######## design 1 ########
[src/rtl/bridge_uart_sequencer.sv]
// Serializes 25-bit bus-bridge frames into four UART bytes under ready/valid.
// For reads it also waits (bounded by a timeout) for one response byte and returns it to the bridge.
module bridge_uart_sequencer #(
    parameter int ADDR_WIDTH     = 14,
    parameter int DATA_WIDTH     = 8,
    parameter int TIMEOUT_CYCLES = 4096
) (
    input  logic                    clk,
    input  logic                    rst,
    input  logic [ADDR_WIDTH+10:0]  frame_in,
    input  logic                    frame_valid,
    output logic                    frame_busy,
    output logic [DATA_WIDTH-1:0]   rd_data_out,
    output logic                    rd_valid_out,
    output logic [DATA_WIDTH-1:0]   tx_data,
    output logic                    tx_valid,
    input  logic                    tx_ready,
    input  logic [DATA_WIDTH-1:0]   rx_data,
    input  logic                    rx_valid,
    output logic                    timeout_err,
    output logic                    overrun_err
);

    localparam int FW = ADDR_WIDTH + 11;
    localparam int TW = (TIMEOUT_CYCLES > 1) ? $clog2(TIMEOUT_CYCLES) : 1;
    localparam logic [TW-1:0] TMO_LAST = TW'(TIMEOUT_CYCLES - 1);

    typedef enum logic [1:0] {IDLE, SEND, WAIT_RX, RESP} state_e;

    state_e                  state_q, state_d;
    logic [31:0]             shift_q, shift_d;
    logic [1:0]              cnt_q, cnt_d;
    logic                    rw_q, rw_d;
    logic [TW-1:0]           tmo_q, tmo_d;
    logic [DATA_WIDTH-1:0]   rd_data_q, rd_data_d;
    logic                    rd_valid_q, rd_valid_d;
    logic                    tmo_err_q, tmo_err_d;
    logic                    ovr_q, ovr_d;
    logic                    tx_valid_q, tx_valid_d;
    logic                    busy_q, busy_d;

    always_comb begin
        state_d    = state_q;
        shift_d    = shift_q;
        cnt_d      = cnt_q;
        rw_d       = rw_q;
        tmo_d      = tmo_q;
        rd_data_d  = rd_data_q;
        rd_valid_d = 1'b0;
        tmo_err_d  = 1'b0;
        ovr_d      = frame_valid && (state_q != IDLE);

        case (state_q)
            IDLE: begin
                if (frame_valid) begin
                    // Read frames carry no payload, so B3 is forced to zero at latch time.
                    shift_d = {7'b0, frame_in[FW-1:DATA_WIDTH],
                               frame_in[FW-1] ? frame_in[DATA_WIDTH-1:0] : {DATA_WIDTH{1'b0}}};
                    rw_d    = frame_in[FW-1];
                    cnt_d   = 2'd0;
                    state_d = SEND;
                end
            end
            SEND: begin
                if (tx_ready) begin
                    shift_d = {shift_q[23:0], 8'h00};
                    cnt_d   = cnt_q + 2'd1;
                    if (cnt_q == 2'd3) begin
                        if (rw_q) begin
                            state_d = IDLE;
                        end else begin
                            tmo_d   = '0;
                            state_d = WAIT_RX;
                        end
                    end
                end
            end
            WAIT_RX: begin
                // A byte arriving on the terminal count takes priority over the timeout.
                if (rx_valid) begin
                    rd_data_d  = rx_data;
                    rd_valid_d = 1'b1;
                    state_d    = RESP;
                end else if (tmo_q == TMO_LAST) begin
                    rd_data_d  = '1;
                    rd_valid_d = 1'b1;
                    tmo_err_d  = 1'b1;
                    state_d    = RESP;
                end else begin
                    tmo_d = tmo_q + 1'b1;
                end
            end
            RESP: begin
                state_d = IDLE;
            end
            default: state_d = IDLE;
        endcase

        tx_valid_d = (state_d == SEND);
        busy_d     = (state_d != IDLE);
    end

    always_ff @(posedge clk) begin
        if (rst) begin
            state_q    <= IDLE;
            shift_q    <= '0;
            cnt_q      <= '0;
            rw_q       <= 1'b0;
            tmo_q      <= '0;
            rd_data_q  <= '0;
            rd_valid_q <= 1'b0;
            tmo_err_q  <= 1'b0;
            ovr_q      <= 1'b0;
            tx_valid_q <= 1'b0;
            busy_q     <= 1'b0;
        end else begin
            state_q    <= state_d;
            shift_q    <= shift_d;
            cnt_q      <= cnt_d;
            rw_q       <= rw_d;
            tmo_q      <= tmo_d;
            rd_data_q  <= rd_data_d;
            rd_valid_q <= rd_valid_d;
            tmo_err_q  <= tmo_err_d;
            ovr_q      <= ovr_d;
            tx_valid_q <= tx_valid_d;
            busy_q     <= busy_d;
        end
    end

    assign frame_busy   = busy_q;
    assign rd_data_out  = rd_data_q;
    assign rd_valid_out = rd_valid_q;
    assign tx_data      = shift_q[31:24];
    assign tx_valid     = tx_valid_q;
    assign timeout_err  = tmo_err_q;
    assign overrun_err  = ovr_q;

endmodule

[config.mk]
export PLATFORM = sky130hd
export DESIGN_NAME = bridge_uart_sequencer
export DESIGN_NICKNAME = d
export VERILOG_FILES = /design/src/rtl/bridge_uart_sequencer.sv
export SDC_FILE = /design/constraint.sdc
export NUM_CORES = 1
export LEC_CHECK = 0
export ABC_AREA = 1
export CORE_MARGIN = 2
export CORE_UTILIZATION = 45
export DETAILED_ROUTE_END_ITERATION = 10
export PLACE_DENSITY = 0.73
export RECOVER_POWER = 25
export SLEW_MARGIN = 40
export SYNTH_ARGS = -nofsm -noshare
export SYNTH_HDL_FRONTEND = slang
export SYNTH_SLANG_ARGS = --single-unit
[constraint.sdc]
create_clock -name clk -period 1.7 [get_ports clk]
set_input_delay 0.34 -clock clk [delete_from_list [all_inputs] [get_ports clk]]
set_output_delay 0.34 -clock clk [all_outputs]
set_load 0.005 [all_outputs]
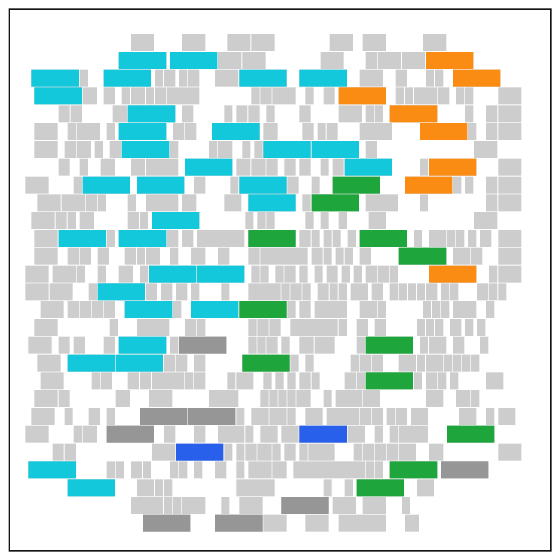
(design_1/ff_map.png)
Other sequential cells in the stronger grey, the rest of the logic in the fainter grey.
legend:
  `state_q`:
    colour: blue
    flops: 2
  `shift_q`:
    colour: cyan
    flops: 32
  `rd_data_out`:
    colour: orange
    flops: 8
    where: top right
  `tmo_q`:
    colour: green
    flops: 12
seq pwr: 1.59 mW
Seq/total area: 0.3288
Final Util: 0.6376
FF+latch area: 0.001241 mm²

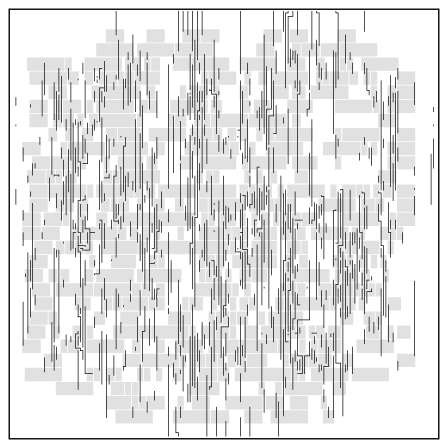
(design_1/m2.png)
Cells faint in the background.
longest straight run: 35.4 µm
main direction: vertical
nets with wire on the layer: 400
wire length on this layer: 3060 µm
share of all routed wire: 47%
via count: 2764
drt total wl: 6.528 mm
grt met2 use: 0.3403

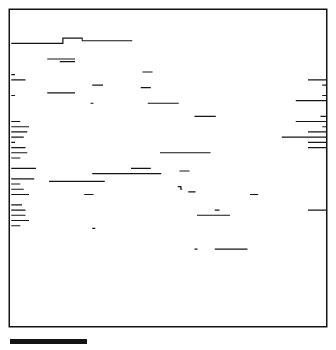
(design_1/m3.png)
Bar = 20 µm.
nets with wire on the layer: 48
wire length on this layer: 265 µm
met3 Use GR: 0.03261

==> results.sh <==
# source this file to load flow results
export IMPL_r2r_start="state_q[1]"
export IMPL_grtUsageMet1=0.2757
export IMPL_ys_top_cells_by_count="nand2_1 (86), dfxtp_1 (62), nor2_1 (50), o21ai_0 (43), nand3_1 (30)"
export IMPL_hold_depth=2
export IMPL_grt_pass1_vias=2509
export IMPL_syn_area_mm2=0.002773
export IMPL_die_area_mm2=0.006805
export IMPL_fin_crit_sh=0.9244
export IMPL_comb_area_mm2=0.001282
export IMPL_grt_pass1_wl_mm=11.01
export IMPL_fillers=550
export IMPL_yosys_most_used_dff="dfxtp_1"
export IMPL_fa_ha_area_frac=0.009025
export IMPL_nMultiInputCombCells=272
export IMPL_avgSynthCellArea_um2=7.073
export IMPL_holdBufCountCts=0
export IMPL_final_setup_viol_count=0
export IMPL_mux_area_frac=0
export IMPL_busiest_layer="met2"
export IMPL_ir_worst_vdd_v=0.0006087
export IMPL_top_area_frac=0.4477
export IMPL_dr_pass1_iters=4
export IMPL_r2r_slack_ps=140
export IMPL_final_nonclk_buf_share=0.2221
export IMPL_clockPowerShare=0.388
export IMPL_clk_power_mw=1.29
export IMPL_p_per_area_mw_per_mm2=878.8
export IMPL_chipWidth_um=82.50
export IMPL_crit_type="reg -> out"
export IMPL_crit_start="shift_q[29]"
export IMPL_xor_area_frac=0
export IMPL_rr_worst_depth=8
export IMPL_critPathLaunchType="flop"
export IMPL_cp_num_buf_inv=1
export IMPL_totalPowerFinal_mw=3.317
export IMPL_taps=75
export IMPL_yosys_warnings=0
export IMPL_ys_sh_simple=0.2703
export IMPL_yosysTopAreaCell="dfxtp_1"
export IMPL_worstPathCellList="clkdlybuf4s50_1"
export IMPL_final_antenna_net_count=0
export IMPL_final_area_mm2=0.003775
export IMPL_async_reset_ff_frac=0
export IMPL_wl_met2_mm=3.056
export IMPL_syn_nets=432
export IMPL_comb_share=0.3397
export IMPL_cts_clk_slew_worst_paths_ps=70
export IMPL_maxUsedRoutingLayer="met4"
export IMPL_clk_latency_ps=330
export IMPL_relSlewSlack=0.6870
export IMPL_synth_flop_count=62
export IMPL_placed_area_mm2=0.003536
export IMPL_pwr_share_seq=0.479
export IMPL_hold_start="rd_data_out[4]"
export IMPL_wl_met3_um=265
export IMPL_final_max_slew_viol_count=0
export IMPL_status="complete, no violations"
export IMPL_swShare=0.2408
export IMPL_cts_root_buf="clkbuf_8"
export IMPL_cts_max_path_buffers=2
export IMPL_min_path_type="reg -> reg"
export IMPL_drt_iter0_markers=205
export IMPL_post_drt_wl_per_cell_um=12.04
export IMPL_hold_ws_ps=473.3
export IMPL_dp_hpwl_mm=4.613
export IMPL_overflow=0
export IMPL_track_usage=0.2091

######## design 2 ########
==> design_2/m3.png <==
Bar = 100 µm.
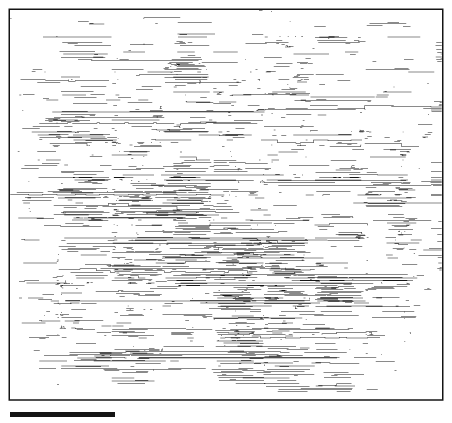
==> design_2/m2.png <==
Cells faint in the background.
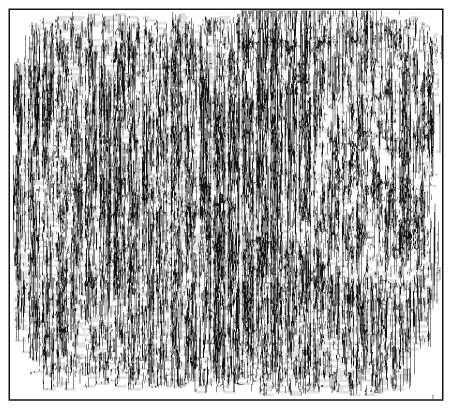
==> design_2/ff_map.png <==
Other sequential cells in the stronger grey, the rest of the logic in the fainter grey.
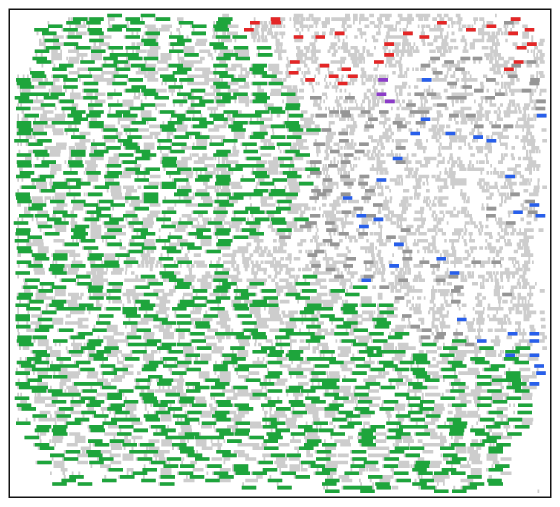
<file path="src/rtl/multicycle_datapath.sv">
// multicycle_datapath: MIPS-subset multicycle core with a single shared memory port.
// Memory and status outputs decode the registered state so FETCH costs no extra cycle.
module multicycle_datapath #(
    parameter logic [31:0] RESET_PC   = 32'h0000_0000,
    parameter int          REG_COUNT  = 32,
    parameter bit          ALLOW_WAIT = 1'b1
) (
    input  logic        CLK,
    input  logic        reset,
    output logic        mem_req,
    output logic        mem_we,
    output logic [31:0] mem_addr,
    output logic [31:0] mem_wdata,
    input  logic [31:0] mem_rdata,
    input  logic        mem_ready,
    output logic [31:0] PC,
    output logic [2:0]  state,
    output logic        retire,
    output logic        illegal
);
    localparam int IW = $clog2(REG_COUNT);
    localparam logic [5:0] OP_R = 6'h00, OP_J = 6'h02, OP_BEQ = 6'h04;
    localparam logic [5:0] OP_ADDI = 6'h08, OP_LW = 6'h23, OP_SW = 6'h2B;

    typedef enum logic [2:0] {FETCH = 3'd0, DECODE = 3'd1, EXEC = 3'd2, MEM = 3'd3, WB = 3'd4} state_t;

    state_t st;
    logic [31:0] ir, a, b, alu_out, mdr, sign_imm, alu_r;
    logic [31:0] regs [REG_COUNT];
    logic [5:0] op, funct;
    logic [IW-1:0] rs, rt, rd, dst;
    logic rdy, op_ok, funct_ok;

    assign op       = ir[31:26];
    assign funct    = ir[5:0];
    assign rs       = ir[21+IW-1:21];
    assign rt       = ir[16+IW-1:16];
    assign rd       = ir[11+IW-1:11];
    assign dst      = (op == OP_R) ? rd : rt;
    assign sign_imm = {{16{ir[15]}}, ir[15:0]};
    assign rdy      = ALLOW_WAIT ? mem_ready : 1'b1;
    assign op_ok    = op inside {OP_R, OP_J, OP_BEQ, OP_ADDI, OP_LW, OP_SW};
    assign funct_ok = funct inside {6'h20, 6'h22, 6'h24, 6'h25, 6'h2A};

    assign alu_r = (funct == 6'h22) ? a - b :
                   (funct == 6'h24) ? a & b :
                   (funct == 6'h25) ? a | b :
                   (funct == 6'h2A) ? {31'b0, $signed(a) < $signed(b)} : a + b;

    assign state     = st;
    assign mem_req   = !reset && (st == FETCH || st == MEM);
    assign mem_we    = (st == MEM) && (op == OP_SW);
    assign mem_addr  = (st == MEM) ? alu_out : PC;
    assign mem_wdata = b;
    assign retire    = !reset && ((st == DECODE && op == OP_J) || (st == EXEC && op == OP_BEQ) ||
                                  (st == MEM && op == OP_SW && rdy) || st == WB);
    assign illegal   = !reset && ((st == DECODE && !op_ok) || (st == EXEC && op == OP_R && !funct_ok));

    always_ff @(posedge CLK) begin
        if (reset) begin
            st      <= FETCH;
            PC      <= RESET_PC;
            ir      <= '0;
            a       <= '0;
            b       <= '0;
            alu_out <= '0;
            mdr     <= '0;
            for (int i = 0; i < REG_COUNT; i++) regs[i] <= '0;
        end else begin
            case (st)
                FETCH: if (rdy) begin
                    ir <= mem_rdata;
                    PC <= PC + 32'd4;
                    st <= DECODE;
                end
                DECODE: begin
                    a  <= regs[rs];
                    b  <= regs[rt];
                    st <= (op == OP_J || !op_ok) ? FETCH : EXEC;
                    if (op == OP_J) PC <= {PC[31:28], ir[25:0], 2'b00};
                end
                EXEC: begin
                    alu_out <= (op == OP_R) ? alu_r : a + sign_imm;
                    if (op == OP_BEQ && a == b) PC <= PC + (sign_imm << 2);
                    st <= (op == OP_BEQ || (op == OP_R && !funct_ok)) ? FETCH :
                          (op == OP_LW || op == OP_SW) ? MEM : WB;
                end
                MEM: if (rdy) begin
                    mdr <= mem_rdata;
                    st  <= (op == OP_LW) ? WB : FETCH;
                end
                WB: begin
                    // regs[0] is never written, so it always reads back as zero
                    if (dst != '0) regs[dst] <= (op == OP_LW) ? mdr : alu_out;
                    st <= FETCH;
                end
                default: st <= FETCH;
            endcase
        end
    end
endmodule
</file>
<file path="config.mk">
export PLATFORM = sky130hd
export DESIGN_NAME = multicycle_datapath
export DESIGN_NICKNAME = d
export VERILOG_FILES = /design/src/rtl/multicycle_datapath.sv
export SDC_FILE = /design/constraint.sdc
export NUM_CORES = 2
export LEC_CHECK = 0
export ABC_AREA = 0
export CAP_MARGIN = 20
export CELL_PAD_IN_SITES_DETAIL_PLACEMENT = 0
export CELL_PAD_IN_SITES_GLOBAL_PLACEMENT = 1
export CORE_ASPECT_RATIO = 0.9
export CORE_MARGIN = 2
export CORE_UTILIZATION = 45
export CTS_BUF_LIST = sky130_fd_sc_hd__clkbuf_2 sky130_fd_sc_hd__clkbuf_4 sky130_fd_sc_hd__clkbuf_8
export DETAILED_ROUTE_END_ITERATION = 10
export PLACE_DENSITY_LB_ADDON = 0.05
export SYNTH_ARGS = -nofsm -noshare
export SYNTH_HDL_FRONTEND = slang
export SYNTH_SLANG_ARGS = --single-unit
</file>
<file path="constraint.sdc">
create_clock -name CLK -period 5.25 [get_ports CLK]
set_clock_uncertainty 0.2 [all_clocks]
set_input_delay 0.7875 -clock CLK [delete_from_list [all_inputs] [get_ports CLK]]
set_output_delay 0.7875 -clock CLK [all_outputs]
set_load 0.01 [all_outputs]
</file>
==> results.sh <==
# source this file to load flow results
export IMPL_synth_edff_count=1024
export IMPL_syn_inst=5294
export IMPL_max_freq_ghz=0.2014
export IMPL_totalPowerFinal_mw=24.07
export IMPL_syn_area_mm2=0.06699
export IMPL_ys_types=89
export IMPL_status="complete, no violations"
export IMPL_clockPowerShare=0.371
export IMPL_holdBufCountCts=1
export IMPL_power_group_top="sequential cells"
export IMPL_cts_tree="yes"
export IMPL_top_register="regs"
export IMPL_swShare=0.2891
export IMPL_cp_slowest_cell="clkdlybuf4s50_1"
export IMPL_worstPathArrival_ps=3980
export IMPL_p_comb_mw=3.94
export IMPL_fp_coreArea_mm2=0.1480
export IMPL_tightest_slew_ps=1144
export IMPL_async_reset_ff_frac=0
export IMPL_grt_pass1_vias=46890
export IMPL_nets=5595
export IMPL_inv_count=109
export IMPL_grtUsageMet1=0.4682
export IMPL_post_cts_buffers=0
## Picture notes: design_2/m3.png
main direction: horizontal
nets with wire on the layer: 628
share of all routed wire: 10%
via count: 48.24k
drt total wl: 251.3 mm
met3 Use GR: 0.07941

## Picture notes: design_2/m2.png
longest straight run: 115 µm
nets with wire on the layer: 4587
wire length on this layer: 114 mm
main direction: vertical
share of all routed wire: 45%
grt met2 use: 0.5021

## Picture notes: design_2/ff_map.png
legend:
  `mem_wdata`:
    colour: blue
    flops: 32
  `state`:
    colour: purple
    flops: 3
  `regs`:
    colour: green
    flops: 1024
    where: widely spread
  `PC`:
    colour: red
    flops: 30
not coloured: 128
Seq/total area: 0.4558
FF+latch area: 0.03465 mm²


######## design 3 ########
==> design_3/m2.png <==
Cells faint in the background.
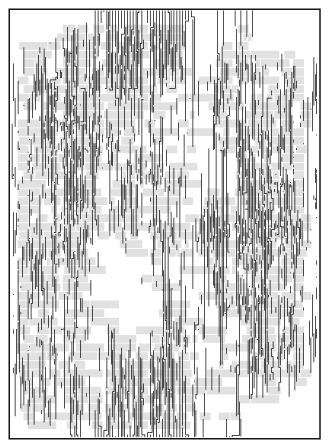
==> design_3/m3.png <==
Bar = 20 µm.
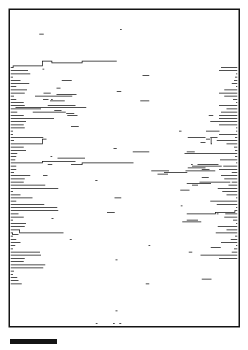
<file path="src/rtl/mem_access_unit_if.sv">
// Bus bundles for mem_access_unit: the MEM-stage request/response side and the
// word-wide data-memory side. The modports are named from the initiator's point of view.
interface mau_req_if #(
  parameter int ADDR_W = 32
);
  logic              req_valid;
  logic              req_ready;
  logic              mem_read;
  logic              mem_write;
  logic [1:0]        mem_size;
  logic              mem_sign;
  logic [ADDR_W-1:0] addr;
  logic [31:0]       wdata;
  logic [31:0]       rdata;
  logic              done;
  logic              err;
  logic              busy;

  modport master (
    output req_valid, mem_read, mem_write, mem_size, mem_sign, addr, wdata,
    input  req_ready, rdata, done, err, busy
  );
  modport slave (
    input  req_valid, mem_read, mem_write, mem_size, mem_sign, addr, wdata,
    output req_ready, rdata, done, err, busy
  );
endinterface

interface mau_dmem_if #(
  parameter int ADDR_W = 32
);
  logic              dmem_req;
  logic              dmem_we;
  logic [ADDR_W-1:0] dmem_addr;
  logic [3:0]        dmem_be;
  logic [31:0]       dmem_wdata;
  logic              dmem_ack;
  logic [31:0]       dmem_rdata;

  modport master (
    output dmem_req, dmem_we, dmem_addr, dmem_be, dmem_wdata,
    input  dmem_ack, dmem_rdata
  );
  modport slave (
    input  dmem_req, dmem_we, dmem_addr, dmem_be, dmem_wdata,
    output dmem_ack, dmem_rdata
  );
endinterface

</file>
<file path="src/rtl/mem_access_unit.sv">
// MEM-stage data-memory access unit: lane steering, load extension and alignment checks.
// Optional ack-wait timeout is compiled in with the MEM_TIMEOUT_EN macro.
module mem_access_unit #(
  parameter int ADDR_W  = 32,
  parameter int TIMEOUT = 255
) (
  input  logic       clk,
  input  logic       rst_n,
  mau_req_if.slave   req,
  mau_dmem_if.master dmem
);

  typedef enum logic [1:0] {IDLE, REQ, RESP} state_e;

  localparam logic [1:0] SizeByte = 2'b01;
  localparam logic [1:0] SizeHalf = 2'b10;
  localparam logic [1:0] SizeWord = 2'b11;

  // A zero timeout would expire before the bus could ever answer.
  if (TIMEOUT < 1) begin : g_timeout_invalid
  end

  state_e            state_q, state_d;
  logic [31:0]       rdata_q, rdata_d;
  logic              done_q, done_d;
  logic              err_q, err_d;
  logic              dreq_q, dreq_d;
  logic              we_q, we_d;
  logic [ADDR_W-1:0] daddr_q, daddr_d;
  logic [3:0]        be_q, be_d;
  logic [31:0]       dwdata_q, dwdata_d;
  logic [1:0]        size_q, size_d;
  logic              sign_q, sign_d;
  logic [1:0]        off_q, off_d;

`ifdef MEM_TIMEOUT_EN
  localparam int CntW = (TIMEOUT > 255) ? $clog2(TIMEOUT + 1) : 8;
  logic [CntW-1:0] cnt_q, cnt_d, cnt_inc;
  assign cnt_inc = cnt_q + 1'b1;
`endif

  logic        accept;
  logic        illegal;
  logic [3:0]  be_new;
  logic [31:0] wdata_new;
  logic [7:0]  lane_byte;
  logic [15:0] lane_half;
  logic [31:0] load_ext;

  assign accept = req.req_valid && (state_q == IDLE) && (req.mem_read || req.mem_write);

  // Request decode: byte enables, replicated store data and legality.
  always_comb begin
    // NOTE: every combinational output gets a value before any branch, so no latch is inferred.
    illegal   = 1'b0;
    be_new    = 4'b0000;
    wdata_new = req.wdata;
    case (req.mem_size)
      SizeByte: begin
        be_new    = 4'b0001 << req.addr[1:0];
        wdata_new = {4{req.wdata[7:0]}};
      end
      SizeHalf: begin
        be_new    = 4'b0011 << req.addr[1:0];
        wdata_new = {2{req.wdata[15:0]}};
        illegal   = req.addr[0];
      end
      SizeWord: begin
        be_new  = 4'b1111;
        illegal = (req.addr[1:0] != 2'b00);
      end
      default: illegal = 1'b1;
    endcase
    if (req.mem_read && req.mem_write) illegal = 1'b1;
  end

  // Load path works from the captured size/offset, since request inputs are stale by ack time.
  assign lane_byte = dmem.dmem_rdata[{off_q, 3'b000} +: 8];
  assign lane_half = dmem.dmem_rdata[{off_q[1], 4'b0000} +: 16];

  always_comb begin
    case (size_q)
      SizeByte: load_ext = {{24{sign_q & lane_byte[7]}}, lane_byte};
      SizeHalf: load_ext = {{16{sign_q & lane_half[15]}}, lane_half};
      default:  load_ext = dmem.dmem_rdata;
    endcase
  end

  always_comb begin
    state_d  = state_q;
    rdata_d  = rdata_q;
    done_d   = 1'b0;
    err_d    = 1'b0;
    dreq_d   = dreq_q;
    we_d     = we_q;
    daddr_d  = daddr_q;
    be_d     = be_q;
    dwdata_d = dwdata_q;
    size_d   = size_q;
    sign_d   = sign_q;
    off_d    = off_q;
`ifdef MEM_TIMEOUT_EN
    cnt_d    = cnt_q;
`endif
    case (state_q)
      IDLE: begin
        if (accept) begin
          size_d = req.mem_size;
          sign_d = req.mem_sign;
          off_d  = req.addr[1:0];
          if (illegal) begin
            // Rejected requests skip the bus and report straight away.
            state_d = RESP;
            done_d  = 1'b1;
            err_d   = 1'b1;
          end else begin
            state_d  = REQ;
            dreq_d   = 1'b1;
            we_d     = req.mem_write;
            daddr_d  = {req.addr[ADDR_W-1:2], 2'b00};
            be_d     = be_new;
            dwdata_d = wdata_new;
`ifdef MEM_TIMEOUT_EN
            cnt_d    = '0;
`endif
          end
        end
      end
      REQ: begin
        if (dmem.dmem_ack) begin
          state_d = RESP;
          done_d  = 1'b1;
          dreq_d  = 1'b0;
          if (!we_q) rdata_d = load_ext;
`ifdef MEM_TIMEOUT_EN
        end else if (cnt_inc == CntW'(TIMEOUT)) begin
          state_d = RESP;
          done_d  = 1'b1;
          err_d   = 1'b1;
          dreq_d  = 1'b0;
        end else begin
          cnt_d = cnt_inc;
`endif
        end
      end
      RESP:    state_d = IDLE;
      default: state_d = IDLE;
    endcase
  end

  always_ff @(posedge clk or negedge rst_n) begin
    if (!rst_n) begin
      state_q  <= IDLE;
      rdata_q  <= '0;
      done_q   <= 1'b0;
      err_q    <= 1'b0;
      dreq_q   <= 1'b0;
      we_q     <= 1'b0;
      daddr_q  <= '0;
      be_q     <= '0;
      dwdata_q <= '0;
      size_q   <= '0;
      sign_q   <= 1'b0;
      off_q    <= '0;
`ifdef MEM_TIMEOUT_EN
      cnt_q    <= '0;
`endif
    end else begin
      // NOTE: non-blocking assignments so every flop samples pre-edge values.
      state_q  <= state_d;
      rdata_q  <= rdata_d;
      done_q   <= done_d;
      err_q    <= err_d;
      dreq_q   <= dreq_d;
      we_q     <= we_d;
      daddr_q  <= daddr_d;
      be_q     <= be_d;
      dwdata_q <= dwdata_d;
      size_q   <= size_d;
      sign_q   <= sign_d;
      off_q    <= off_d;
`ifdef MEM_TIMEOUT_EN
      cnt_q    <= cnt_d;
`endif
    end
  end

  assign req.req_ready   = (state_q == IDLE);
  assign req.busy        = (state_q != IDLE);
  assign req.rdata       = rdata_q;
  assign req.done        = done_q;
  assign req.err         = err_q;
  assign dmem.dmem_req   = dreq_q;
  assign dmem.dmem_we    = we_q;
  assign dmem.dmem_addr  = daddr_q;
  assign dmem.dmem_be    = be_q;
  assign dmem.dmem_wdata = dwdata_q;

endmodule

</file>
<file path="src/flat_wrapper.sv">
// flat-port wrapper written by rule: the top's interface ports become plain ports
module mem_access_unit_flat 
#(
  parameter int ADDR_W  = 32,
  parameter int TIMEOUT = 255
)
  (clk, rst_n, req_req_valid, req_mem_read, req_mem_write, req_mem_size, req_mem_sign, req_addr, req_wdata, req_req_ready, req_rdata, req_done, req_err, req_busy, dmem_dmem_req, dmem_dmem_we, dmem_dmem_addr, dmem_dmem_be, dmem_dmem_wdata, dmem_dmem_ack, dmem_dmem_rdata);
  mau_req_if #(.ADDR_W(ADDR_W)) req_i ();
  mau_dmem_if #(.ADDR_W(ADDR_W)) dmem_i ();
  input  logic clk;
  input  logic rst_n;
  input wire logic [$bits(req_i.req_valid)-1:0] req_req_valid;
  input wire logic [$bits(req_i.mem_read)-1:0] req_mem_read;
  input wire logic [$bits(req_i.mem_write)-1:0] req_mem_write;
  input wire logic [$bits(req_i.mem_size)-1:0] req_mem_size;
  input wire logic [$bits(req_i.mem_sign)-1:0] req_mem_sign;
  input wire logic [$bits(req_i.addr)-1:0] req_addr;
  input wire logic [$bits(req_i.wdata)-1:0] req_wdata;
  output wire logic [$bits(req_i.req_ready)-1:0] req_req_ready;
  output wire logic [$bits(req_i.rdata)-1:0] req_rdata;
  output wire logic [$bits(req_i.done)-1:0] req_done;
  output wire logic [$bits(req_i.err)-1:0] req_err;
  output wire logic [$bits(req_i.busy)-1:0] req_busy;
  output wire logic [$bits(dmem_i.dmem_req)-1:0] dmem_dmem_req;
  output wire logic [$bits(dmem_i.dmem_we)-1:0] dmem_dmem_we;
  output wire logic [$bits(dmem_i.dmem_addr)-1:0] dmem_dmem_addr;
  output wire logic [$bits(dmem_i.dmem_be)-1:0] dmem_dmem_be;
  output wire logic [$bits(dmem_i.dmem_wdata)-1:0] dmem_dmem_wdata;
  input wire logic [$bits(dmem_i.dmem_ack)-1:0] dmem_dmem_ack;
  input wire logic [$bits(dmem_i.dmem_rdata)-1:0] dmem_dmem_rdata;
  assign req_i.req_valid = req_req_valid;
  assign req_i.mem_read = req_mem_read;
  assign req_i.mem_write = req_mem_write;
  assign req_i.mem_size = req_mem_size;
  assign req_i.mem_sign = req_mem_sign;
  assign req_i.addr = req_addr;
  assign req_i.wdata = req_wdata;
  assign req_req_ready = req_i.req_ready;
  assign req_rdata = req_i.rdata;
  assign req_done = req_i.done;
  assign req_err = req_i.err;
  assign req_busy = req_i.busy;
  assign dmem_dmem_req = dmem_i.dmem_req;
  assign dmem_dmem_we = dmem_i.dmem_we;
  assign dmem_dmem_addr = dmem_i.dmem_addr;
  assign dmem_dmem_be = dmem_i.dmem_be;
  assign dmem_dmem_wdata = dmem_i.dmem_wdata;
  assign dmem_i.dmem_ack = dmem_dmem_ack;
  assign dmem_i.dmem_rdata = dmem_dmem_rdata;
  mem_access_unit #(.ADDR_W(ADDR_W), .TIMEOUT(TIMEOUT)) u_core (.clk(clk), .rst_n(rst_n), .req(req_i), .dmem(dmem_i));
endmodule
</file>
<file path="config.mk">
export PLATFORM = sky130hd
export DESIGN_NAME = mem_access_unit_flat
export DESIGN_NICKNAME = d
export VERILOG_FILES = /design/src/rtl/mem_access_unit_if.sv /design/src/rtl/mem_access_unit.sv /design/src/flat_wrapper.sv
export SDC_FILE = /design/constraint.sdc
export NUM_CORES = 1
export LEC_CHECK = 0
export CORE_ASPECT_RATIO = 1.4
export CORE_MARGIN = 2
export CORE_UTILIZATION = 44
export CTS_BUF_LIST = sky130_fd_sc_hd__clkbuf_8 sky130_fd_sc_hd__clkbuf_16
export DETAILED_ROUTE_END_ITERATION = 8
export HOLD_SLACK_MARGIN = 0.12
export PLACE_DENSITY = 0.91
export SYNTH_ARGS = -nofsm -noshare
export SYNTH_HDL_FRONTEND = slang
export SYNTH_SLANG_ARGS = --single-unit
</file>
<file path="constraint.sdc">
create_clock -name clk -period 3.04 [get_ports clk]
set_clock_uncertainty 0.15 [all_clocks]
set_input_delay 0.608 -clock clk [delete_from_list [all_inputs] [get_ports clk]]
set_output_delay 0.608 -clock clk [all_outputs]
set_load 0.01 [all_outputs]
</file>
==> results.sh <==
# source this file to load flow results
export IMPL_pg_seq_mw=2.47
export IMPL_worstPathCellList="clkdlybuf4s50_1 -> inv_1 -> ha_1 -> a21o_1 -> a2111oi_4 -> buf_12 -> mux2_1"
export IMPL_hold_ws_ps=157.8
export IMPL_post_drt_wl_per_cell_um=19.27
export IMPL_p_int_mw=4.452
export IMPL_aoi_share=0.1135
export IMPL_async_reset_ff_frac=1.000
export IMPL_lay_top_count="clkdlybuf4s50_1"
export IMPL_nMultiInputCombCells=302
export IMPL_ctsResizeCount=0
export IMPL_gp_congestion=0.8990
export IMPL_status="complete, no violations"
export IMPL_avgSynthCellArea_um2=11.95
export IMPL_hold_viol_final=0
export IMPL_crit_fanout=36
export IMPL_grt_pass1_wl_mm=24.85
## Picture notes: design_3/m2.png
longest straight run: 67.5 µm
wire length on this layer: 8290 µm
grt met2 use: 0.4234
via count: 4535
drt total wl: 15.53 mm

## Picture notes: design_3/m3.png
wire length on this layer: 1130 µm
share of all routed wire: 7.3%
longest straight run: 29.9 µm
nets with wire on the layer: 172
main direction: horizontal
met3 Use GR: 0.05072


######## design 4 ########
==> design_4/ff_map.png <==
Other sequential cells in the stronger grey, the rest of the logic in the fainter grey.
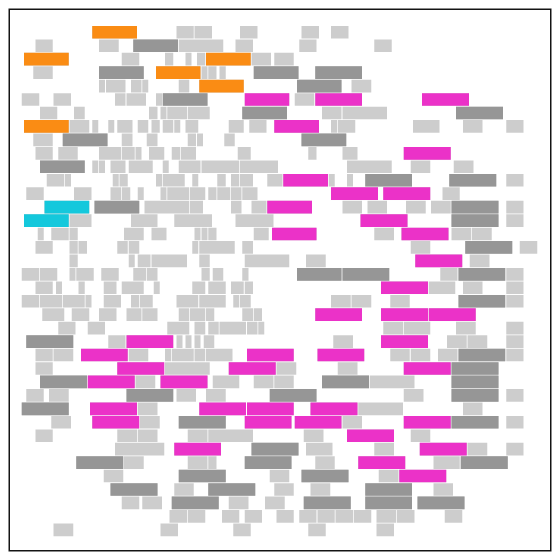
==> design_4/m3.png <==
Bar = 20 µm.
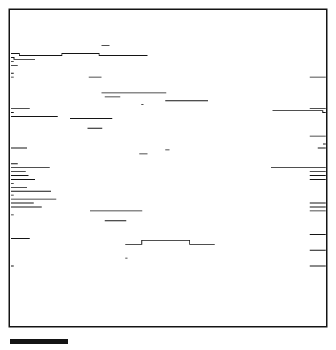
==> design_4/gates.png <==
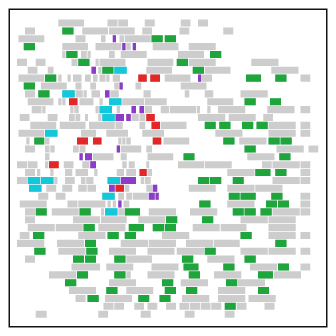
[src/rtl/string_composer.sv]
// Edit buffer for the custom-text path: collects keyboard characters, maps them to
// font codes, and publishes the string to the renderer on a frame boundary after Enter.
module string_composer #(
  parameter int         STRING_LENGTH = 5,
  parameter logic [7:0] SPACE_CODE    = 8'h7F,
  parameter logic [7:0] PAD_CODE      = 8'h7F
) (
  input  logic                       clk,
  input  logic                       rst_n,
  input  logic [7:0]                 char_in,
  input  logic                       char_valid,
  input  logic                       frame_start,
  input  logic                       clear,
  output logic [STRING_LENGTH*8-1:0] str,
  output logic [5:0]                 numchar,
  output logic                       ready,
  output logic                       busy,
  output logic                       full,
  output logic [5:0]                 edit_len
);

  typedef enum logic [1:0] {EDIT, WAIT_FRAME, COMMIT} state_t;

  state_t     state, state_next;
  logic [7:0] edit_buf [STRING_LENGTH];
  logic       accept, do_store, do_back, do_enter, do_commit;
  logic [7:0] store_code;

  assign full   = (edit_len == 6'(STRING_LENGTH));
  assign accept = (state == EDIT) && char_valid && !clear;

  // Character classification; storable codes are dropped once the buffer is full
  always_comb begin
    do_store   = 1'b0;
    do_back    = 1'b0;
    do_enter   = 1'b0;
    store_code = PAD_CODE;
    if (char_in >= 8'h61 && char_in <= 8'h7A) begin
      do_store   = accept && !full;
      store_code = char_in - 8'h20;
    end else if (char_in >= 8'h41 && char_in <= 8'h5A) begin
      do_store   = accept && !full;
      store_code = char_in;
    end else if (char_in == 8'h20) begin
      do_store   = accept && !full;
      store_code = SPACE_CODE;
    end else if (char_in == 8'h08) begin
      do_back    = accept && (edit_len != 6'd0);
    end else if (char_in == 8'h0D) begin
      do_enter   = accept;
    end
  end

  always_ff @(posedge clk or negedge rst_n) begin
    if (!rst_n) state <= EDIT;
    else        state <= state_next;
  end

  always_comb begin
    state_next = state;
    ready      = 1'b0;
    busy       = 1'b0;
    do_commit  = 1'b0;
    case (state)
      EDIT: begin
        if (do_enter) state_next = WAIT_FRAME;
      end
      WAIT_FRAME: begin
        busy = 1'b1;
        if (frame_start) begin
          state_next = COMMIT;
          do_commit  = !clear;
        end
      end
      COMMIT: begin
        busy       = 1'b1;
        ready      = 1'b1;
        state_next = EDIT;
      end
      default: state_next = EDIT;
    endcase
    if (clear) state_next = EDIT;
  end

  // The committed string is loaded on entry to COMMIT so it is already valid while ready is high
  always_ff @(posedge clk or negedge rst_n) begin
    if (!rst_n) begin
      for (int i = 0; i < STRING_LENGTH; i++) edit_buf[i] <= PAD_CODE;
      edit_len <= 6'd0;
      str      <= {STRING_LENGTH{PAD_CODE}};
      numchar  <= 6'd0;
    end else begin
      if (clear) begin
        for (int i = 0; i < STRING_LENGTH; i++) edit_buf[i] <= PAD_CODE;
        edit_len <= 6'd0;
      end else if (do_store) begin
        for (int i = 0; i < STRING_LENGTH; i++)
          if (edit_len == 6'(i)) edit_buf[i] <= store_code;
        edit_len <= edit_len + 6'd1;
      end else if (do_back) begin
        for (int i = 0; i < STRING_LENGTH; i++)
          if (edit_len == 6'(i + 1)) edit_buf[i] <= PAD_CODE;
        edit_len <= edit_len - 6'd1;
      end
      if (do_commit) begin
        for (int i = 0; i < STRING_LENGTH; i++)
          str[STRING_LENGTH*8-1-8*i -: 8] <= edit_buf[i];
        numchar <= edit_len;
      end
    end
  end

endmodule

[config.mk]
export PLATFORM = sky130hd
export DESIGN_NAME = string_composer
export DESIGN_NICKNAME = d
export VERILOG_FILES = /design/src/rtl/string_composer.sv
export SDC_FILE = /design/constraint.sdc
export NUM_CORES = 1
export LEC_CHECK = 0
export CAP_MARGIN = 30
export CORE_MARGIN = 2
export CORE_UTILIZATION = 40
export CTS_BUF_LIST = sky130_fd_sc_hd__clkbuf_16
export DETAILED_ROUTE_END_ITERATION = 6
export GPL_TIMING_DRIVEN = 0
export REMOVE_ABC_BUFFERS = 1
export SLEW_MARGIN = 20
export SYNTH_ARGS = -nofsm -noshare
export SYNTH_HDL_FRONTEND = slang
export SYNTH_SLANG_ARGS = --single-unit
[constraint.sdc]
create_clock -name clk -period 5.7 [get_ports clk]
set_input_delay 0.855 -clock clk [delete_from_list [all_inputs] [get_ports clk]]
set_output_delay 0.855 -clock clk [all_outputs]
set_load 0.02 [all_outputs]
==> results.sh <==
# source this file to load flow results
export IMPL_status="complete, no violations"
export IMPL_worstPathArrival_ps=3510
export IMPL_crit_start="char_in[1]"
export IMPL_port_buffer_count=67
export IMPL_mux_area_frac=0.2167
export IMPL_power_group_top="sequential cells"
export IMPL_endpoint="edit_buf[27]"
export IMPL_area_growth_pct=25.20
export IMPL_wl_met2_mm=4.319
export IMPL_cp_top_family="AND-OR/OR-AND gates"
export IMPL_clk_power_uw=535
export IMPL_row_count=38
export IMPL_totalPowerFinal_mw=1.352
export IMPL_synth_edff_count=0
export IMPL_hold_viol_final=0
export IMPL_final_setup_tns_ps=0
export IMPL_clockPowerShare=0.396
export IMPL_nMultiInputCombCells=209
export IMPL_regToRegEndpoint="edit_buf[20]"
export IMPL_met2_usage=0.2622
export IMPL_drive_gt1_frac=0.4261
export IMPL_final_cell_mix="dfstp_2 (70), clkdlybuf4s50_1 (66), mux2_2 (58)"
export IMPL_fp_coreArea_mm2=0.01084
export IMPL_cpPeakStageDelay_ps=620
export IMPL_tightest_slew_ps=761.4
export IMPL_cp_num_buf_inv=1
export IMPL_fa_ha_area_frac=0.03390
## Picture notes: design_4/ff_map.png
legend:
  `numchar`:
    colour: orange
    flops: 6
  `edit_buf`:
    colour: magenta
    flops: 40
  `state`:
    colour: cyan
    flops: 2
not coloured: 46
seq pwr: 700 µW
FF+latch area: 0.002440 mm²
Final Util: 0.5115
Seq/total area: 0.4400

## Picture notes: design_4/m3.png
nets with wire on the layer: 46
share of all routed wire: 4.7%
via count: 2814
met3 Use GR: 0.04124
drt total wl: 8.981 mm

## Picture notes: design_4/gates.png
legend:
  fa/ha/maj cells:
    colour: cyan
    cells: 12
    most_used: ha_1
  mux cells:
    colour: green
    cells: 83
    most_used: mux2_2
    where: widely spread
  non-inverting ao/oa cells:
    colour: red
    cells: 11
    most_used: a22o_1
    where: middle
  nand cells:
    colour: purple
    cells: 21
    most_used: nand2_1
final non-filler cell total: 539
most numerous logic cell after layout: dfstp_2
multi-input combinational area share: 0.3434


######## design 5 ########
[src/rtl/ram_s4_arbiter.sv]
// rtl/ram_s4_arbiter.sv - round-robin two-requester arbiter and clear sequencer for a 4K x 4 single-port RAM
module ram_s4_arbiter #(
    parameter int                 ADDR_W  = 12,
    parameter int                 DATA_W  = 4,
    parameter logic [DATA_W-1:0]  CLR_VAL = '0
) (
    input  logic              CLK,
    input  logic              RST,

    input  logic              A_REQ,
    input  logic              A_WE,
    input  logic [ADDR_W-1:0] A_ADDR,
    input  logic [DATA_W-1:0] A_DI,
    output logic              A_GNT,
    output logic              A_VLD,
    output logic [DATA_W-1:0] A_DO,

    input  logic              B_REQ,
    input  logic              B_WE,
    input  logic [ADDR_W-1:0] B_ADDR,
    input  logic [DATA_W-1:0] B_DI,
    output logic              B_GNT,
    output logic              B_VLD,
    output logic [DATA_W-1:0] B_DO,

    input  logic              CLR_START,
    output logic              CLR_BUSY,
    output logic              CLR_DONE,

    output logic [ADDR_W-1:0] RAM_ADDR,
    output logic [DATA_W-1:0] RAM_DI,
    output logic              RAM_EN,
    output logic              RAM_WE,
    output logic              RAM_SSR,
    input  logic [DATA_W-1:0] RAM_DO
);

    typedef enum logic {
        S_IDLE  = 1'b0,
        S_CLEAR = 1'b1
    } state_t;

    state_t            state;
    logic              ptr;        // 0: A wins a tie, 1: B wins a tie
    logic [ADDR_W-1:0] clr_cnt;
    logic [ADDR_W-1:0] addr_q;
    logic [DATA_W-1:0] di_q;
    logic              a_own;
    logic              b_own;
    logic              busy_q;
    logic              done_q;

    logic              arb_ok;
    logic              clr_act;
    logic              gnt_a;
    logic              gnt_b;
    logic              last_cnt;

    always_comb begin
        arb_ok   = !RST && (state == S_IDLE);
        clr_act  = !RST && (state == S_CLEAR);
        gnt_a    = arb_ok && A_REQ && (!B_REQ || !ptr);
        gnt_b    = arb_ok && B_REQ && (!A_REQ ||  ptr);
        last_cnt = (clr_cnt == {ADDR_W{1'b1}});
    end

    // Idle cycles replay the last address/data so the RAM pins stay quiet.
    always_comb begin
        RAM_EN   = 1'b0;
        RAM_WE   = 1'b0;
        RAM_ADDR = addr_q;
        RAM_DI   = di_q;
        if (clr_act) begin
            RAM_EN   = 1'b1;
            RAM_WE   = 1'b1;
            RAM_ADDR = clr_cnt;
            RAM_DI   = CLR_VAL;
        end else if (gnt_a) begin
            RAM_EN   = 1'b1;
            RAM_WE   = A_WE;
            RAM_ADDR = A_ADDR;
            RAM_DI   = A_DI;
        end else if (gnt_b) begin
            RAM_EN   = 1'b1;
            RAM_WE   = B_WE;
            RAM_ADDR = B_ADDR;
            RAM_DI   = B_DI;
        end
    end

    always_ff @(posedge CLK) begin
        if (RST) begin
            state   <= S_IDLE;
            ptr     <= 1'b0;
            clr_cnt <= '0;
            addr_q  <= '0;
            di_q    <= '0;
            a_own   <= 1'b0;
            b_own   <= 1'b0;
            busy_q  <= 1'b0;
            done_q  <= 1'b0;
        end else begin
            addr_q <= RAM_ADDR;
            di_q   <= RAM_DI;
            // Only reads claim the next-cycle RAM_DO; write-through data is dropped.
            a_own  <= gnt_a && !A_WE;
            b_own  <= gnt_b && !B_WE;
            done_q <= 1'b0;

            if (gnt_a) begin
                ptr <= 1'b1;
            end else if (gnt_b) begin
                ptr <= 1'b0;
            end

            case (state)
                S_IDLE: begin
                    if (CLR_START) begin
                        state   <= S_CLEAR;
                        busy_q  <= 1'b1;
                        clr_cnt <= '0;
                    end
                end
                S_CLEAR: begin
                    clr_cnt <= clr_cnt + 1'b1;
                    if (last_cnt) begin
                        state  <= S_IDLE;
                        busy_q <= 1'b0;
                        done_q <= 1'b1;
                    end
                end
                default: state <= S_IDLE;
            endcase
        end
    end

    assign A_GNT    = gnt_a;
    assign B_GNT    = gnt_b;
    assign A_VLD    = a_own;
    assign B_VLD    = b_own;
    assign A_DO     = RAM_DO;
    assign B_DO     = RAM_DO;
    assign CLR_BUSY = busy_q;
    assign CLR_DONE = done_q;
    assign RAM_SSR  = 1'b0;

endmodule

[config.mk]
export PLATFORM = sky130hd
export DESIGN_NAME = ram_s4_arbiter
export DESIGN_NICKNAME = d
export VERILOG_FILES = /design/src/rtl/ram_s4_arbiter.sv
export SDC_FILE = /design/constraint.sdc
export NUM_CORES = 1
export LEC_CHECK = 0
export CORE_MARGIN = 4
export CORE_UTILIZATION = 25
export CTS_BUF_LIST = sky130_fd_sc_hd__clkbuf_4
export CTS_CLUSTER_DIAMETER = 100
export DETAILED_ROUTE_END_ITERATION = 10
export SYNTH_ARGS = -nofsm -noshare
export SYNTH_HDL_FRONTEND = slang
export SYNTH_SLANG_ARGS = --single-unit
[constraint.sdc]
create_clock -name CLK -period 2.9 [get_ports CLK]
set_input_delay 0.725 -clock CLK [delete_from_list [all_inputs] [get_ports CLK]]
set_output_delay 0.725 -clock CLK [all_outputs]
set_load 0.005 [all_outputs]
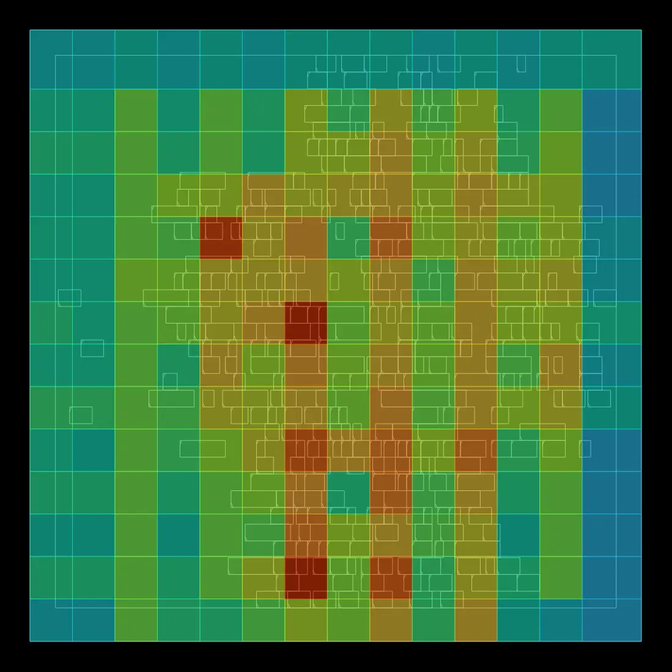
(design_5/congestion_map.png)
grt met2 use: 0.2113
DR WL/cell: 13.54 µm

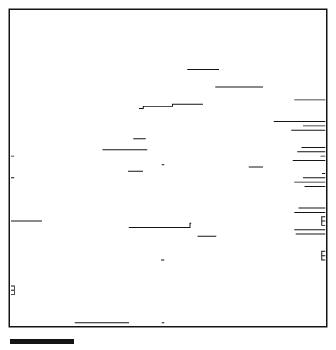
(design_5/m3.png)
Bar = 20 µm.
wire length on this layer: 271 µm
nets with wire on the layer: 31
main direction: horizontal
via count: 2177
drt total wl: 6.145 mm
met3 Use GR: 0.02805

==> results.sh <==
# source this file to load flow results
export IMPL_status="complete, no violations"
export IMPL_inv_count=8
export IMPL_cts_max_path_buffers=2
export IMPL_cp_num_buf_inv=7
export IMPL_swShare=0.2726
export IMPL_grt_pass1_wl_mm=10.21
export IMPL_pg_seq_uw=496
export IMPL_yosys_warnings=0
export IMPL_totalPowerFinal_mw=1.178
export IMPL_nMultiInputCombCells=186
export IMPL_cts_made_buffers=5
export IMPL_final_setup_tns_ps=0
export IMPL_wl_met1_mm=2.798
export IMPL_max_freq_ghz=0.3547
export IMPL_comb_area_mm2=0.001234
export IMPL_cp_top_family="buffers and inverters"
export IMPL_regToRegEndpoint="CLR_DONE"
export IMPL_maxUsedRoutingLayer="met4"
export IMPL_signal_buffers=114
export IMPL_dr_pass1_iters=4
export IMPL_min_period_ps=2819
export IMPL_p_int_uw=856.9
export IMPL_grtUsageMet1=0.1627
export IMPL_clk_latency_ps=340
export IMPL_cts_root_buf="clkbuf_4"
export IMPL_hold_ws_ps=484.5
export IMPL_antenna_found_initial=0
export IMPL_port_buffer_count=62
export IMPL_cts_clk_slew_worst_paths_ps=110
export IMPL_final_nonclk_buf_share=0.3276
export IMPL_placed_area_mm2=0.003075
export IMPL_ctsResizeCount=30
export IMPL_cpMostUsedCell="buf_4"
export IMPL_cpPeakStageDelay_ps=490
export IMPL_aoi_share=0.3517
export IMPL_warnings=26
export IMPL_tightest_slew_ps=511.6
export IMPL_worstPathRequired_ps=2170
export IMPL_grt_pass1_vias=2092
export IMPL_fp_coreArea_mm2=0.008175
export IMPL_reg_top3="addr_q (12), clr_cnt (12), di_q (4)"
export IMPL_syn_area_mm2=0.002084
export IMPL_clk_power_uw=339
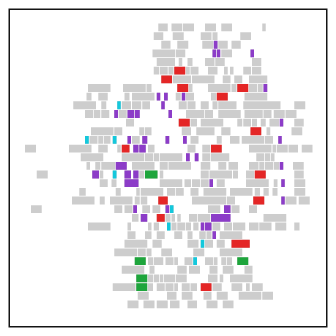
(design_5/gates.png)
legend:
  mux cells:
    colour: green
    cells: 5
    most_used: mux2i_1
    where: bottom middle
  non-inverting ao/oa cells:
    colour: red
    cells: 15
    most_used: o21ba_2
  inv cells:
    colour: cyan
    cells: 8
    most_used: inv_1
  nand cells:
    colour: purple
    cells: 40
    most_used: nand2_1
final non-filler cell total: 454
most numerous logic cell after layout: buf_4


######## design 6 ########
==> design_6/congestion_map.png <==
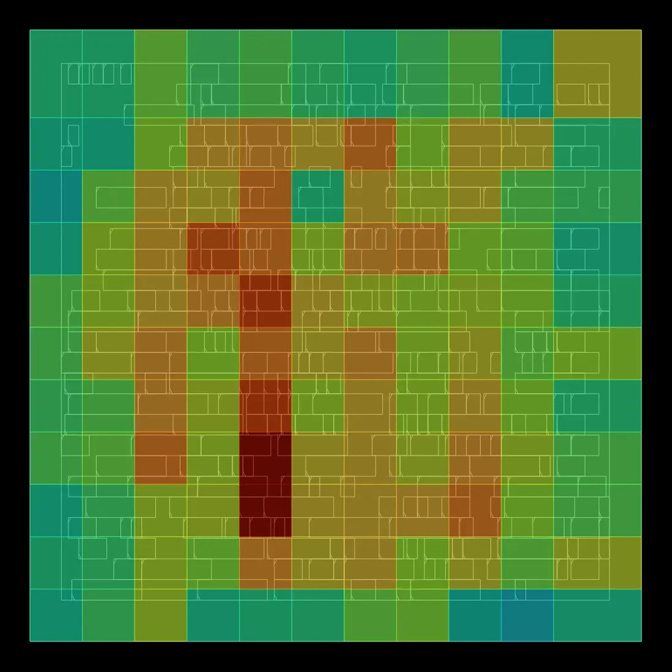
==> design_6/m2.png <==
Cells faint in the background.
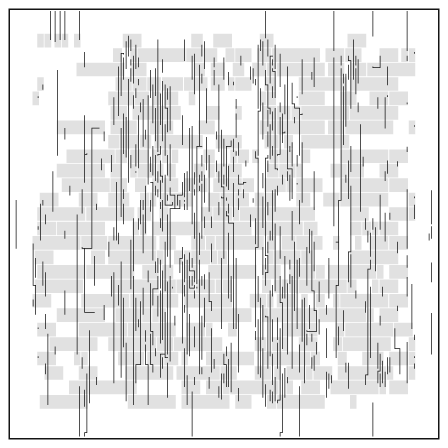
==> src/rtl/nv_blkbox_pkg.sv <==
// Shared definitions for the blackbox sink monitor: register map and read FSM states.
// Latency: n/a (constants and types only).
// Backpressure: n/a.
package nv_blkbox_pkg;

    // Status register selects on the read port
    localparam logic [1:0] ADDR_CUR    = 2'd0;
    localparam logic [1:0] ADDR_STICKY = 2'd1;
    localparam logic [1:0] ADDR_CNT    = 2'd2;
    localparam logic [1:0] ADDR_MISM   = 2'd3;

    // Read port FSM: waiting for a request, or holding a response
    typedef enum logic {
        IDLE = 1'b0,
        RESP = 1'b1
    } rd_state_e;

endpackage

==> src/rtl/nv_blkbox_sync2.sv <==
// WIDTH-wide two-flop synchronizer with a configurable reset value.
// Latency: 2 cycles from i_d to o_q.
// Backpressure: none; samples every clock.
module nv_blkbox_sync2 #(
    parameter int               WIDTH   = 8,
    parameter logic [WIDTH-1:0] RST_VAL = {WIDTH{1'b0}}
) (
    input  logic             i_clk,
    input  logic             i_rst,
    input  logic [WIDTH-1:0] i_d,
    output logic [WIDTH-1:0] o_q
);

    logic [WIDTH-1:0] r_s1;
    logic [WIDTH-1:0] r_s2;

    // Two back-to-back flops; resetting to the expected tie value keeps
    // the first post-reset cycles free of artificial transitions
    always_ff @(posedge i_clk or posedge i_rst) begin
        if (i_rst) begin
            r_s1 <= RST_VAL;
            r_s2 <= RST_VAL;
        end else begin
            r_s1 <= i_d;
            r_s2 <= r_s1;
        end
    end

    assign o_q = r_s2;

endmodule

==> src/rtl/nv_blkbox_sink_mon.sv <==
// Monitors a bus of tie-off nets: sticky change mask, saturating event counter, mismatch flag.
// Latency: snk_in to status 2 edges after capture; read accept to response 1 cycle.
// Backpressure: one read outstanding; the response holds until rd_rsp_prdy, requests are refused meanwhile.
module nv_blkbox_sink_mon
    import nv_blkbox_pkg::*;
#(
    parameter int               WIDTH  = 8,
    parameter logic [WIDTH-1:0] EXPECT = {WIDTH{1'b0}},
    parameter int               CNT_W  = 16
) (
    input  logic             nvdla_core_clk,
    input  logic             nvdla_core_rst,
    input  logic [WIDTH-1:0] snk_in,
    input  logic             mon_en,
    input  logic             clr,
    input  logic             rd_req_pvld,
    output logic             rd_req_prdy,
    input  logic [1:0]       rd_req_addr,
    output logic             rd_rsp_pvld,
    input  logic             rd_rsp_prdy,
    output logic [31:0]      rd_rsp_data,
    output logic             mismatch
);

    localparam logic [CNT_W-1:0] CNT_MAX = '1;

    logic [WIDTH-1:0] w_s2;
    logic [WIDTH-1:0] r_s3;
    logic [WIDTH-1:0] w_chg;
    logic             w_evt;
    logic [WIDTH-1:0] r_sticky;
    logic [CNT_W-1:0] r_cnt;
    logic [CNT_W-1:0] w_cnt_base;
    logic [CNT_W-1:0] w_cnt_nxt;
    logic             r_mismatch;
    logic [31:0]      w_rd_dat;
    rd_state_e        r_state;
    rd_state_e        w_state_nxt;
    logic             w_req_prdy;
    logic             w_accept;
    logic             r_rsp_pvld;
    logic [31:0]      r_rsp_data;

    nv_blkbox_sync2 #(
        .WIDTH   (WIDTH),
        .RST_VAL (EXPECT)
    ) u_sync (
        .i_clk (nvdla_core_clk),
        .i_rst (nvdla_core_rst),
        .i_d   (snk_in),
        .o_q   (w_s2)
    );

    // History stage: previous synchronized value, used only for edge detection
    always_ff @(posedge nvdla_core_clk or posedge nvdla_core_rst) begin
        if (nvdla_core_rst) r_s3 <= EXPECT;
        else                r_s3 <= w_s2;
    end

    assign w_chg = w_s2 ^ r_s3;
    assign w_evt = |w_chg;

    // Clear takes effect first, then this cycle's event is counted, saturating at all-ones
    always_comb begin
        w_cnt_base = clr ? '0 : r_cnt;
        w_cnt_nxt  = w_cnt_base;
        if (w_evt && (w_cnt_base != CNT_MAX)) w_cnt_nxt = w_cnt_base + CNT_W'(1);
    end

    // Status registers: accumulate while enabled; a clear is honoured even when disabled
    always_ff @(posedge nvdla_core_clk or posedge nvdla_core_rst) begin
        if (nvdla_core_rst) begin
            r_sticky   <= '0;
            r_cnt      <= '0;
            r_mismatch <= 1'b0;
        end else if (mon_en) begin
            r_sticky   <= (clr ? '0 : r_sticky) | w_chg;
            r_cnt      <= w_cnt_nxt;
            r_mismatch <= (clr ? 1'b0 : r_mismatch) | (w_s2 != EXPECT);
        end else if (clr) begin
            r_sticky   <= '0;
            r_cnt      <= '0;
            r_mismatch <= 1'b0;
        end
    end

    // Register map mux, every field zero-extended to the 32-bit response
    always_comb begin
        w_rd_dat = '0;
        case (rd_req_addr)
            ADDR_CUR:    w_rd_dat[WIDTH-1:0] = w_s2;
            ADDR_STICKY: w_rd_dat[WIDTH-1:0] = r_sticky;
            ADDR_CNT:    w_rd_dat[CNT_W-1:0] = r_cnt;
            ADDR_MISM:   w_rd_dat[0]         = r_mismatch;
            default:     w_rd_dat            = '0;
        endcase
    end

    // FSM state register
    always_ff @(posedge nvdla_core_clk or posedge nvdla_core_rst) begin
        if (nvdla_core_rst) r_state <= IDLE;
        else                r_state <= w_state_nxt;
    end

    // FSM next state: accept in IDLE, leave RESP on the response handshake
    always_comb begin
        w_state_nxt = r_state;
        case (r_state)
            IDLE:    if (rd_req_pvld) w_state_nxt = RESP;
            RESP:    if (rd_rsp_prdy) w_state_nxt = IDLE;
            default: w_state_nxt = IDLE;
        endcase
    end

    // FSM outputs: ready only in IDLE, so no accept in the response handshake cycle
    always_comb begin
        w_req_prdy = (r_state == IDLE);
        w_accept   = w_req_prdy & rd_req_pvld;
    end

    // Response registers: snapshot taken at accept, so a coincident clear reads the old value
    always_ff @(posedge nvdla_core_clk or posedge nvdla_core_rst) begin
        if (nvdla_core_rst) begin
            r_rsp_pvld <= 1'b0;
            r_rsp_data <= '0;
        end else begin
            r_rsp_pvld <= (w_state_nxt == RESP);
            if (w_accept) r_rsp_data <= w_rd_dat;
        end
    end

    assign rd_req_prdy = w_req_prdy;
    assign rd_rsp_pvld = r_rsp_pvld;
    assign rd_rsp_data = r_rsp_data;
    assign mismatch    = r_mismatch;

endmodule

==> config.mk <==
export PLATFORM = sky130hd
export DESIGN_NAME = nv_blkbox_sink_mon
export DESIGN_NICKNAME = d
export VERILOG_FILES = /design/src/rtl/nv_blkbox_pkg.sv /design/src/rtl/nv_blkbox_sync2.sv /design/src/rtl/nv_blkbox_sink_mon.sv
export SDC_FILE = /design/constraint.sdc
export NUM_CORES = 1
export LEC_CHECK = 0
export CAP_MARGIN = 15
export CORE_MARGIN = 4
export CORE_UTILIZATION = 56
export DETAILED_ROUTE_END_ITERATION = 8
export PLACE_DENSITY_LB_ADDON = 0.1
export SYNTH_ARGS = -nofsm -noshare
export SYNTH_HDL_FRONTEND = slang
export SYNTH_HIERARCHICAL = 1
export SYNTH_SLANG_ARGS = --single-unit
==> constraint.sdc <==
create_clock -name nvdla_core_clk -period 3.6 [get_ports nvdla_core_clk]
set_clock_uncertainty 0.1 [all_clocks]
set_input_delay 1.08 -clock nvdla_core_clk [delete_from_list [all_inputs] [get_ports nvdla_core_clk]]
set_output_delay 1.08 -clock nvdla_core_clk [all_outputs]
set_load 0.02 [all_outputs]
==> results.sh <==
# source this file to load flow results
export IMPL_gp_congestion=0.8044
export IMPL_hold_ws_ps=249.8
export IMPL_cts_max_path_buffers=2
export IMPL_port_buffer_count=34
export IMPL_crit_type="in -> reg"
export IMPL_final_area_mm2=0.003526
export IMPL_critPathLaunchType="primary input"
export IMPL_maxUsedRoutingLayer="met4"
export IMPL_post_cts_buffers=0
export IMPL_drc=0
export IMPL_fin_cells=391
export IMPL_swShare=0.2722
export IMPL_clk_latency_ps=330
export IMPL_min_period_ps=3126
export IMPL_hold_depth=0
export IMPL_busiest_layer="met2"
export IMPL_status="complete, no violations"
export IMPL_fp_coreArea_mm2=0.005107
export IMPL_final_setup_viol_count=0
export IMPL_area_growth_pct=19.56
export IMPL_avgViaCountPerCell=5.404
export IMPL_ys_top_cells_by_count="dfrtp_1 (66), nand2_1 (24), o21ai_0 (18), buf_4 (16), nor2_1 (16)"
export IMPL_track_usage=0.2062
export IMPL_hold_viol_final=0
export IMPL_relSlewSlack=0.5557
export IMPL_yosys_warnings=6
export IMPL_clk_power_uw=572
export IMPL_rsz0062_at_grt="no"
export IMPL_wl_met3_um=363
export IMPL_pwr_share_seq=0.510
export IMPL_die_height_um=80.57
export IMPL_placed_area_mm2=0.003337
export IMPL_p_int_mw=1.170
About design_6/congestion_map.png:
grt met2 use: 0.3038
DR WL/cell: 15.12 µm
met1 global-route usage: 0.2816
Final Util: 0.6903

About design_6/m2.png:
main direction: vertical
share of all routed wire: 45%
drt total wl: 5.912 mm
via count: 2113


######## design 7 ########
File: src/rtl/id_ex_pipe_reg.sv
// ID/EX pipeline register for the RV64 core: captures decoded control and operands,
// with stall (hold), flush (bubble) and a saturating bubble counter.
module id_ex_pipe_reg #(
    parameter int XLEN       = 64,
    parameter int REG_ADDR_W = 5,
    parameter int CNT_W      = 16
) (
    input  logic                  clk,
    input  logic                  reset,
    input  logic                  stall,
    input  logic                  flush,
    input  logic                  id_valid,
    input  logic                  id_RegWrite,
    input  logic                  id_MemRead,
    input  logic                  id_MemWrite,
    input  logic                  id_MemtoReg,
    input  logic                  id_ALUSrc,
    input  logic                  id_Branch,
    input  logic [1:0]            id_ALUOp,
    input  logic [XLEN-1:0]       id_pc,
    input  logic [XLEN-1:0]       id_rs1_data,
    input  logic [XLEN-1:0]       id_rs2_data,
    input  logic [XLEN-1:0]       id_imm,
    input  logic [REG_ADDR_W-1:0] id_rs1,
    input  logic [REG_ADDR_W-1:0] id_rs2,
    input  logic [REG_ADDR_W-1:0] id_rd,
    input  logic [2:0]            id_funct3,
    input  logic                  id_funct7b5,
    output logic                  ex_valid,
    output logic                  ex_RegWrite,
    output logic                  ex_MemRead,
    output logic                  ex_MemWrite,
    output logic                  ex_MemtoReg,
    output logic                  ex_ALUSrc,
    output logic                  ex_Branch,
    output logic [1:0]            ex_ALUOp,
    output logic [XLEN-1:0]       ex_pc,
    output logic [XLEN-1:0]       ex_rs1_data,
    output logic [XLEN-1:0]       ex_rs2_data,
    output logic [XLEN-1:0]       ex_imm,
    output logic [REG_ADDR_W-1:0] ex_rs1,
    output logic [REG_ADDR_W-1:0] ex_rs2,
    output logic [REG_ADDR_W-1:0] ex_rd,
    output logic [2:0]            ex_funct3,
    output logic                  ex_funct7b5,
    output logic [CNT_W-1:0]      bubble_cnt
);

    typedef struct packed {
        logic                  valid;
        logic                  reg_write;
        logic                  mem_read;
        logic                  mem_write;
        logic                  memto_reg;
        logic                  alu_src;
        logic                  branch;
        logic [1:0]            alu_op;
        logic [XLEN-1:0]       pc;
        logic [XLEN-1:0]       rs1_data;
        logic [XLEN-1:0]       rs2_data;
        logic [XLEN-1:0]       imm;
        logic [REG_ADDR_W-1:0] rs1;
        logic [REG_ADDR_W-1:0] rs2;
        logic [REG_ADDR_W-1:0] rd;
        logic [2:0]            funct3;
        logic                  funct7b5;
    } ex_bundle_t;

    ex_bundle_t       ex_d, ex_q;
    logic [CNT_W-1:0] bubble_cnt_d, bubble_cnt_q;

    always_comb begin
        // NOTE: defaulting every always_comb target to its held value first keeps this latch-free.
        ex_d         = ex_q;
        bubble_cnt_d = bubble_cnt_q;
        if (flush) begin
            ex_d = '0;
            if (bubble_cnt_q != {CNT_W{1'b1}}) begin
                bubble_cnt_d = bubble_cnt_q + CNT_W'(1);
            end
        end else if (!stall) begin
            ex_d.valid     = id_valid;
            ex_d.pc        = id_pc;
            ex_d.rs1_data  = id_rs1_data;
            ex_d.rs2_data  = id_rs2_data;
            ex_d.imm       = id_imm;
            ex_d.rs1       = id_rs1;
            ex_d.rs2       = id_rs2;
            ex_d.rd        = id_rd;
            ex_d.funct3    = id_funct3;
            ex_d.funct7b5  = id_funct7b5;
            // An empty decode slot must never carry side-effecting control into EX.
            ex_d.reg_write = id_RegWrite & id_valid;
            ex_d.mem_read  = id_MemRead  & id_valid;
            ex_d.mem_write = id_MemWrite & id_valid;
            ex_d.memto_reg = id_MemtoReg & id_valid;
            ex_d.alu_src   = id_ALUSrc   & id_valid;
            ex_d.branch    = id_Branch   & id_valid;
            ex_d.alu_op    = id_valid ? id_ALUOp : 2'b00;
        end
    end

    // NOTE: state updates use non-blocking assignments so every flop samples pre-edge values.
    always_ff @(posedge clk or posedge reset) begin
        if (reset) begin
            ex_q         <= '0;
            bubble_cnt_q <= '0;
        end else begin
            ex_q         <= ex_d;
            bubble_cnt_q <= bubble_cnt_d;
        end
    end

    assign ex_valid    = ex_q.valid;
    assign ex_RegWrite = ex_q.reg_write;
    assign ex_MemRead  = ex_q.mem_read;
    assign ex_MemWrite = ex_q.mem_write;
    assign ex_MemtoReg = ex_q.memto_reg;
    assign ex_ALUSrc   = ex_q.alu_src;
    assign ex_Branch   = ex_q.branch;
    assign ex_ALUOp    = ex_q.alu_op;
    assign ex_pc       = ex_q.pc;
    assign ex_rs1_data = ex_q.rs1_data;
    assign ex_rs2_data = ex_q.rs2_data;
    assign ex_imm      = ex_q.imm;
    assign ex_rs1      = ex_q.rs1;
    assign ex_rs2      = ex_q.rs2;
    assign ex_rd       = ex_q.rd;
    assign ex_funct3   = ex_q.funct3;
    assign ex_funct7b5 = ex_q.funct7b5;
    assign bubble_cnt  = bubble_cnt_q;

endmodule
File: config.mk
export PLATFORM = sky130hd
export DESIGN_NAME = id_ex_pipe_reg
export DESIGN_NICKNAME = d
export VERILOG_FILES = /design/src/rtl/id_ex_pipe_reg.sv
export SDC_FILE = /design/constraint.sdc
export NUM_CORES = 1
export LEC_CHECK = 0
export CELL_PAD_IN_SITES_DETAIL_PLACEMENT = 1
export CELL_PAD_IN_SITES_GLOBAL_PLACEMENT = 1
export CORE_AREA = 2 2 230 232
export CTS_BUF_LIST = sky130_fd_sc_hd__clkbuf_8
export DETAILED_ROUTE_END_ITERATION = 12
export DIE_AREA = 0 0 232 234
export PLACE_DENSITY = 0.64
export SYNTH_ARGS = -nofsm -noshare
export SYNTH_HDL_FRONTEND = slang
export SYNTH_SLANG_ARGS = --single-unit
File: constraint.sdc
create_clock -name clk -period 24.1 [get_ports clk]
set_input_delay 4.82 -clock clk [delete_from_list [all_inputs] [get_ports clk]]
set_output_delay 4.82 -clock clk [all_outputs]
set_load 0.05 [all_outputs]
==> results.sh <==
# source this file to load flow results
export IMPL_status="complete, no violations"
export IMPL_htree_levels=2
export IMPL_min_period_ps=7888
export IMPL_cp_slowest_cell="buf_4"
export IMPL_nMultiInputCombCells=642
export IMPL_final_antenna_net_count=0
export IMPL_crit_cells=7
export IMPL_ys_chip_area_mm2=0.01218
export IMPL_end_kind="flop"
export IMPL_hold_ws_ps=516.3
export IMPL_avgSynthCellArea_um2=12.05
export IMPL_cp_top_family="buffers and inverters"
export IMPL_row_count=84
export IMPL_drc=0
export IMPL_dp_hpwl_mm=31.00
export IMPL_maxUsedRoutingLayer="met5"
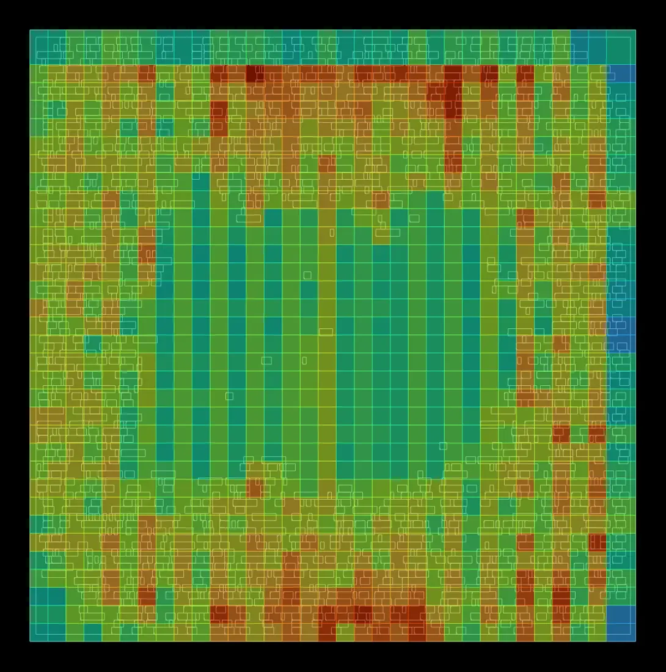
(design_7/congestion_map.png)
met1 global-route usage: 0.1780
met3 Use GR: 0.06007
DR WL/cell: 18.66 µm
Final Util: 0.3806
grt met2 use: 0.2681

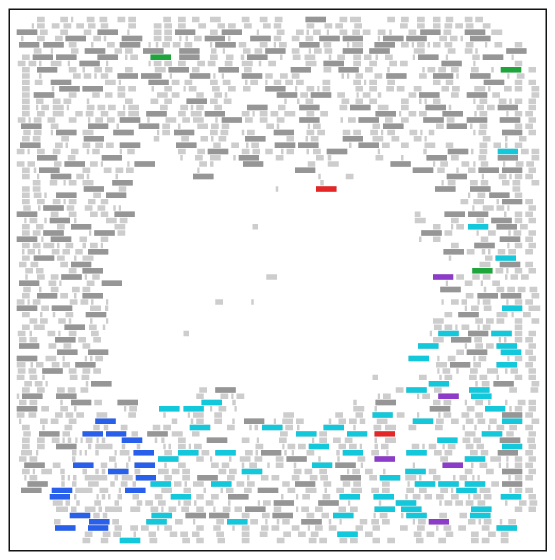
(design_7/ff_map.png)
Other sequential cells in the stronger grey, the rest of the logic in the fainter grey.
legend:
  `bubble_cnt`:
    colour: blue
    flops: 16
    where: bottom left
  `ex_imm`:
    colour: cyan
    flops: 64
  `ex_funct3`:
    colour: green
    flops: 3
  `ex_rs1`:
    colour: purple
    flops: 5
    where: bottom right
  `ex_ALUOp`:
    colour: red
    flops: 2
not coloured: 210
Seq/total area: 0.3791
FF+latch area: 0.007507 mm²
seq pwr: 563 µW


######## design 8 ########
[src/rtl/four_phase_receiver.sv]
// Purpose: receiving end of a four-phase req/ack link; queues captured words in a FIFO and drains them over valid/ready.
// Latency: word is written and ack/valid rise one edge after req_s rises (req_s = req delayed by SYNC_STAGES flops).
// Backpressure: ack is withheld while the FIFO holds DEPTH words, so a full FIFO stalls the sender via the handshake.
//
// Ports:
//   clk, reset         sole clock; synchronous active-high reset
//   req, data_in       four-phase request and its payload (payload stable while req = 1)
//   ack                registered four-phase acknowledge, high exactly in ACKED
//   data_out, valid    head-of-FIFO word (0 when empty) and FIFO non-empty flag
//   ready              downstream accepts data_out this cycle
//   count              registered FIFO occupancy
module four_phase_receiver #(
  parameter int DATA_WIDTH  = 4,
  parameter int DEPTH       = 4,
  parameter int SYNC_STAGES = 0
) (
  input  logic                         clk,
  input  logic                         reset,
  input  logic                         req,
  input  logic [DATA_WIDTH-1:0]        data_in,
  output logic                         ack,
  output logic [DATA_WIDTH-1:0]        data_out,
  output logic                         valid,
  input  logic                         ready,
  output logic [$clog2(DEPTH+1)-1:0]   count
);

  localparam int CW = $clog2(DEPTH + 1);
  localparam int AW = $clog2(DEPTH);
  localparam logic [CW-1:0] FULL = CW'(DEPTH);

  typedef enum logic {
    IDLE  = 1'b0,
    ACKED = 1'b1
  } state_t;

  logic req_s;

  // Optional synchroniser chain on req; depth 0 feeds req straight to the FSM.
  generate
    if (SYNC_STAGES == 0) begin : g_nosync
      assign req_s = req;
    end else begin : g_sync
      logic [SYNC_STAGES-1:0] sync_q;
      logic [SYNC_STAGES-1:0] sync_d;

      always_comb begin
        sync_d    = sync_q;
        sync_d[0] = req;
        for (int i = 1; i < SYNC_STAGES; i++) begin
          sync_d[i] = sync_q[i-1];
        end
      end

      always_ff @(posedge clk) begin
        if (reset) begin
          sync_q <= '0;
        end else begin
          sync_q <= sync_d;
        end
      end

      assign req_s = sync_q[SYNC_STAGES-1];
    end
  endgenerate

  state_t                 state_q, state_d;
  logic [AW-1:0]          wr_ptr_q, wr_ptr_d;
  logic [AW-1:0]          rd_ptr_q, rd_ptr_d;
  logic [CW-1:0]          count_q, count_d;
  logic [DATA_WIDTH-1:0]  mem_q [DEPTH];

  logic wr_en;
  logic rd_en;

  // A write happens only on the IDLE->ACKED edge, so a long-held req writes
  // once. The full check uses the registered count: a same-cycle read does
  // not open a slot for the write.
  assign wr_en = (state_q == IDLE) && req_s && (count_q != FULL);
  assign rd_en = (count_q != '0) && ready;

  always_comb begin
    state_d  = state_q;
    wr_ptr_d = wr_ptr_q;
    rd_ptr_d = rd_ptr_q;
    count_d  = count_q;

    case (state_q)
      IDLE:    if (wr_en)  state_d = ACKED;
      ACKED:   if (!req_s) state_d = IDLE;
      default: state_d = IDLE;
    endcase

    // DEPTH is a power of two, so the pointers wrap by natural overflow.
    if (wr_en) wr_ptr_d = wr_ptr_q + 1'b1;
    if (rd_en) rd_ptr_d = rd_ptr_q + 1'b1;

    case ({wr_en, rd_en})
      2'b10:   count_d = count_q + CW'(1);
      2'b01:   count_d = count_q - CW'(1);
      default: count_d = count_q;
    endcase
  end

  always_ff @(posedge clk) begin
    if (reset) begin
      state_q  <= IDLE;
      wr_ptr_q <= '0;
      rd_ptr_q <= '0;
      count_q  <= '0;
    end else begin
      state_q  <= state_d;
      wr_ptr_q <= wr_ptr_d;
      rd_ptr_q <= rd_ptr_d;
      count_q  <= count_d;
    end
  end

  // Storage is deliberately not reset; the pointers and count define what is live.
  always_ff @(posedge clk) begin
    if (wr_en && !reset) begin
      mem_q[wr_ptr_q] <= data_in;
    end
  end

  assign ack      = (state_q == ACKED);
  assign count    = count_q;
  assign valid    = (count_q != '0);
  assign data_out = valid ? mem_q[rd_ptr_q] : '0;

endmodule

[config.mk]
export PLATFORM = sky130hd
export DESIGN_NAME = four_phase_receiver
export DESIGN_NICKNAME = d
export VERILOG_FILES = /design/src/rtl/four_phase_receiver.sv
export SDC_FILE = /design/constraint.sdc
export NUM_CORES = 1
export LEC_CHECK = 0
export CAP_MARGIN = 30
export CORE_MARGIN = 2
export CORE_UTILIZATION = 52
export DETAILED_ROUTE_END_ITERATION = 12
export PLACE_DENSITY = 0.77
export SETUP_SLACK_MARGIN = 0.1
export SLEW_MARGIN = 15
export SYNTH_ARGS = -nofsm -noshare
export SYNTH_HDL_FRONTEND = slang
export SYNTH_SLANG_ARGS = --single-unit
[constraint.sdc]
create_clock -name clk -period 2.9 [get_ports clk]
set_clock_uncertainty 0.05 [all_clocks]
set_input_delay 0.87 -clock clk [delete_from_list [all_inputs] [get_ports clk]]
set_output_delay 0.87 -clock clk [all_outputs]
set_load 0.005 [all_outputs]
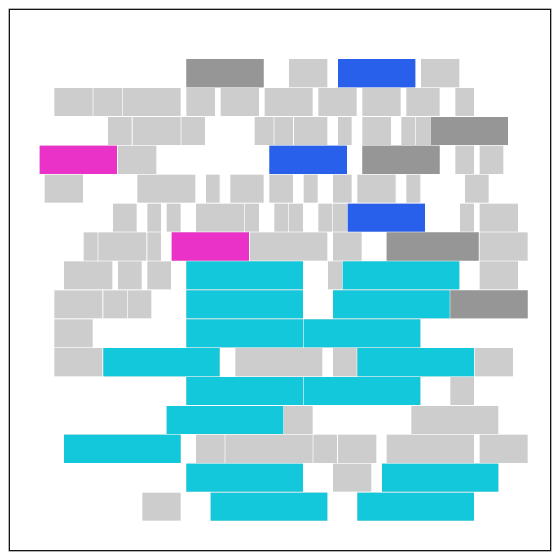
(design_8/ff_map.png)
Other sequential cells in the stronger grey, the rest of the logic in the fainter grey.
legend:
  `count`:
    colour: blue
    flops: 3
  `mem_q`:
    colour: cyan
    flops: 16
  `wr_ptr_q`:
    colour: magenta
    flops: 2
not coloured: 5
FF+latch area: 684.4 µm²
seq pwr: 510 µW
Seq/total area: 0.4986

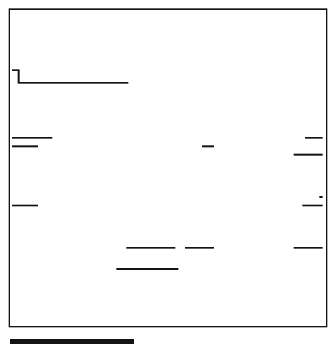
(design_8/m3.png)
Bar = 20 µm.
nets with wire on the layer: 10
longest straight run: 17.5 µm
wire length on this layer: 72.2 µm
via count: 653
met3 Use GR: 0.04386
drt total wl: 1.733 mm

==> results.sh <==
# source this file to load flow results
export IMPL_dp_hpwl_mm=1.277
export IMPL_status="complete, no violations"
export IMPL_antenna_cells=0
export IMPL_ys_chip_area_mm2=0.001140
export IMPL_crit_cells=3
export IMPL_clockPowerShare=0.144
export IMPL_top_area_frac=0.4215
export IMPL_endpoint="data_out[0]"
export IMPL_warnings=29
export IMPL_crit_type="reg -> out"
export IMPL_placed_area_mm2=0.001338
export IMPL_ys_sh_simple=0.1482
export IMPL_worstPathCellList="mux4_2 -> nor2b_1 -> clkdlybuf4s50_1"
export IMPL_maxUsedRoutingLayer="met4"
export IMPL_overflow=0
export IMPL_cp_top_family="multiplexers"
export IMPL_fa_ha_area_frac=0.07245
export IMPL_wl_met2_um=797
export IMPL_async_reset_ff_frac=0
export IMPL_nets=117
export IMPL_p_switching_uw=328.7
export IMPL_area_growth_pct=20.42
export IMPL_inv_count=8
export IMPL_grt_pass1_wl_mm=2.787
export IMPL_die_area_mm2=0.002583
export IMPL_mux_area_frac=0.1010
export IMPL_synth_edff_count=16
export IMPL_die_height_um=50.82
export IMPL_post_drt_wl_per_cell_um=13.43
export IMPL_regToRegEndpoint="count[2]"
export IMPL_grt_pass1_vias=595
export IMPL_wl_met1_um=820
export IMPL_taps=27
export IMPL_aoi_share=0.02854
export IMPL_comb_area_um2=425.4
export IMPL_clk_share=0.01914
export IMPL_min_path_type="reg -> reg"
export IMPL_topCombFamilyByArea="simple AND/OR/NAND/NOR gates"
export IMPL_lay_top_count="edfxtp_1"
export IMPL_io_pins=17
export IMPL_syn_area_mm2=0.001140
export IMPL_avgSynthCellArea_um2=13.90
export IMPL_n_clock_buffer=3
export IMPL_swShare=0.3094
export IMPL_yosys_stat_cells=82
export IMPL_busiest_layer="met2"
export IMPL_yosys_most_used_dff="edfxtp_1"
export IMPL_yosys_warnings=0
export IMPL_drt_iter0_markers=6
export IMPL_yosysTopAreaCell="edfxtp_1"
export IMPL_cts_tree="yes"
export IMPL_ys_types=23
export IMPL_worstPathArrival_ps=1810
export IMPL_pwr_share_seq=0.480
export IMPL_ir_worst_vdd_v=0.0004637
export IMPL_utilization=0.6788
export IMPL_flops=26
export IMPL_r2r_start="count[2]"
export IMPL_min_period_ps=2732
export IMPL_tightest_slew_ps=430.8
export IMPL_numClockSinks=26
export IMPL_r2r_slack_ps=670
export IMPL_syn_inst=82
export IMPL_holdPathEnd="rd_ptr_q[1]"
export IMPL_met2_usage=0.2368
export IMPL_totalPowerFinal_mw=1.063
export IMPL_hold_start="rd_ptr_q[1]"
export IMPL_fin_crit_sh=0.9419
export IMPL_max_freq_ghz=0.3661
export IMPL_final_nonclk_buf_share=0.1258

######## design 9 ########
## src/rtl/mips_pkg.sv

```systemverilog
// Shared constants for the multi-cycle MIPS controller:
// opcodes, functs, ALU codes, mux selects and FSM states.
package mips_pkg;

  localparam int WORD_SIZE = 32;

  localparam logic [5:0] OP_RTYPE = 6'h00;
  localparam logic [5:0] OP_J     = 6'h02;
  localparam logic [5:0] OP_JAL   = 6'h03;
  localparam logic [5:0] OP_BEQ   = 6'h04;
  localparam logic [5:0] OP_BNE   = 6'h05;
  localparam logic [5:0] OP_ADDI  = 6'h08;
  localparam logic [5:0] OP_ADDIU = 6'h09;
  localparam logic [5:0] OP_SLTI  = 6'h0a;
  localparam logic [5:0] OP_SLTIU = 6'h0b;
  localparam logic [5:0] OP_ANDI  = 6'h0c;
  localparam logic [5:0] OP_ORI   = 6'h0d;
  localparam logic [5:0] OP_LUI   = 6'h0f;
  localparam logic [5:0] OP_LW    = 6'h23;
  localparam logic [5:0] OP_LBU   = 6'h24;
  localparam logic [5:0] OP_LHU   = 6'h25;
  localparam logic [5:0] OP_SB    = 6'h28;
  localparam logic [5:0] OP_SH    = 6'h29;
  localparam logic [5:0] OP_SW    = 6'h2b;

  localparam logic [5:0] FN_SLL  = 6'h00;
  localparam logic [5:0] FN_SRL  = 6'h02;
  localparam logic [5:0] FN_SRA  = 6'h03;
  localparam logic [5:0] FN_JR   = 6'h08;
  localparam logic [5:0] FN_ADD  = 6'h20;
  localparam logic [5:0] FN_ADDU = 6'h21;
  localparam logic [5:0] FN_SUB  = 6'h22;
  localparam logic [5:0] FN_SUBU = 6'h23;
  localparam logic [5:0] FN_AND  = 6'h24;
  localparam logic [5:0] FN_OR   = 6'h25;
  localparam logic [5:0] FN_XOR  = 6'h26;
  localparam logic [5:0] FN_NOR  = 6'h27;
  localparam logic [5:0] FN_SLT  = 6'h2a;
  localparam logic [5:0] FN_SLTU = 6'h2b;

  localparam logic [3:0] ALU_ADD  = 4'd0;
  localparam logic [3:0] ALU_SUB  = 4'd1;
  localparam logic [3:0] ALU_AND  = 4'd2;
  localparam logic [3:0] ALU_OR   = 4'd3;
  localparam logic [3:0] ALU_XOR  = 4'd4;
  localparam logic [3:0] ALU_NOR  = 4'd5;
  localparam logic [3:0] ALU_SLT  = 4'd6;
  localparam logic [3:0] ALU_SLTU = 4'd7;
  localparam logic [3:0] ALU_SLL  = 4'd8;
  localparam logic [3:0] ALU_SRL  = 4'd9;
  localparam logic [3:0] ALU_SRA  = 4'd10;
  localparam logic [3:0] ALU_LUI  = 4'd11;

  localparam logic [1:0] SIZE_BYTE = 2'b00;
  localparam logic [1:0] SIZE_HALF = 2'b01;
  localparam logic [1:0] SIZE_WORD = 2'b10;

  localparam logic [1:0] PCSRC_ALU    = 2'b00;
  localparam logic [1:0] PCSRC_ALUOUT = 2'b01;
  localparam logic [1:0] PCSRC_JUMP   = 2'b10;
  localparam logic [1:0] PCSRC_RS     = 2'b11;

  localparam logic SRCA_PC = 1'b0;
  localparam logic SRCA_RS = 1'b1;

  localparam logic [2:0] SRCB_RT     = 3'b000;
  localparam logic [2:0] SRCB_FOUR   = 3'b001;
  localparam logic [2:0] SRCB_SEXT   = 3'b010;
  localparam logic [2:0] SRCB_ZEXT   = 3'b011;
  localparam logic [2:0] SRCB_BRANCH = 3'b100;

  localparam logic [1:0] DST_RT = 2'b00;
  localparam logic [1:0] DST_RD = 2'b01;
  localparam logic [1:0] DST_RA = 2'b10;

  localparam logic [1:0] M2R_ALU = 2'b00;
  localparam logic [1:0] M2R_MEM = 2'b01;
  localparam logic [1:0] M2R_PC  = 2'b10;

  typedef enum logic [3:0] {
    S_IDLE,
    S_FETCH,
    S_DECODE,
    S_EXEC_R,
    S_EXEC_I,
    S_MEM_ADDR,
    S_MEM_READ,
    S_MEM_WRITE,
    S_MEM_WB,
    S_ALU_WB,
    S_BRANCH,
    S_JUMP,
    S_JUMP_REG,
    S_TRAP
  } state_e;

  localparam logic [2:0] CLS_R      = 3'd0;
  localparam logic [2:0] CLS_I      = 3'd1;
  localparam logic [2:0] CLS_LOAD   = 3'd2;
  localparam logic [2:0] CLS_STORE  = 3'd3;
  localparam logic [2:0] CLS_BRANCH = 3'd4;
  localparam logic [2:0] CLS_JUMP   = 3'd5;
  localparam logic [2:0] CLS_JR     = 3'd6;
  localparam logic [2:0] CLS_ILL    = 3'd7;

endpackage

```

## src/rtl/mips_ctrl_decode.sv

```systemverilog
// Combinational instruction classifier: opcode/funct to class,
// ALU operation, memory access size and extension flags.
module mips_ctrl_decode
  import mips_pkg::*;
(
  input  logic [5:0] opcode,
  input  logic [5:0] funct,
  output logic [2:0] cls,
  output logic [3:0] alu_op,
  output logic [1:0] mem_size,
  output logic       load_unsigned,
  output logic       imm_zext,
  output logic       illegal
);

  always_comb begin
    cls           = CLS_ILL;
    alu_op        = ALU_ADD;
    mem_size      = SIZE_WORD;
    load_unsigned = 1'b0;
    imm_zext      = 1'b0;
    unique case (opcode)
      OP_RTYPE: begin
        cls = CLS_R;
        unique case (funct)
          FN_JR:           cls = CLS_JR;
          FN_ADD, FN_ADDU: alu_op = ALU_ADD;
          FN_SUB, FN_SUBU: alu_op = ALU_SUB;
          FN_AND:          alu_op = ALU_AND;
          FN_OR:           alu_op = ALU_OR;
          FN_XOR:          alu_op = ALU_XOR;
          FN_NOR:          alu_op = ALU_NOR;
          FN_SLT:          alu_op = ALU_SLT;
          FN_SLTU:         alu_op = ALU_SLTU;
          FN_SLL:          alu_op = ALU_SLL;
          FN_SRL:          alu_op = ALU_SRL;
          FN_SRA:          alu_op = ALU_SRA;
          default:         cls = CLS_ILL;
        endcase
      end
      OP_J, OP_JAL: cls = CLS_JUMP;
      OP_BEQ, OP_BNE: begin
        cls    = CLS_BRANCH;
        alu_op = ALU_SUB;
      end
      OP_ADDI, OP_ADDIU: cls = CLS_I;
      OP_SLTI: begin
        cls    = CLS_I;
        alu_op = ALU_SLT;
      end
      OP_SLTIU: begin
        cls    = CLS_I;
        alu_op = ALU_SLTU;
      end
      OP_ANDI: begin
        cls      = CLS_I;
        alu_op   = ALU_AND;
        imm_zext = 1'b1;
      end
      OP_ORI: begin
        cls      = CLS_I;
        alu_op   = ALU_OR;
        imm_zext = 1'b1;
      end
      OP_LUI: begin
        cls      = CLS_I;
        alu_op   = ALU_LUI;
        imm_zext = 1'b1;
      end
      OP_LW: cls = CLS_LOAD;
      OP_LBU: begin
        cls           = CLS_LOAD;
        mem_size      = SIZE_BYTE;
        load_unsigned = 1'b1;
      end
      OP_LHU: begin
        cls           = CLS_LOAD;
        mem_size      = SIZE_HALF;
        load_unsigned = 1'b1;
      end
      OP_SB: begin
        cls      = CLS_STORE;
        mem_size = SIZE_BYTE;
      end
      OP_SH: begin
        cls      = CLS_STORE;
        mem_size = SIZE_HALF;
      end
      OP_SW: cls = CLS_STORE;
      default: cls = CLS_ILL;
    endcase
  end

  assign illegal = (cls == CLS_ILL);

endmodule

```

## src/rtl/mips_multicycle_ctrl.sv

```systemverilog
// Multi-cycle MIPS main controller: sequences fetch, decode,
// execute, memory and writeback over a shared datapath.
module mips_multicycle_ctrl
  import mips_pkg::*;
(
  input  logic       clk,
  input  logic       reset,
  input  logic       start,
  input  logic [5:0] opcode,
  input  logic [5:0] funct,
  input  logic       alu_zero,
  input  logic       mem_ready,
  output logic       mem_req,
  output logic       mem_we,
  output logic [1:0] mem_size,
  output logic       iord,
  output logic       ir_write,
  output logic       pc_write,
  output logic       reg_write,
  output logic [1:0] pc_source,
  output logic       alu_src_a,
  output logic [2:0] alu_src_b,
  output logic [3:0] alu_op,
  output logic [1:0] reg_dst,
  output logic [1:0] mem_to_reg,
  output logic       load_unsigned,
  output logic       busy,
  output logic       illegal_op
);

  state_e     state_q, state_d;
  logic [2:0] dec_cls;
  logic [3:0] dec_alu_op;
  logic [1:0] dec_mem_size;
  logic       dec_load_unsigned;
  logic       dec_imm_zext;
  logic       dec_illegal;

  mips_ctrl_decode u_decode (
    .opcode        (opcode),
    .funct         (funct),
    .cls           (dec_cls),
    .alu_op        (dec_alu_op),
    .mem_size      (dec_mem_size),
    .load_unsigned (dec_load_unsigned),
    .imm_zext      (dec_imm_zext),
    .illegal       (dec_illegal)
  );

  always_ff @(posedge clk or posedge reset) begin
    if (reset) state_q <= S_IDLE;
    else       state_q <= state_d;
  end

  always_comb begin
    state_d       = state_q;
    mem_req       = 1'b0;
    mem_we        = 1'b0;
    mem_size      = SIZE_BYTE;
    iord          = 1'b0;
    ir_write      = 1'b0;
    pc_write      = 1'b0;
    reg_write     = 1'b0;
    pc_source     = PCSRC_ALU;
    alu_src_a     = SRCA_PC;
    alu_src_b     = SRCB_RT;
    alu_op        = ALU_ADD;
    reg_dst       = DST_RT;
    mem_to_reg    = M2R_ALU;
    load_unsigned = 1'b0;
    illegal_op    = 1'b0;
    unique case (state_q)
      S_IDLE: begin
        if (start) state_d = S_FETCH;
      end
      S_FETCH: begin
        mem_req   = 1'b1;
        mem_size  = SIZE_WORD;
        alu_src_b = SRCB_FOUR;
        if (mem_ready) begin
          ir_write = 1'b1;
          pc_write = 1'b1;
          state_d  = S_DECODE;
        end
      end
      S_DECODE: begin
        // Branch target is precomputed here while the class resolves
        alu_src_b = SRCB_BRANCH;
        if (dec_illegal) state_d = S_TRAP;
        else begin
          unique case (dec_cls)
            CLS_R:      state_d = S_EXEC_R;
            CLS_I:      state_d = S_EXEC_I;
            CLS_BRANCH: state_d = S_BRANCH;
            CLS_JUMP:   state_d = S_JUMP;
            CLS_JR:     state_d = S_JUMP_REG;
            CLS_LOAD,
            CLS_STORE:  state_d = S_MEM_ADDR;
            default:    state_d = S_TRAP;
          endcase
        end
      end
      S_EXEC_R: begin
        alu_src_a = SRCA_RS;
        alu_op    = dec_alu_op;
        state_d   = S_ALU_WB;
      end
      S_EXEC_I: begin
        alu_src_a = SRCA_RS;
        alu_src_b = dec_imm_zext ? SRCB_ZEXT : SRCB_SEXT;
        alu_op    = dec_alu_op;
        state_d   = S_ALU_WB;
      end
      S_ALU_WB: begin
        reg_write = 1'b1;
        reg_dst   = (dec_cls == CLS_R) ? DST_RD : DST_RT;
        state_d   = S_FETCH;
      end
      S_MEM_ADDR: begin
        alu_src_a = SRCA_RS;
        alu_src_b = SRCB_SEXT;
        state_d   = (dec_cls == CLS_LOAD) ? S_MEM_READ
                                          : S_MEM_WRITE;
      end
      S_MEM_READ: begin
        mem_req  = 1'b1;
        iord     = 1'b1;
        mem_size = dec_mem_size;
        if (mem_ready) state_d = S_MEM_WB;
      end
      S_MEM_WRITE: begin
        mem_req  = 1'b1;
        mem_we   = 1'b1;
        iord     = 1'b1;
        mem_size = dec_mem_size;
        if (mem_ready) state_d = S_FETCH;
      end
      S_MEM_WB: begin
        reg_write     = 1'b1;
        mem_to_reg    = M2R_MEM;
        load_unsigned = dec_load_unsigned;
        state_d       = S_FETCH;
      end
      S_BRANCH: begin
        alu_src_a = SRCA_RS;
        alu_op    = ALU_SUB;
        pc_source = PCSRC_ALUOUT;
        // Only combinational path from a datapath flag
        pc_write  = (opcode == OP_BNE) ? !alu_zero : alu_zero;
        state_d   = S_FETCH;
      end
      S_JUMP: begin
        pc_source = PCSRC_JUMP;
        pc_write  = 1'b1;
        if (opcode == OP_JAL) begin
          reg_write  = 1'b1;
          reg_dst    = DST_RA;
          mem_to_reg = M2R_PC;
        end
        state_d = S_FETCH;
      end
      S_JUMP_REG: begin
        pc_source = PCSRC_RS;
        pc_write  = 1'b1;
        state_d   = S_FETCH;
      end
      S_TRAP: begin
        illegal_op = 1'b1;
      end
      default: state_d = S_IDLE;
    endcase
  end

  assign busy = (state_q != S_IDLE) && (state_q != S_TRAP);

endmodule

```

## config.mk

```make
export PLATFORM = sky130hd
export DESIGN_NAME = mips_multicycle_ctrl
export DESIGN_NICKNAME = d
export VERILOG_FILES = /design/src/rtl/mips_pkg.sv /design/src/rtl/mips_ctrl_decode.sv /design/src/rtl/mips_multicycle_ctrl.sv
export SDC_FILE = /design/constraint.sdc
export NUM_CORES = 1
export LEC_CHECK = 0
export CORE_ASPECT_RATIO = 1.25
export CORE_MARGIN = 10
export CORE_UTILIZATION = 35
export DETAILED_ROUTE_END_ITERATION = 10
export DONT_BUFFER_PORTS = 1
export PLACE_DENSITY_LB_ADDON = 0.3
export SLEW_MARGIN = 20
export SYNTH_ARGS = -nofsm -noshare
export SYNTH_HDL_FRONTEND = slang
export SYNTH_HIERARCHICAL = 1
export SYNTH_SLANG_ARGS = --single-unit
```

## constraint.sdc

```tcl
create_clock -name clk -period 5.11 [get_ports clk]
set_input_delay 1.022 -clock clk [delete_from_list [all_inputs] [get_ports clk]]
set_output_delay 1.022 -clock clk [all_outputs]
set_load 0.01 [all_outputs]
```

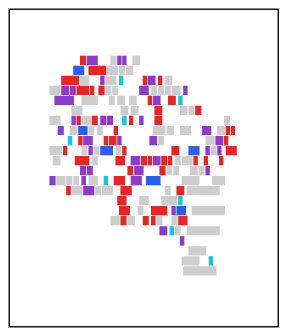
(design_9/gates.png)
legend:
  nand cells:
    colour: purple
    cells: 37
    most_used: nand2_1
  nor cells:
    colour: red
    cells: 49
    most_used: nor2_1
  non-inverting ao/oa cells:
    colour: blue
    cells: 6
    most_used: a211o_1
  inv cells:
    colour: cyan
    cells: 8
    most_used: inv_1
most numerous logic cell after layout: nor2_1
multi-input combinational area share: 0.8184
final non-filler cell total: 210

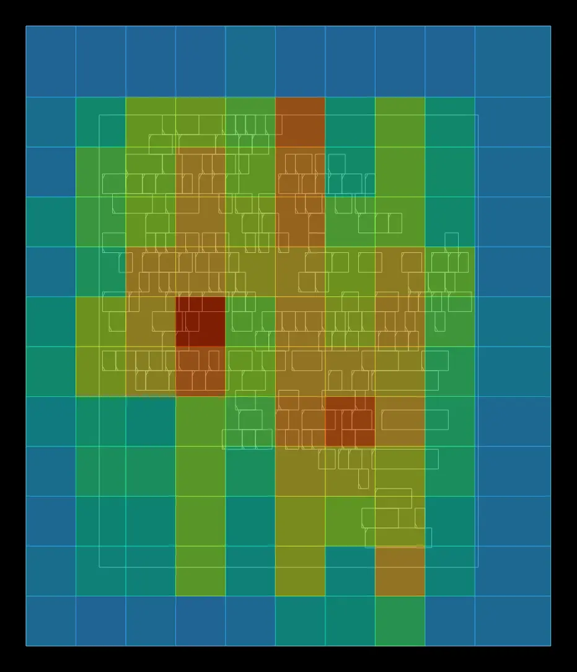
(design_9/congestion_map.png)
Final Util: 0.3654
DR WL/cell: 16.81 µm
grt met2 use: 0.1643
Overall Global Routing Usage: 0.1086
met3 Use GR: 0.03230

==> results.sh <==
# source this file to load flow results
export IMPL_cts_made_buffers=3
export IMPL_die_area_mm2=0.006224
export IMPL_num_vias=1265
export IMPL_taps=37
export IMPL_row_count=23
export IMPL_pwr_share_seq=0.264
export IMPL_status="complete, no violations"
export IMPL_dp_hpwl_mm=2.720
export IMPL_placed_area_mm2=0.001157
export IMPL_syn_nets=204
export IMPL_syn_inst=187
export IMPL_area_growth_pct=-0.9306
export IMPL_p_leak_nw=0.4319
export IMPL_worstPathRequired_ps=4090
export IMPL_topCombFamilyByArea="simple AND/OR/NAND/NOR gates"
export IMPL_drt_iter0_markers=80
export IMPL_drive_gt1_frac=0.08092
export IMPL_end_kind="primary output"
export IMPL_drc=0
export IMPL_numClockSinks=4
export IMPL_grtUsageMet1=0.1427
export IMPL_fillers=376
export IMPL_reg_top3="state_q (4)"
export IMPL_clk_share=0.03445
export IMPL_yosys_most_used_dff="dfrtp_1"
export IMPL_ys_sh_simple=0.4953
export IMPL_topCellsByArea="dfrtp_1 (8.3%), nor2_1 (6.5%), o21ai_0 (5.8%)"
export IMPL_top_register="state_q"
export IMPL_antenna_found_initial=0
export IMPL_clk_latency_ps=220
export IMPL_synth_edff_count=0
export IMPL_finalClockSkew_ps=0.8948
export IMPL_fa_ha_area_frac=0
export IMPL_max_cap_violations=0
export IMPL_yosys_stat_cells=187

######## design 10 ########
==> config.mk <==
export PLATFORM = sky130hd
export DESIGN_NAME = mnist_tile_scheduler
export DESIGN_NICKNAME = d
export VERILOG_FILES = /design/src/rtl/mnist_tile_scheduler.sv
export SDC_FILE = /design/constraint.sdc
export NUM_CORES = 2
export LEC_CHECK = 0
export CORE_ASPECT_RATIO = 0.5
export CORE_MARGIN = 2
export CORE_UTILIZATION = 25
export CTS_CLUSTER_DIAMETER = 200
export DETAILED_ROUTE_END_ITERATION = 6
export GPL_TIMING_DRIVEN = 0
export HOLD_SLACK_MARGIN = 0.12
export PLACE_DENSITY_LB_ADDON = 0.05
export SLEW_MARGIN = 5
export SYNTH_ARGS = -nofsm -noshare
export SYNTH_HDL_FRONTEND = slang
export SYNTH_SLANG_ARGS = --single-unit
==> constraint.sdc <==
create_clock -name clk -period 15.5 [get_ports clk]
set_input_delay 2.325 -clock clk [delete_from_list [all_inputs] [get_ports clk]]
set_output_delay 2.325 -clock clk [all_outputs]
set_load 0.05 [all_outputs]
==> src/rtl/mnist_tile_scheduler.sv <==
// MNIST tile scheduler: walks the input vector in tiles, fires the
// systolic array per tile, accumulates class sums and runs an argmax.
// Ports:
//   clk, reset            : clock, synchronous active-high reset
//   start, image_num      : start request (rising edge) and image index
//   ready                 : idle and accepting start
//   tile_req/ack/idx/len  : tile load handshake towards the loader
//   image_idx             : latched image index
//   arr_start/done/result : array compute pulse, completion, partial sums
//   result_valid          : one-cycle pulse when classification is done
//   class_idx, classes    : winning class (binary and one-hot)
//   hex_out               : active-low 7-seg {g,f,e,d,c,b,a}
module mnist_tile_scheduler #(
  parameter int DATA_WIDTH = 16,
  parameter int ARRAY_W    = 10,
  parameter int ARRAY_L    = 13,
  parameter int VEC_LEN    = 784,
  parameter int ACC_WIDTH  = 32,
  parameter int IMAGES     = 10
) (
  input  logic                                             clk,
  input  logic                                             reset,
  input  logic                                             start,
  input  logic [3:0]                                       image_num,
  output logic                                             ready,
  output logic                                             tile_req,
  input  logic                                             tile_ack,
  output logic [$clog2((VEC_LEN+ARRAY_L-1)/ARRAY_L)-1:0]   tile_idx,
  output logic [$clog2(ARRAY_L+1)-1:0]                     tile_len,
  output logic [3:0]                                       image_idx,
  output logic                                             arr_start,
  input  logic                                             arr_done,
  input  logic [ARRAY_W*DATA_WIDTH-1:0]                    arr_result,
  output logic                                             result_valid,
  output logic [3:0]                                       class_idx,
  output logic [ARRAY_W-1:0]                               classes,
  output logic [6:0]                                       hex_out
);

  localparam int NUM_TILES = (VEC_LEN + ARRAY_L - 1) / ARRAY_L;
  localparam int LAST_LEN  = VEC_LEN - (NUM_TILES - 1) * ARRAY_L;
  localparam int TW        = $clog2(NUM_TILES);
  localparam int LW        = $clog2(ARRAY_L + 1);

  localparam logic [2:0] S_IDLE   = 3'd0;
  localparam logic [2:0] S_LOAD   = 3'd1;
  localparam logic [2:0] S_COMP   = 3'd2;
  localparam logic [2:0] S_ACCUM  = 3'd3;
  localparam logic [2:0] S_ARGMAX = 3'd4;
  localparam logic [2:0] S_DONE   = 3'd5;

  localparam logic [6:0] BLANK = 7'b1111111;

  logic [2:0]                   r_state;
  logic                         r_start_q;
  logic                         r_ready;
  logic                         r_tile_req;
  logic [TW-1:0]                r_tile_idx;
  logic [LW-1:0]                r_tile_len;
  logic [3:0]                   r_image_idx;
  logic                         r_arr_start;
  logic                         r_result_valid;
  logic [3:0]                   r_class_idx;
  logic [ARRAY_W-1:0]           r_classes;
  logic [6:0]                   r_hex;
  logic signed [DATA_WIDTH-1:0] r_res [ARRAY_W];
  logic signed [ACC_WIDTH-1:0]  r_acc [ARRAY_W];
  logic signed [ACC_WIDTH-1:0]  r_best;
  logic [3:0]                   r_bidx;
  logic [3:0]                   r_cnt;

  logic                         w_edge;
  logic                         w_img_ok;

  assign w_edge   = start & ~r_start_q;
  assign w_img_ok = 32'(image_num) < IMAGES;

  assign ready        = r_ready;
  assign tile_req     = r_tile_req;
  assign tile_idx     = r_tile_idx;
  assign tile_len     = r_tile_len;
  assign image_idx    = r_image_idx;
  assign arr_start    = r_arr_start;
  assign result_valid = r_result_valid;
  assign class_idx    = r_class_idx;
  assign classes      = r_classes;
  assign hex_out      = r_hex;

  function automatic logic [6:0] f_digit(input logic [3:0] d);
    logic [6:0] s;
    case (d)
      4'd0:    s = 7'b1000000;
      4'd1:    s = 7'b1111001;
      4'd2:    s = 7'b0100100;
      4'd3:    s = 7'b0110000;
      4'd4:    s = 7'b0011001;
      4'd5:    s = 7'b0010010;
      4'd6:    s = 7'b0000010;
      4'd7:    s = 7'b1111000;
      4'd8:    s = 7'b0000000;
      4'd9:    s = 7'b0010000;
      default: s = BLANK;
    endcase
    return s;
  endfunction

  always_ff @(posedge clk) begin
    // Edge detector follows start in every state, so a start held
    // through a run (or through reset) never retriggers.
    r_start_q <= start;
    if (reset) begin
      r_state        <= S_IDLE;
      r_ready        <= 1'b1;
      r_tile_req     <= 1'b0;
      r_tile_idx     <= '0;
      r_tile_len     <= LW'(ARRAY_L);
      r_image_idx    <= '0;
      r_arr_start    <= 1'b0;
      r_result_valid <= 1'b0;
      r_class_idx    <= '0;
      r_classes      <= '0;
      r_hex          <= BLANK;
      r_best         <= '0;
      r_bidx         <= '0;
      r_cnt          <= '0;
      for (int c = 0; c < ARRAY_W; c++) begin
        r_acc[c] <= '0;
        r_res[c] <= '0;
      end
    end else begin
      r_result_valid <= 1'b0;
      case (r_state)
        S_IDLE: begin
          if (w_edge && w_img_ok) begin
            r_image_idx <= image_num;
            r_tile_idx  <= '0;
            r_tile_len  <= (NUM_TILES == 1) ? LW'(LAST_LEN)
                                            : LW'(ARRAY_L);
            r_ready     <= 1'b0;
            r_tile_req  <= 1'b1;
            r_classes   <= '0;
            r_hex       <= BLANK;
            for (int c = 0; c < ARRAY_W; c++) r_acc[c] <= '0;
            r_state     <= S_LOAD;
          end
        end
        S_LOAD: begin
          if (tile_ack) begin
            r_tile_req  <= 1'b0;
            r_arr_start <= 1'b1;
            r_state     <= S_COMP;
          end
        end
        S_COMP: begin
          r_arr_start <= 1'b0;
          // A done pulse coincident with our own start pulse is stale.
          if (arr_done && !r_arr_start) begin
            for (int c = 0; c < ARRAY_W; c++)
              r_res[c] <= arr_result[c*DATA_WIDTH +: DATA_WIDTH];
            r_state <= S_ACCUM;
          end
        end
        S_ACCUM: begin
          for (int c = 0; c < ARRAY_W; c++)
            r_acc[c] <= r_acc[c] + ACC_WIDTH'(r_res[c]);
          if (r_tile_idx == TW'(NUM_TILES - 1)) begin
            r_cnt   <= '0;
            r_state <= S_ARGMAX;
          end else begin
            r_tile_idx <= r_tile_idx + 1'b1;
            r_tile_len <= (r_tile_idx == TW'(NUM_TILES - 2))
                          ? LW'(LAST_LEN) : LW'(ARRAY_L);
            r_tile_req <= 1'b1;
            r_state    <= S_LOAD;
          end
        end
        S_ARGMAX: begin
          if (r_cnt == 4'd0) begin
            r_best <= r_acc[0];
            r_bidx <= '0;
          end else if (r_acc[r_cnt] > r_best) begin
            // Strictly greater keeps the lowest index on ties.
            r_best <= r_acc[r_cnt];
            r_bidx <= r_cnt;
          end
          if (r_cnt == 4'(ARRAY_W - 1)) r_state <= S_DONE;
          r_cnt <= r_cnt + 1'b1;
        end
        S_DONE: begin
          r_class_idx    <= r_bidx;
          r_classes      <= {{(ARRAY_W-1){1'b0}}, 1'b1} << r_bidx;
          r_hex          <= f_digit(r_bidx);
          r_result_valid <= 1'b1;
          r_ready        <= 1'b1;
          r_state        <= S_IDLE;
        end
        default: r_state <= S_IDLE;
      endcase
    end
  end

endmodule

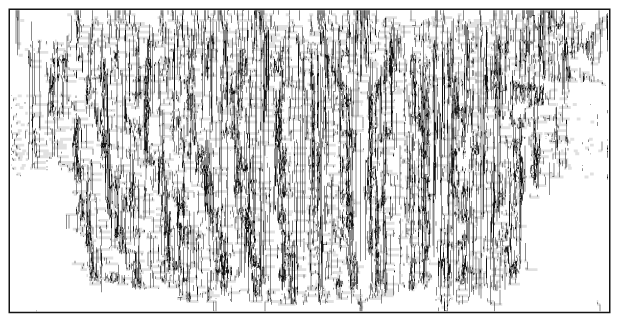
(design_10/m2.png)
Cells faint in the background.
share of all routed wire: 42%
longest straight run: 241 µm
main direction: vertical
nets with wire on the layer: 3889
wire length on this layer: 59.0 mm
grt met2 use: 0.2540
drt total wl: 139.2 mm

==> results.sh <==
# source this file to load flow results
export IMPL_combinationalPowerShare=0.164
export IMPL_warnings=33
export IMPL_synth_edff_count=480
export IMPL_final_max_slew_viol_count=0
export IMPL_yosysTopAreaCell="edfxtp_1"
export IMPL_cts_tree="yes"
export IMPL_fp_util=0.2519
export IMPL_cts_clk_slew_worst_paths_ps=60
export IMPL_numClockSinks=571
export IMPL_fa_ha_area_frac=0.1181
export IMPL_taps=2080
export IMPL_mux_area_frac=0.04784
export IMPL_r2r_slack_ps=7780
export IMPL_grt_max_degree=50
export IMPL_p_leak_nw=18.07
export IMPL_end_kind="flop"
export IMPL_cp_num_buf_inv=5
export IMPL_dp_cells=6172
export IMPL_final_area_mm2=0.04638
export IMPL_fin_cells=6305
export IMPL_crit_type="reg -> reg"
export IMPL_status="complete, no violations"
export IMPL_xor_area_frac=0.05008
export IMPL_wl_met2_mm=59.02
export IMPL_largest_register_ffs=320
export IMPL_grt_pass1_wl_mm=201.0
export IMPL_maxUsedRoutingLayer="met4"
export IMPL_p_comb_uw=688
export IMPL_met3_usage=0.02641
export IMPL_htree_levels=3
export IMPL_relSlewSlack=0.1420
export IMPL_power_group_top="sequential cells"
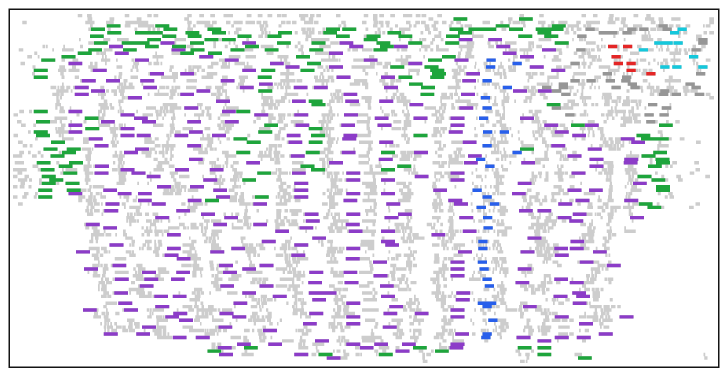
(design_10/ff_map.png)
Other sequential cells in the stronger grey, the rest of the logic in the fainter grey.
legend:
  `classes`:
    colour: cyan
    flops: 10
    where: top right
  `r_res`:
    colour: green
    flops: 160
  `r_acc`:
    colour: purple
    flops: 320
    where: widely spread
  `r_best`:
    colour: blue
    flops: 32
  `hex_out`:
    colour: red
    flops: 7
    where: top right
not coloured: 42
seq pwr: 1.81 mW
FF+latch area: 0.01624 mm²
Seq/total area: 0.3500


######## design 11 ########
==> design_11/gates.png <==
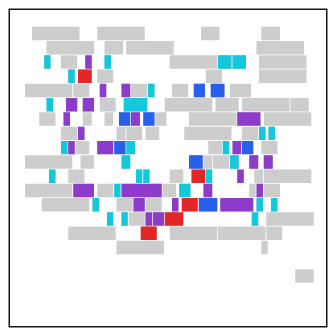
==> design_11/congestion_map.png <==
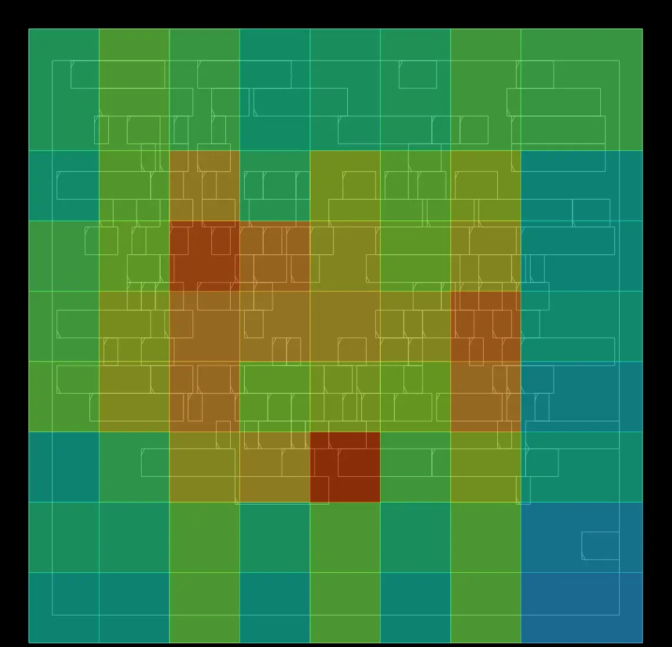
**src/rtl/button_dejitter_if.sv**
```systemverilog
// Button signal bundle: raw level toward the debouncer, clean level and edge strobes back.
// The master is the pin/board side, the slave is the debouncer.
interface button_dejitter_if;
  logic BTN_IN;
  logic BTN_OUT;
  logic BTN_RISE;
  logic BTN_FALL;

  modport master (
    output BTN_IN,
    input  BTN_OUT,
    input  BTN_RISE,
    input  BTN_FALL
  );

  modport slave (
    input  BTN_IN,
    output BTN_OUT,
    output BTN_RISE,
    output BTN_FALL
  );
endinterface

```
**src/rtl/button_dejitter.sv**
```systemverilog
// Push-button debouncer: two-flop synchronizer plus a stability counter.
// The output takes a new level only after COUNT_TO consecutive stable cycles, with one-cycle edge strobes.
module button_dejitter #(
  parameter int unsigned COUNT_TO = 250000
) (
  input  logic               CLK,
  input  logic               RST_N,
  button_dejitter_if.slave   btn
);

  localparam int unsigned   CW    = $clog2(COUNT_TO + 1);
  localparam logic [CW:0]   LIMIT = (CW + 1)'(COUNT_TO);
  localparam logic [CW:0]   ONE   = (CW + 1)'(1);

  logic          s1_q, s1_d;
  logic          s2_q, s2_d;
  logic [CW-1:0] cnt_q, cnt_d;
  logic          out_q, out_d;
  logic          rise_q, rise_d;
  logic          fall_q, fall_d;
  logic [CW:0]   cnt_inc;

  // One extra bit on the increment keeps the terminal compare free of wrap.
  always_comb begin
    s1_d    = btn.BTN_IN;
    s2_d    = s1_q;
    cnt_inc = {1'b0, cnt_q} + ONE;
    cnt_d   = cnt_q;
    out_d   = out_q;
    rise_d  = 1'b0;
    fall_d  = 1'b0;

    if (s2_q == out_q) begin
      cnt_d = '0;
    end else if (cnt_inc >= LIMIT) begin
      cnt_d  = '0;
      out_d  = s2_q;
      rise_d = s2_q;
      fall_d = ~s2_q;
    end else begin
      cnt_d = cnt_inc[CW-1:0];
    end
  end

  always_ff @(posedge CLK or negedge RST_N) begin
    if (!RST_N) begin
      s1_q   <= 1'b0;
      s2_q   <= 1'b0;
      cnt_q  <= '0;
      out_q  <= 1'b0;
      rise_q <= 1'b0;
      fall_q <= 1'b0;
    end else begin
      s1_q   <= s1_d;
      s2_q   <= s2_d;
      cnt_q  <= cnt_d;
      out_q  <= out_d;
      rise_q <= rise_d;
      fall_q <= fall_d;
    end
  end

  assign btn.BTN_OUT  = out_q;
  assign btn.BTN_RISE = rise_q;
  assign btn.BTN_FALL = fall_q;

endmodule

```
**src/flat_wrapper.sv**
```systemverilog
// flat-port wrapper written by rule: the top's interface ports become plain ports
module button_dejitter_flat 
#(
  parameter int unsigned COUNT_TO = 250000
)
  (CLK, RST_N, btn_BTN_IN, btn_BTN_OUT, btn_BTN_RISE, btn_BTN_FALL);
  button_dejitter_if btn_i ();
  input  logic CLK;
  input  logic RST_N;
  input wire logic [$bits(btn_i.BTN_IN)-1:0] btn_BTN_IN;
  output wire logic [$bits(btn_i.BTN_OUT)-1:0] btn_BTN_OUT;
  output wire logic [$bits(btn_i.BTN_RISE)-1:0] btn_BTN_RISE;
  output wire logic [$bits(btn_i.BTN_FALL)-1:0] btn_BTN_FALL;
  assign btn_i.BTN_IN = btn_BTN_IN;
  assign btn_BTN_OUT = btn_i.BTN_OUT;
  assign btn_BTN_RISE = btn_i.BTN_RISE;
  assign btn_BTN_FALL = btn_i.BTN_FALL;
  button_dejitter #(.COUNT_TO(COUNT_TO)) u_core (.CLK(CLK), .RST_N(RST_N), .btn(btn_i));
endmodule
```
**config.mk**
```make
export PLATFORM = sky130hd
export DESIGN_NAME = button_dejitter_flat
export DESIGN_NICKNAME = d
export VERILOG_FILES = /design/src/rtl/button_dejitter_if.sv /design/src/rtl/button_dejitter.sv /design/src/flat_wrapper.sv
export SDC_FILE = /design/constraint.sdc
export NUM_CORES = 1
export LEC_CHECK = 0
export ABC_CLOCK_PERIOD_IN_PS = 5500
export CAP_MARGIN = 20
export CORE_MARGIN = 2
export CORE_UTILIZATION = 40
export DETAILED_ROUTE_END_ITERATION = 7
export RECOVER_POWER = 100
export SETUP_SLACK_MARGIN = 0.05
export SLEW_MARGIN = 10
export SYNTH_ARGS = -nofsm -noshare
export SYNTH_HDL_FRONTEND = slang
export SYNTH_SLANG_ARGS = --single-unit
```
**constraint.sdc**
```tcl
create_clock -name CLK -period 5.5 [get_ports CLK]
set_input_delay 1.1 -clock CLK [delete_from_list [all_inputs] [get_ports CLK]]
set_output_delay 1.1 -clock CLK [all_outputs]
set_load 0.02 [all_outputs]
```
==> results.sh <==
# source this file to load flow results
export IMPL_status="complete, no violations"
export IMPL_grtUsageMet1=0.2045
export IMPL_syn_area_mm2=0.001265
export IMPL_yosys_stat_cells=122
export IMPL_critPathLaunchType="flop"
export IMPL_inv_count=1
export IMPL_maxUsedRoutingLayer="met4"
export IMPL_flops=23
export IMPL_finalClockSkew_ps=2.059
export IMPL_final_antenna_net_count=0
export IMPL_r2r_start="u_core.cnt_q[0]"
export IMPL_cp_num_buf_inv=0
export IMPL_cts_tree="yes"
export IMPL_avgViaCountPerCell=5.140
export IMPL_cp_slowest_cell="nor3_1"
export IMPL_min_path_type="reg -> reg"
export IMPL_yosysTopAreaCell="dfrtp_1"
export IMPL_largest_register_ffs=18
export IMPL_htree_levels=1
export IMPL_gp_congestion=0.7461
export IMPL_wl_met2_mm=1.008
export IMPL_wirelength_mm=2.244
export IMPL_final_area_mm2=0.001346
export IMPL_worstPathCellList="ha_1 -> nand3_1 -> nor3_1 -> a21oi_1 -> a41oi_1 -> a31oi_1 -> o21ai_2 -> o21ba_2"
export IMPL_hold_ws_ps=363.3
export IMPL_drt_iter0_markers=57
export IMPL_cts_made_buffers=3
export IMPL_cts_max_path_buffers=2
export IMPL_holdBufCountCts=0
export IMPL_p_leak_nw=0.5569
export IMPL_synth_flop_count=23
export IMPL_clockPowerShare=0.296
export IMPL_max_cap_violations=0
export IMPL_p_switching_uw=59.96
export IMPL_dp_hpwl_mm=1.528
export IMPL_ys_top_cells_by_count="dfrtp_1 (23), nor2_1 (20), xor2_1 (11), nand2_1 (9), nand3_1 (6)"
export IMPL_power_group_top="sequential cells"
export IMPL_tightest_slew_ps=826.3
export IMPL_end_kind="flop"
export IMPL_grt_max_degree=24
export IMPL_crit_start="u_core.cnt_q[0]"
export IMPL_final_setup_tns_ps=0
export IMPL_grt_pass1_wl_mm=3.877
export IMPL_wl_met1_mm=1.177
export IMPL_die_height_um=60.24
export IMPL_drive_gt1_frac=0.1016
export IMPL_synth_most_common_cell="dfrtp_1"
export IMPL_synth_edff_count=0
export IMPL_worstPathRequired_ps=5720
export IMPL_relSlewSlack=0.4449
export IMPL_fp_util=0.4178
export IMPL_crit_fanout=17
export IMPL_rsz0062_at_grt="no"
export IMPL_final_setup_viol_count=0
export IMPL_hold_viol_final=0
export IMPL_p_int_uw=202.2
export IMPL_crit_type="reg -> reg"
export IMPL_totalPowerFinal_uw=262.1
export IMPL_fillers=300
export IMPL_clk_share=0.02045
export IMPL_warnings=26
export IMPL_ctsResizeCount=0
export IMPL_utilization=0.4446
export IMPL_mux_area_frac=0.01187
Notes on design_11/gates.png above:
legend:
  non-inverting ao/oa cells:
    colour: red
    cells: 5
    most_used: o21a_1
  nand cells:
    colour: purple
    cells: 24
    most_used: nand2_1
  nor cells:
    colour: cyan
    cells: 27
    most_used: nor2_1
  and/or cells:
    colour: blue
    cells: 8
    most_used: and3_1
multi-input combinational area share: 0.4684
most numerous logic cell after layout: dfrtp_1
final non-filler cell total: 172

Notes on design_11/congestion_map.png above:
Overall Global Routing Usage: 0.1420
grt peak-use layer: met2
met3 Use GR: 0.03896
DR WL/cell: 13.05 µm
grt met2 use: 0.2127


######## design 12 ########
===== src/rtl/stage_scroller.sv =====
// Camera/stage controller: frame-synchronous scroll position and stage sequencing.
// All visible state changes land on the edge that ends the frame_tick cycle.
module stage_scroller #(
  parameter int unsigned H_ACTIVE    = 640,
  parameter int unsigned V_ACTIVE    = 480,
  parameter int unsigned WORLD_PX    = 1024,
  parameter int unsigned SCROLL_STEP = 2,
  parameter int unsigned NUM_STAGES  = 4,
  parameter int unsigned HOLD_FRAMES = 60
) (
  input  logic        clk,
  input  logic        rst_n,
  input  logic [31:0] CounterX,
  input  logic [31:0] CounterY,
  input  logic        start,
  input  logic        btn_left,
  input  logic        btn_right,
  input  logic        btn_up,
  input  logic        btn_down,
  input  logic        stage_clear,
  output logic [31:0] stage_posX,
  output logic [31:0] stage_posY,
  output logic [10:0] stageCode,
  output logic        frame_tick,
  output logic        transitioning
);

  localparam logic [31:0] MaxX = 32'(WORLD_PX - H_ACTIVE);
  localparam logic [31:0] MaxY = 32'(WORLD_PX - V_ACTIVE);
  localparam logic [31:0] Step = 32'(SCROLL_STEP);
  localparam int unsigned HoldW = $clog2(HOLD_FRAMES + 1);

  typedef enum logic [1:0] {StIdle, StScroll, StHold, StLoad} state_t;

  state_t             state;
  logic               pending;
  logic [HoldW-1:0]   holdCnt;
  logic               hitPrev;
  logic               hit;
  logic [31:0]        nextX;
  logic [31:0]        nextY;
  logic [10:0]        codeInc;

  assign hit     = (CounterX == 32'd0) && (CounterY == 32'(V_ACTIVE));
  assign codeInc = stageCode + 11'd1;

  always_comb begin
    nextX = stage_posX;
    if (btn_right && !btn_left) begin
      nextX = (stage_posX + Step > MaxX) ? MaxX : stage_posX + Step;
    end else if (btn_left && !btn_right) begin
      nextX = (stage_posX < Step) ? 32'd0 : stage_posX - Step;
    end
  end

  always_comb begin
    nextY = stage_posY;
    if (btn_down && !btn_up) begin
      nextY = (stage_posY + Step > MaxY) ? MaxY : stage_posY + Step;
    end else if (btn_up && !btn_down) begin
      nextY = (stage_posY < Step) ? 32'd0 : stage_posY - Step;
    end
  end

  always_ff @(posedge clk or negedge rst_n) begin
    if (!rst_n) begin
      state         <= StIdle;
      pending       <= 1'b0;
      holdCnt       <= '0;
      hitPrev       <= 1'b0;
      frame_tick    <= 1'b0;
      stage_posX    <= 32'd0;
      stage_posY    <= 32'd0;
      stageCode     <= 11'd0;
      transitioning <= 1'b0;
    end else begin
      // Rising-edge guard keeps the pulse to one per frame even if the counters dwell.
      hitPrev    <= hit;
      frame_tick <= hit && !hitPrev;
      case (state)
        StIdle: begin
          if (frame_tick && start) state <= StScroll;
        end
        StScroll: begin
          if (frame_tick) begin
            if (pending || stage_clear) begin
              state         <= StHold;
              holdCnt       <= '0;
              pending       <= 1'b1;
              transitioning <= 1'b1;
            end else begin
              stage_posX <= nextX;
              stage_posY <= nextY;
            end
          end else if (stage_clear) begin
            pending       <= 1'b1;
            transitioning <= 1'b1;
          end
        end
        StHold: begin
          if (frame_tick) begin
            if (holdCnt == HoldW'(HOLD_FRAMES - 1)) state <= StLoad;
            else holdCnt <= holdCnt + 1'b1;
          end
        end
        StLoad: begin
          if (frame_tick) begin
            stageCode     <= (codeInc == 11'(NUM_STAGES)) ? 11'd0 : codeInc;
            stage_posX    <= 32'd0;
            stage_posY    <= 32'd0;
            pending       <= 1'b0;
            transitioning <= 1'b0;
            state         <= StScroll;
          end
        end
        default: state <= StIdle;
      endcase
    end
  end

endmodule


===== config.mk =====
export PLATFORM = sky130hd
export DESIGN_NAME = stage_scroller
export DESIGN_NICKNAME = d
export VERILOG_FILES = /design/src/rtl/stage_scroller.sv
export SDC_FILE = /design/constraint.sdc
export NUM_CORES = 1
export LEC_CHECK = 0
export CAP_MARGIN = 20
export CORE_MARGIN = 2
export CORE_UTILIZATION = 45
export DETAILED_ROUTE_END_ITERATION = 8
export PLACE_DENSITY = 0.71
export SKIP_LAST_GASP = 1
export SYNTH_ARGS = -nofsm -noshare
export SYNTH_HDL_FRONTEND = slang
export SYNTH_SLANG_ARGS = --single-unit

===== constraint.sdc =====
create_clock -name clk -period 3 [get_ports clk]
set_input_delay 0.45 -clock clk [delete_from_list [all_inputs] [get_ports clk]]
set_output_delay 0.45 -clock clk [all_outputs]
set_load 0.05 [all_outputs]

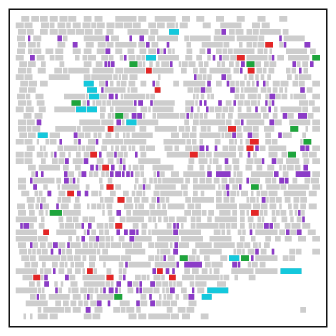
(design_12/gates.png)
legend:
  mux cells:
    colour: green
    cells: 13
    most_used: mux2i_1
    where: widely spread
  non-inverting ao/oa cells:
    colour: red
    cells: 23
    most_used: o31a_1
  fa/ha/maj cells:
    colour: cyan
    cells: 13
    most_used: ha_1
  nand cells:
    colour: purple
    cells: 197
    most_used: nand2_1
    where: widely spread
final non-filler cell total: 1455
most numerous logic cell after layout: buf_4
multi-input combinational area share: 0.4765

==> results.sh <==
# source this file to load flow results
export IMPL_wl_met3_mm=2.028
export IMPL_p_int_mw=1.914
export IMPL_synth_flop_count=84
export IMPL_rr_worst_depth=12
export IMPL_drt_iter0_markers=1009
export IMPL_mux_area_frac=0.01822
export IMPL_r2r_start="stage_posY[1]"
export IMPL_inv_count=40
export IMPL_ys_sh_simple=0.3295
export IMPL_topCombFamilyByArea="simple AND/OR/NAND/NOR gates"
export IMPL_taps=220
export IMPL_cpMostUsedCell="buf_12"
export IMPL_failed_checks="setup timing"
export IMPL_power_group_top="the clock network"
export IMPL_synth_most_common_cell="nand2_1"
export IMPL_crit_fanout=7
export IMPL_hold_ws_ps=94.39
export IMPL_dp_cells=1424
export IMPL_comb_area_mm2=0.005201
export IMPL_cts_root_buf="clkbuf_16"
export IMPL_syn_inst=981
export IMPL_wirelength_mm=26.55
export IMPL_rsz0062_at_grt="yes"
export IMPL_overflow=0
export IMPL_max_freq_ghz=0.3246
export IMPL_cp_slowest_cell="or4_4"
export IMPL_final_setup_viol_count=19
export IMPL_drive_gt1_frac=0.2502
export IMPL_htree_levels=3
export IMPL_hold_viol_final=0
export IMPL_pwr_share_seq=0.450
export IMPL_aoi_share=0.2434
export IMPL_clk_latency_ps=360
export IMPL_met2_usage=0.4868
export IMPL_clockPowerShare=0.472
export IMPL_combinationalPowerShare=0.078
export IMPL_yosys_most_used_dff="dfrtp_1"
export IMPL_fin_ws_ps=-81.01
export IMPL_track_usage=0.2963
export IMPL_fin_crit_sh=1.027
export IMPL_status="finished with violations"
export IMPL_holdBufCountCts=0
export IMPL_worstPathArrival_ps=3320
export IMPL_utilization=0.6653


## Gallery

Met3 routing.
image #1
Bar = 50 µm.
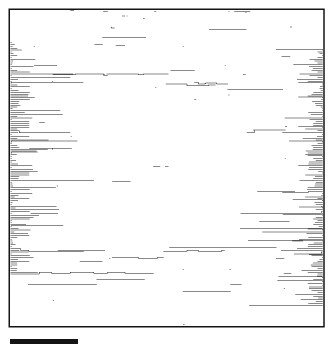
image #2
Bar = 20 µm.
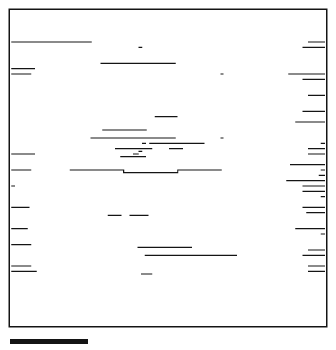
image #3
Bar = 50 µm.
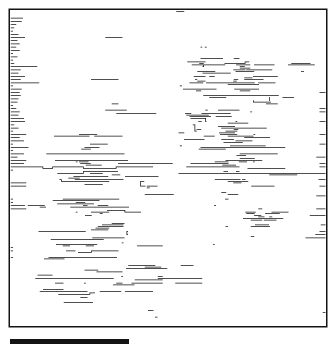
image #4
Bar = 200 µm.
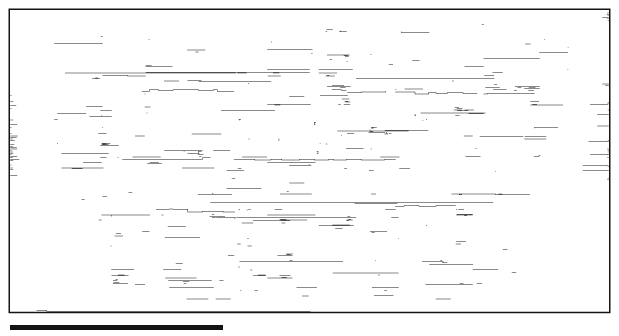
image #5
Bar = 20 µm.
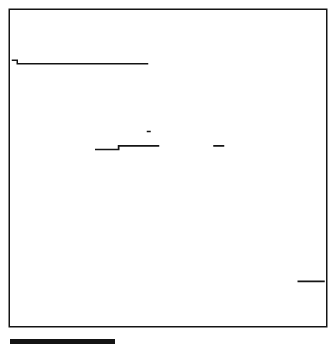
| picture | from |
|---|---|
| image #4 | design 10 |
| image #2 | design 6 |
| image #3 | design 12 |
| image #1 | design 7 |
| image #5 | design 11 |
- largest die: image #4
- smallest die: image #5

Key to image #5:
nets with wire on the layer: 4
share of all routed wire: 2.1%


==> gallery <==
Congestion heat map.
panel A
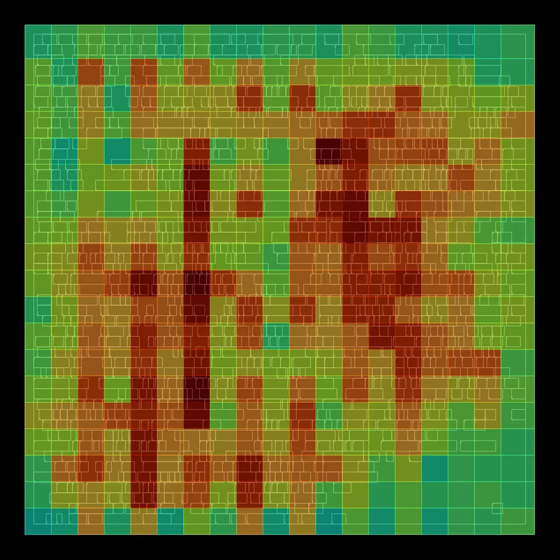
panel B
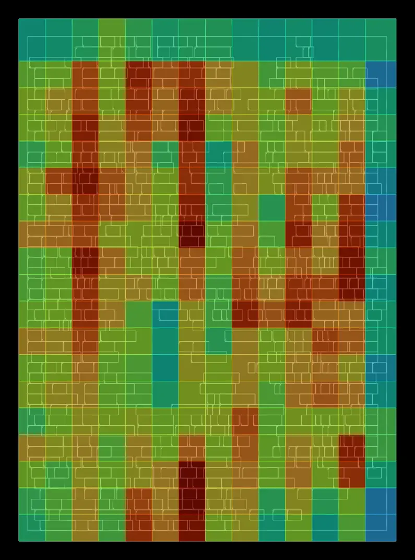
panel C
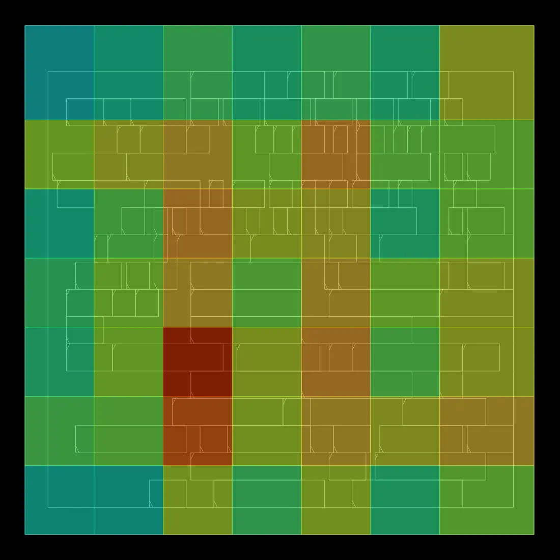
panel D
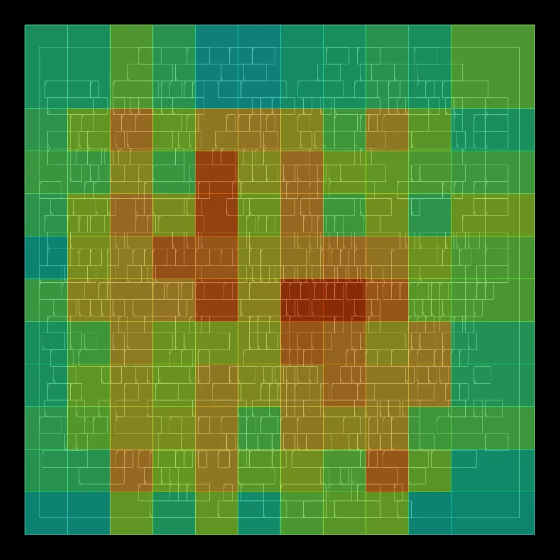
panel E
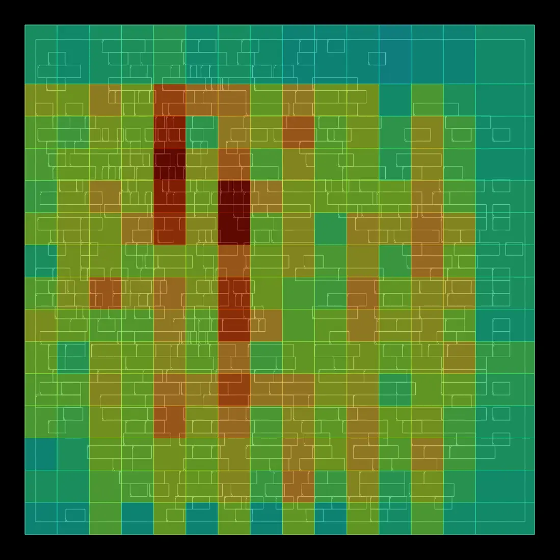
panel F
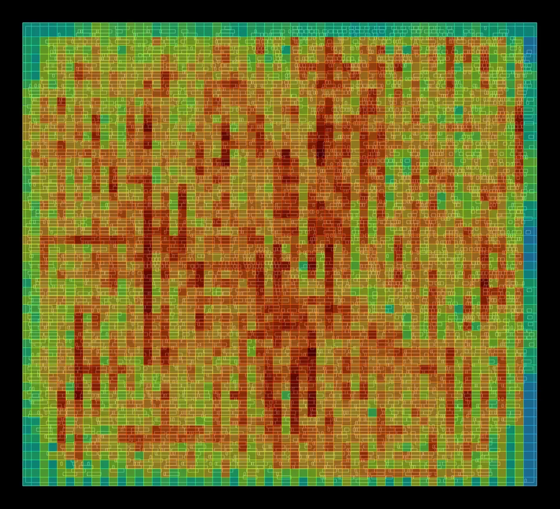
Design 4 is panel E.
Design 2 is panel F.
Design 12 is panel A.
Design 8 is panel C.
Design 3 is panel B.
Design 1 is panel D.

Power figures rest on the tool's default switching activity, not on a simulated workload.
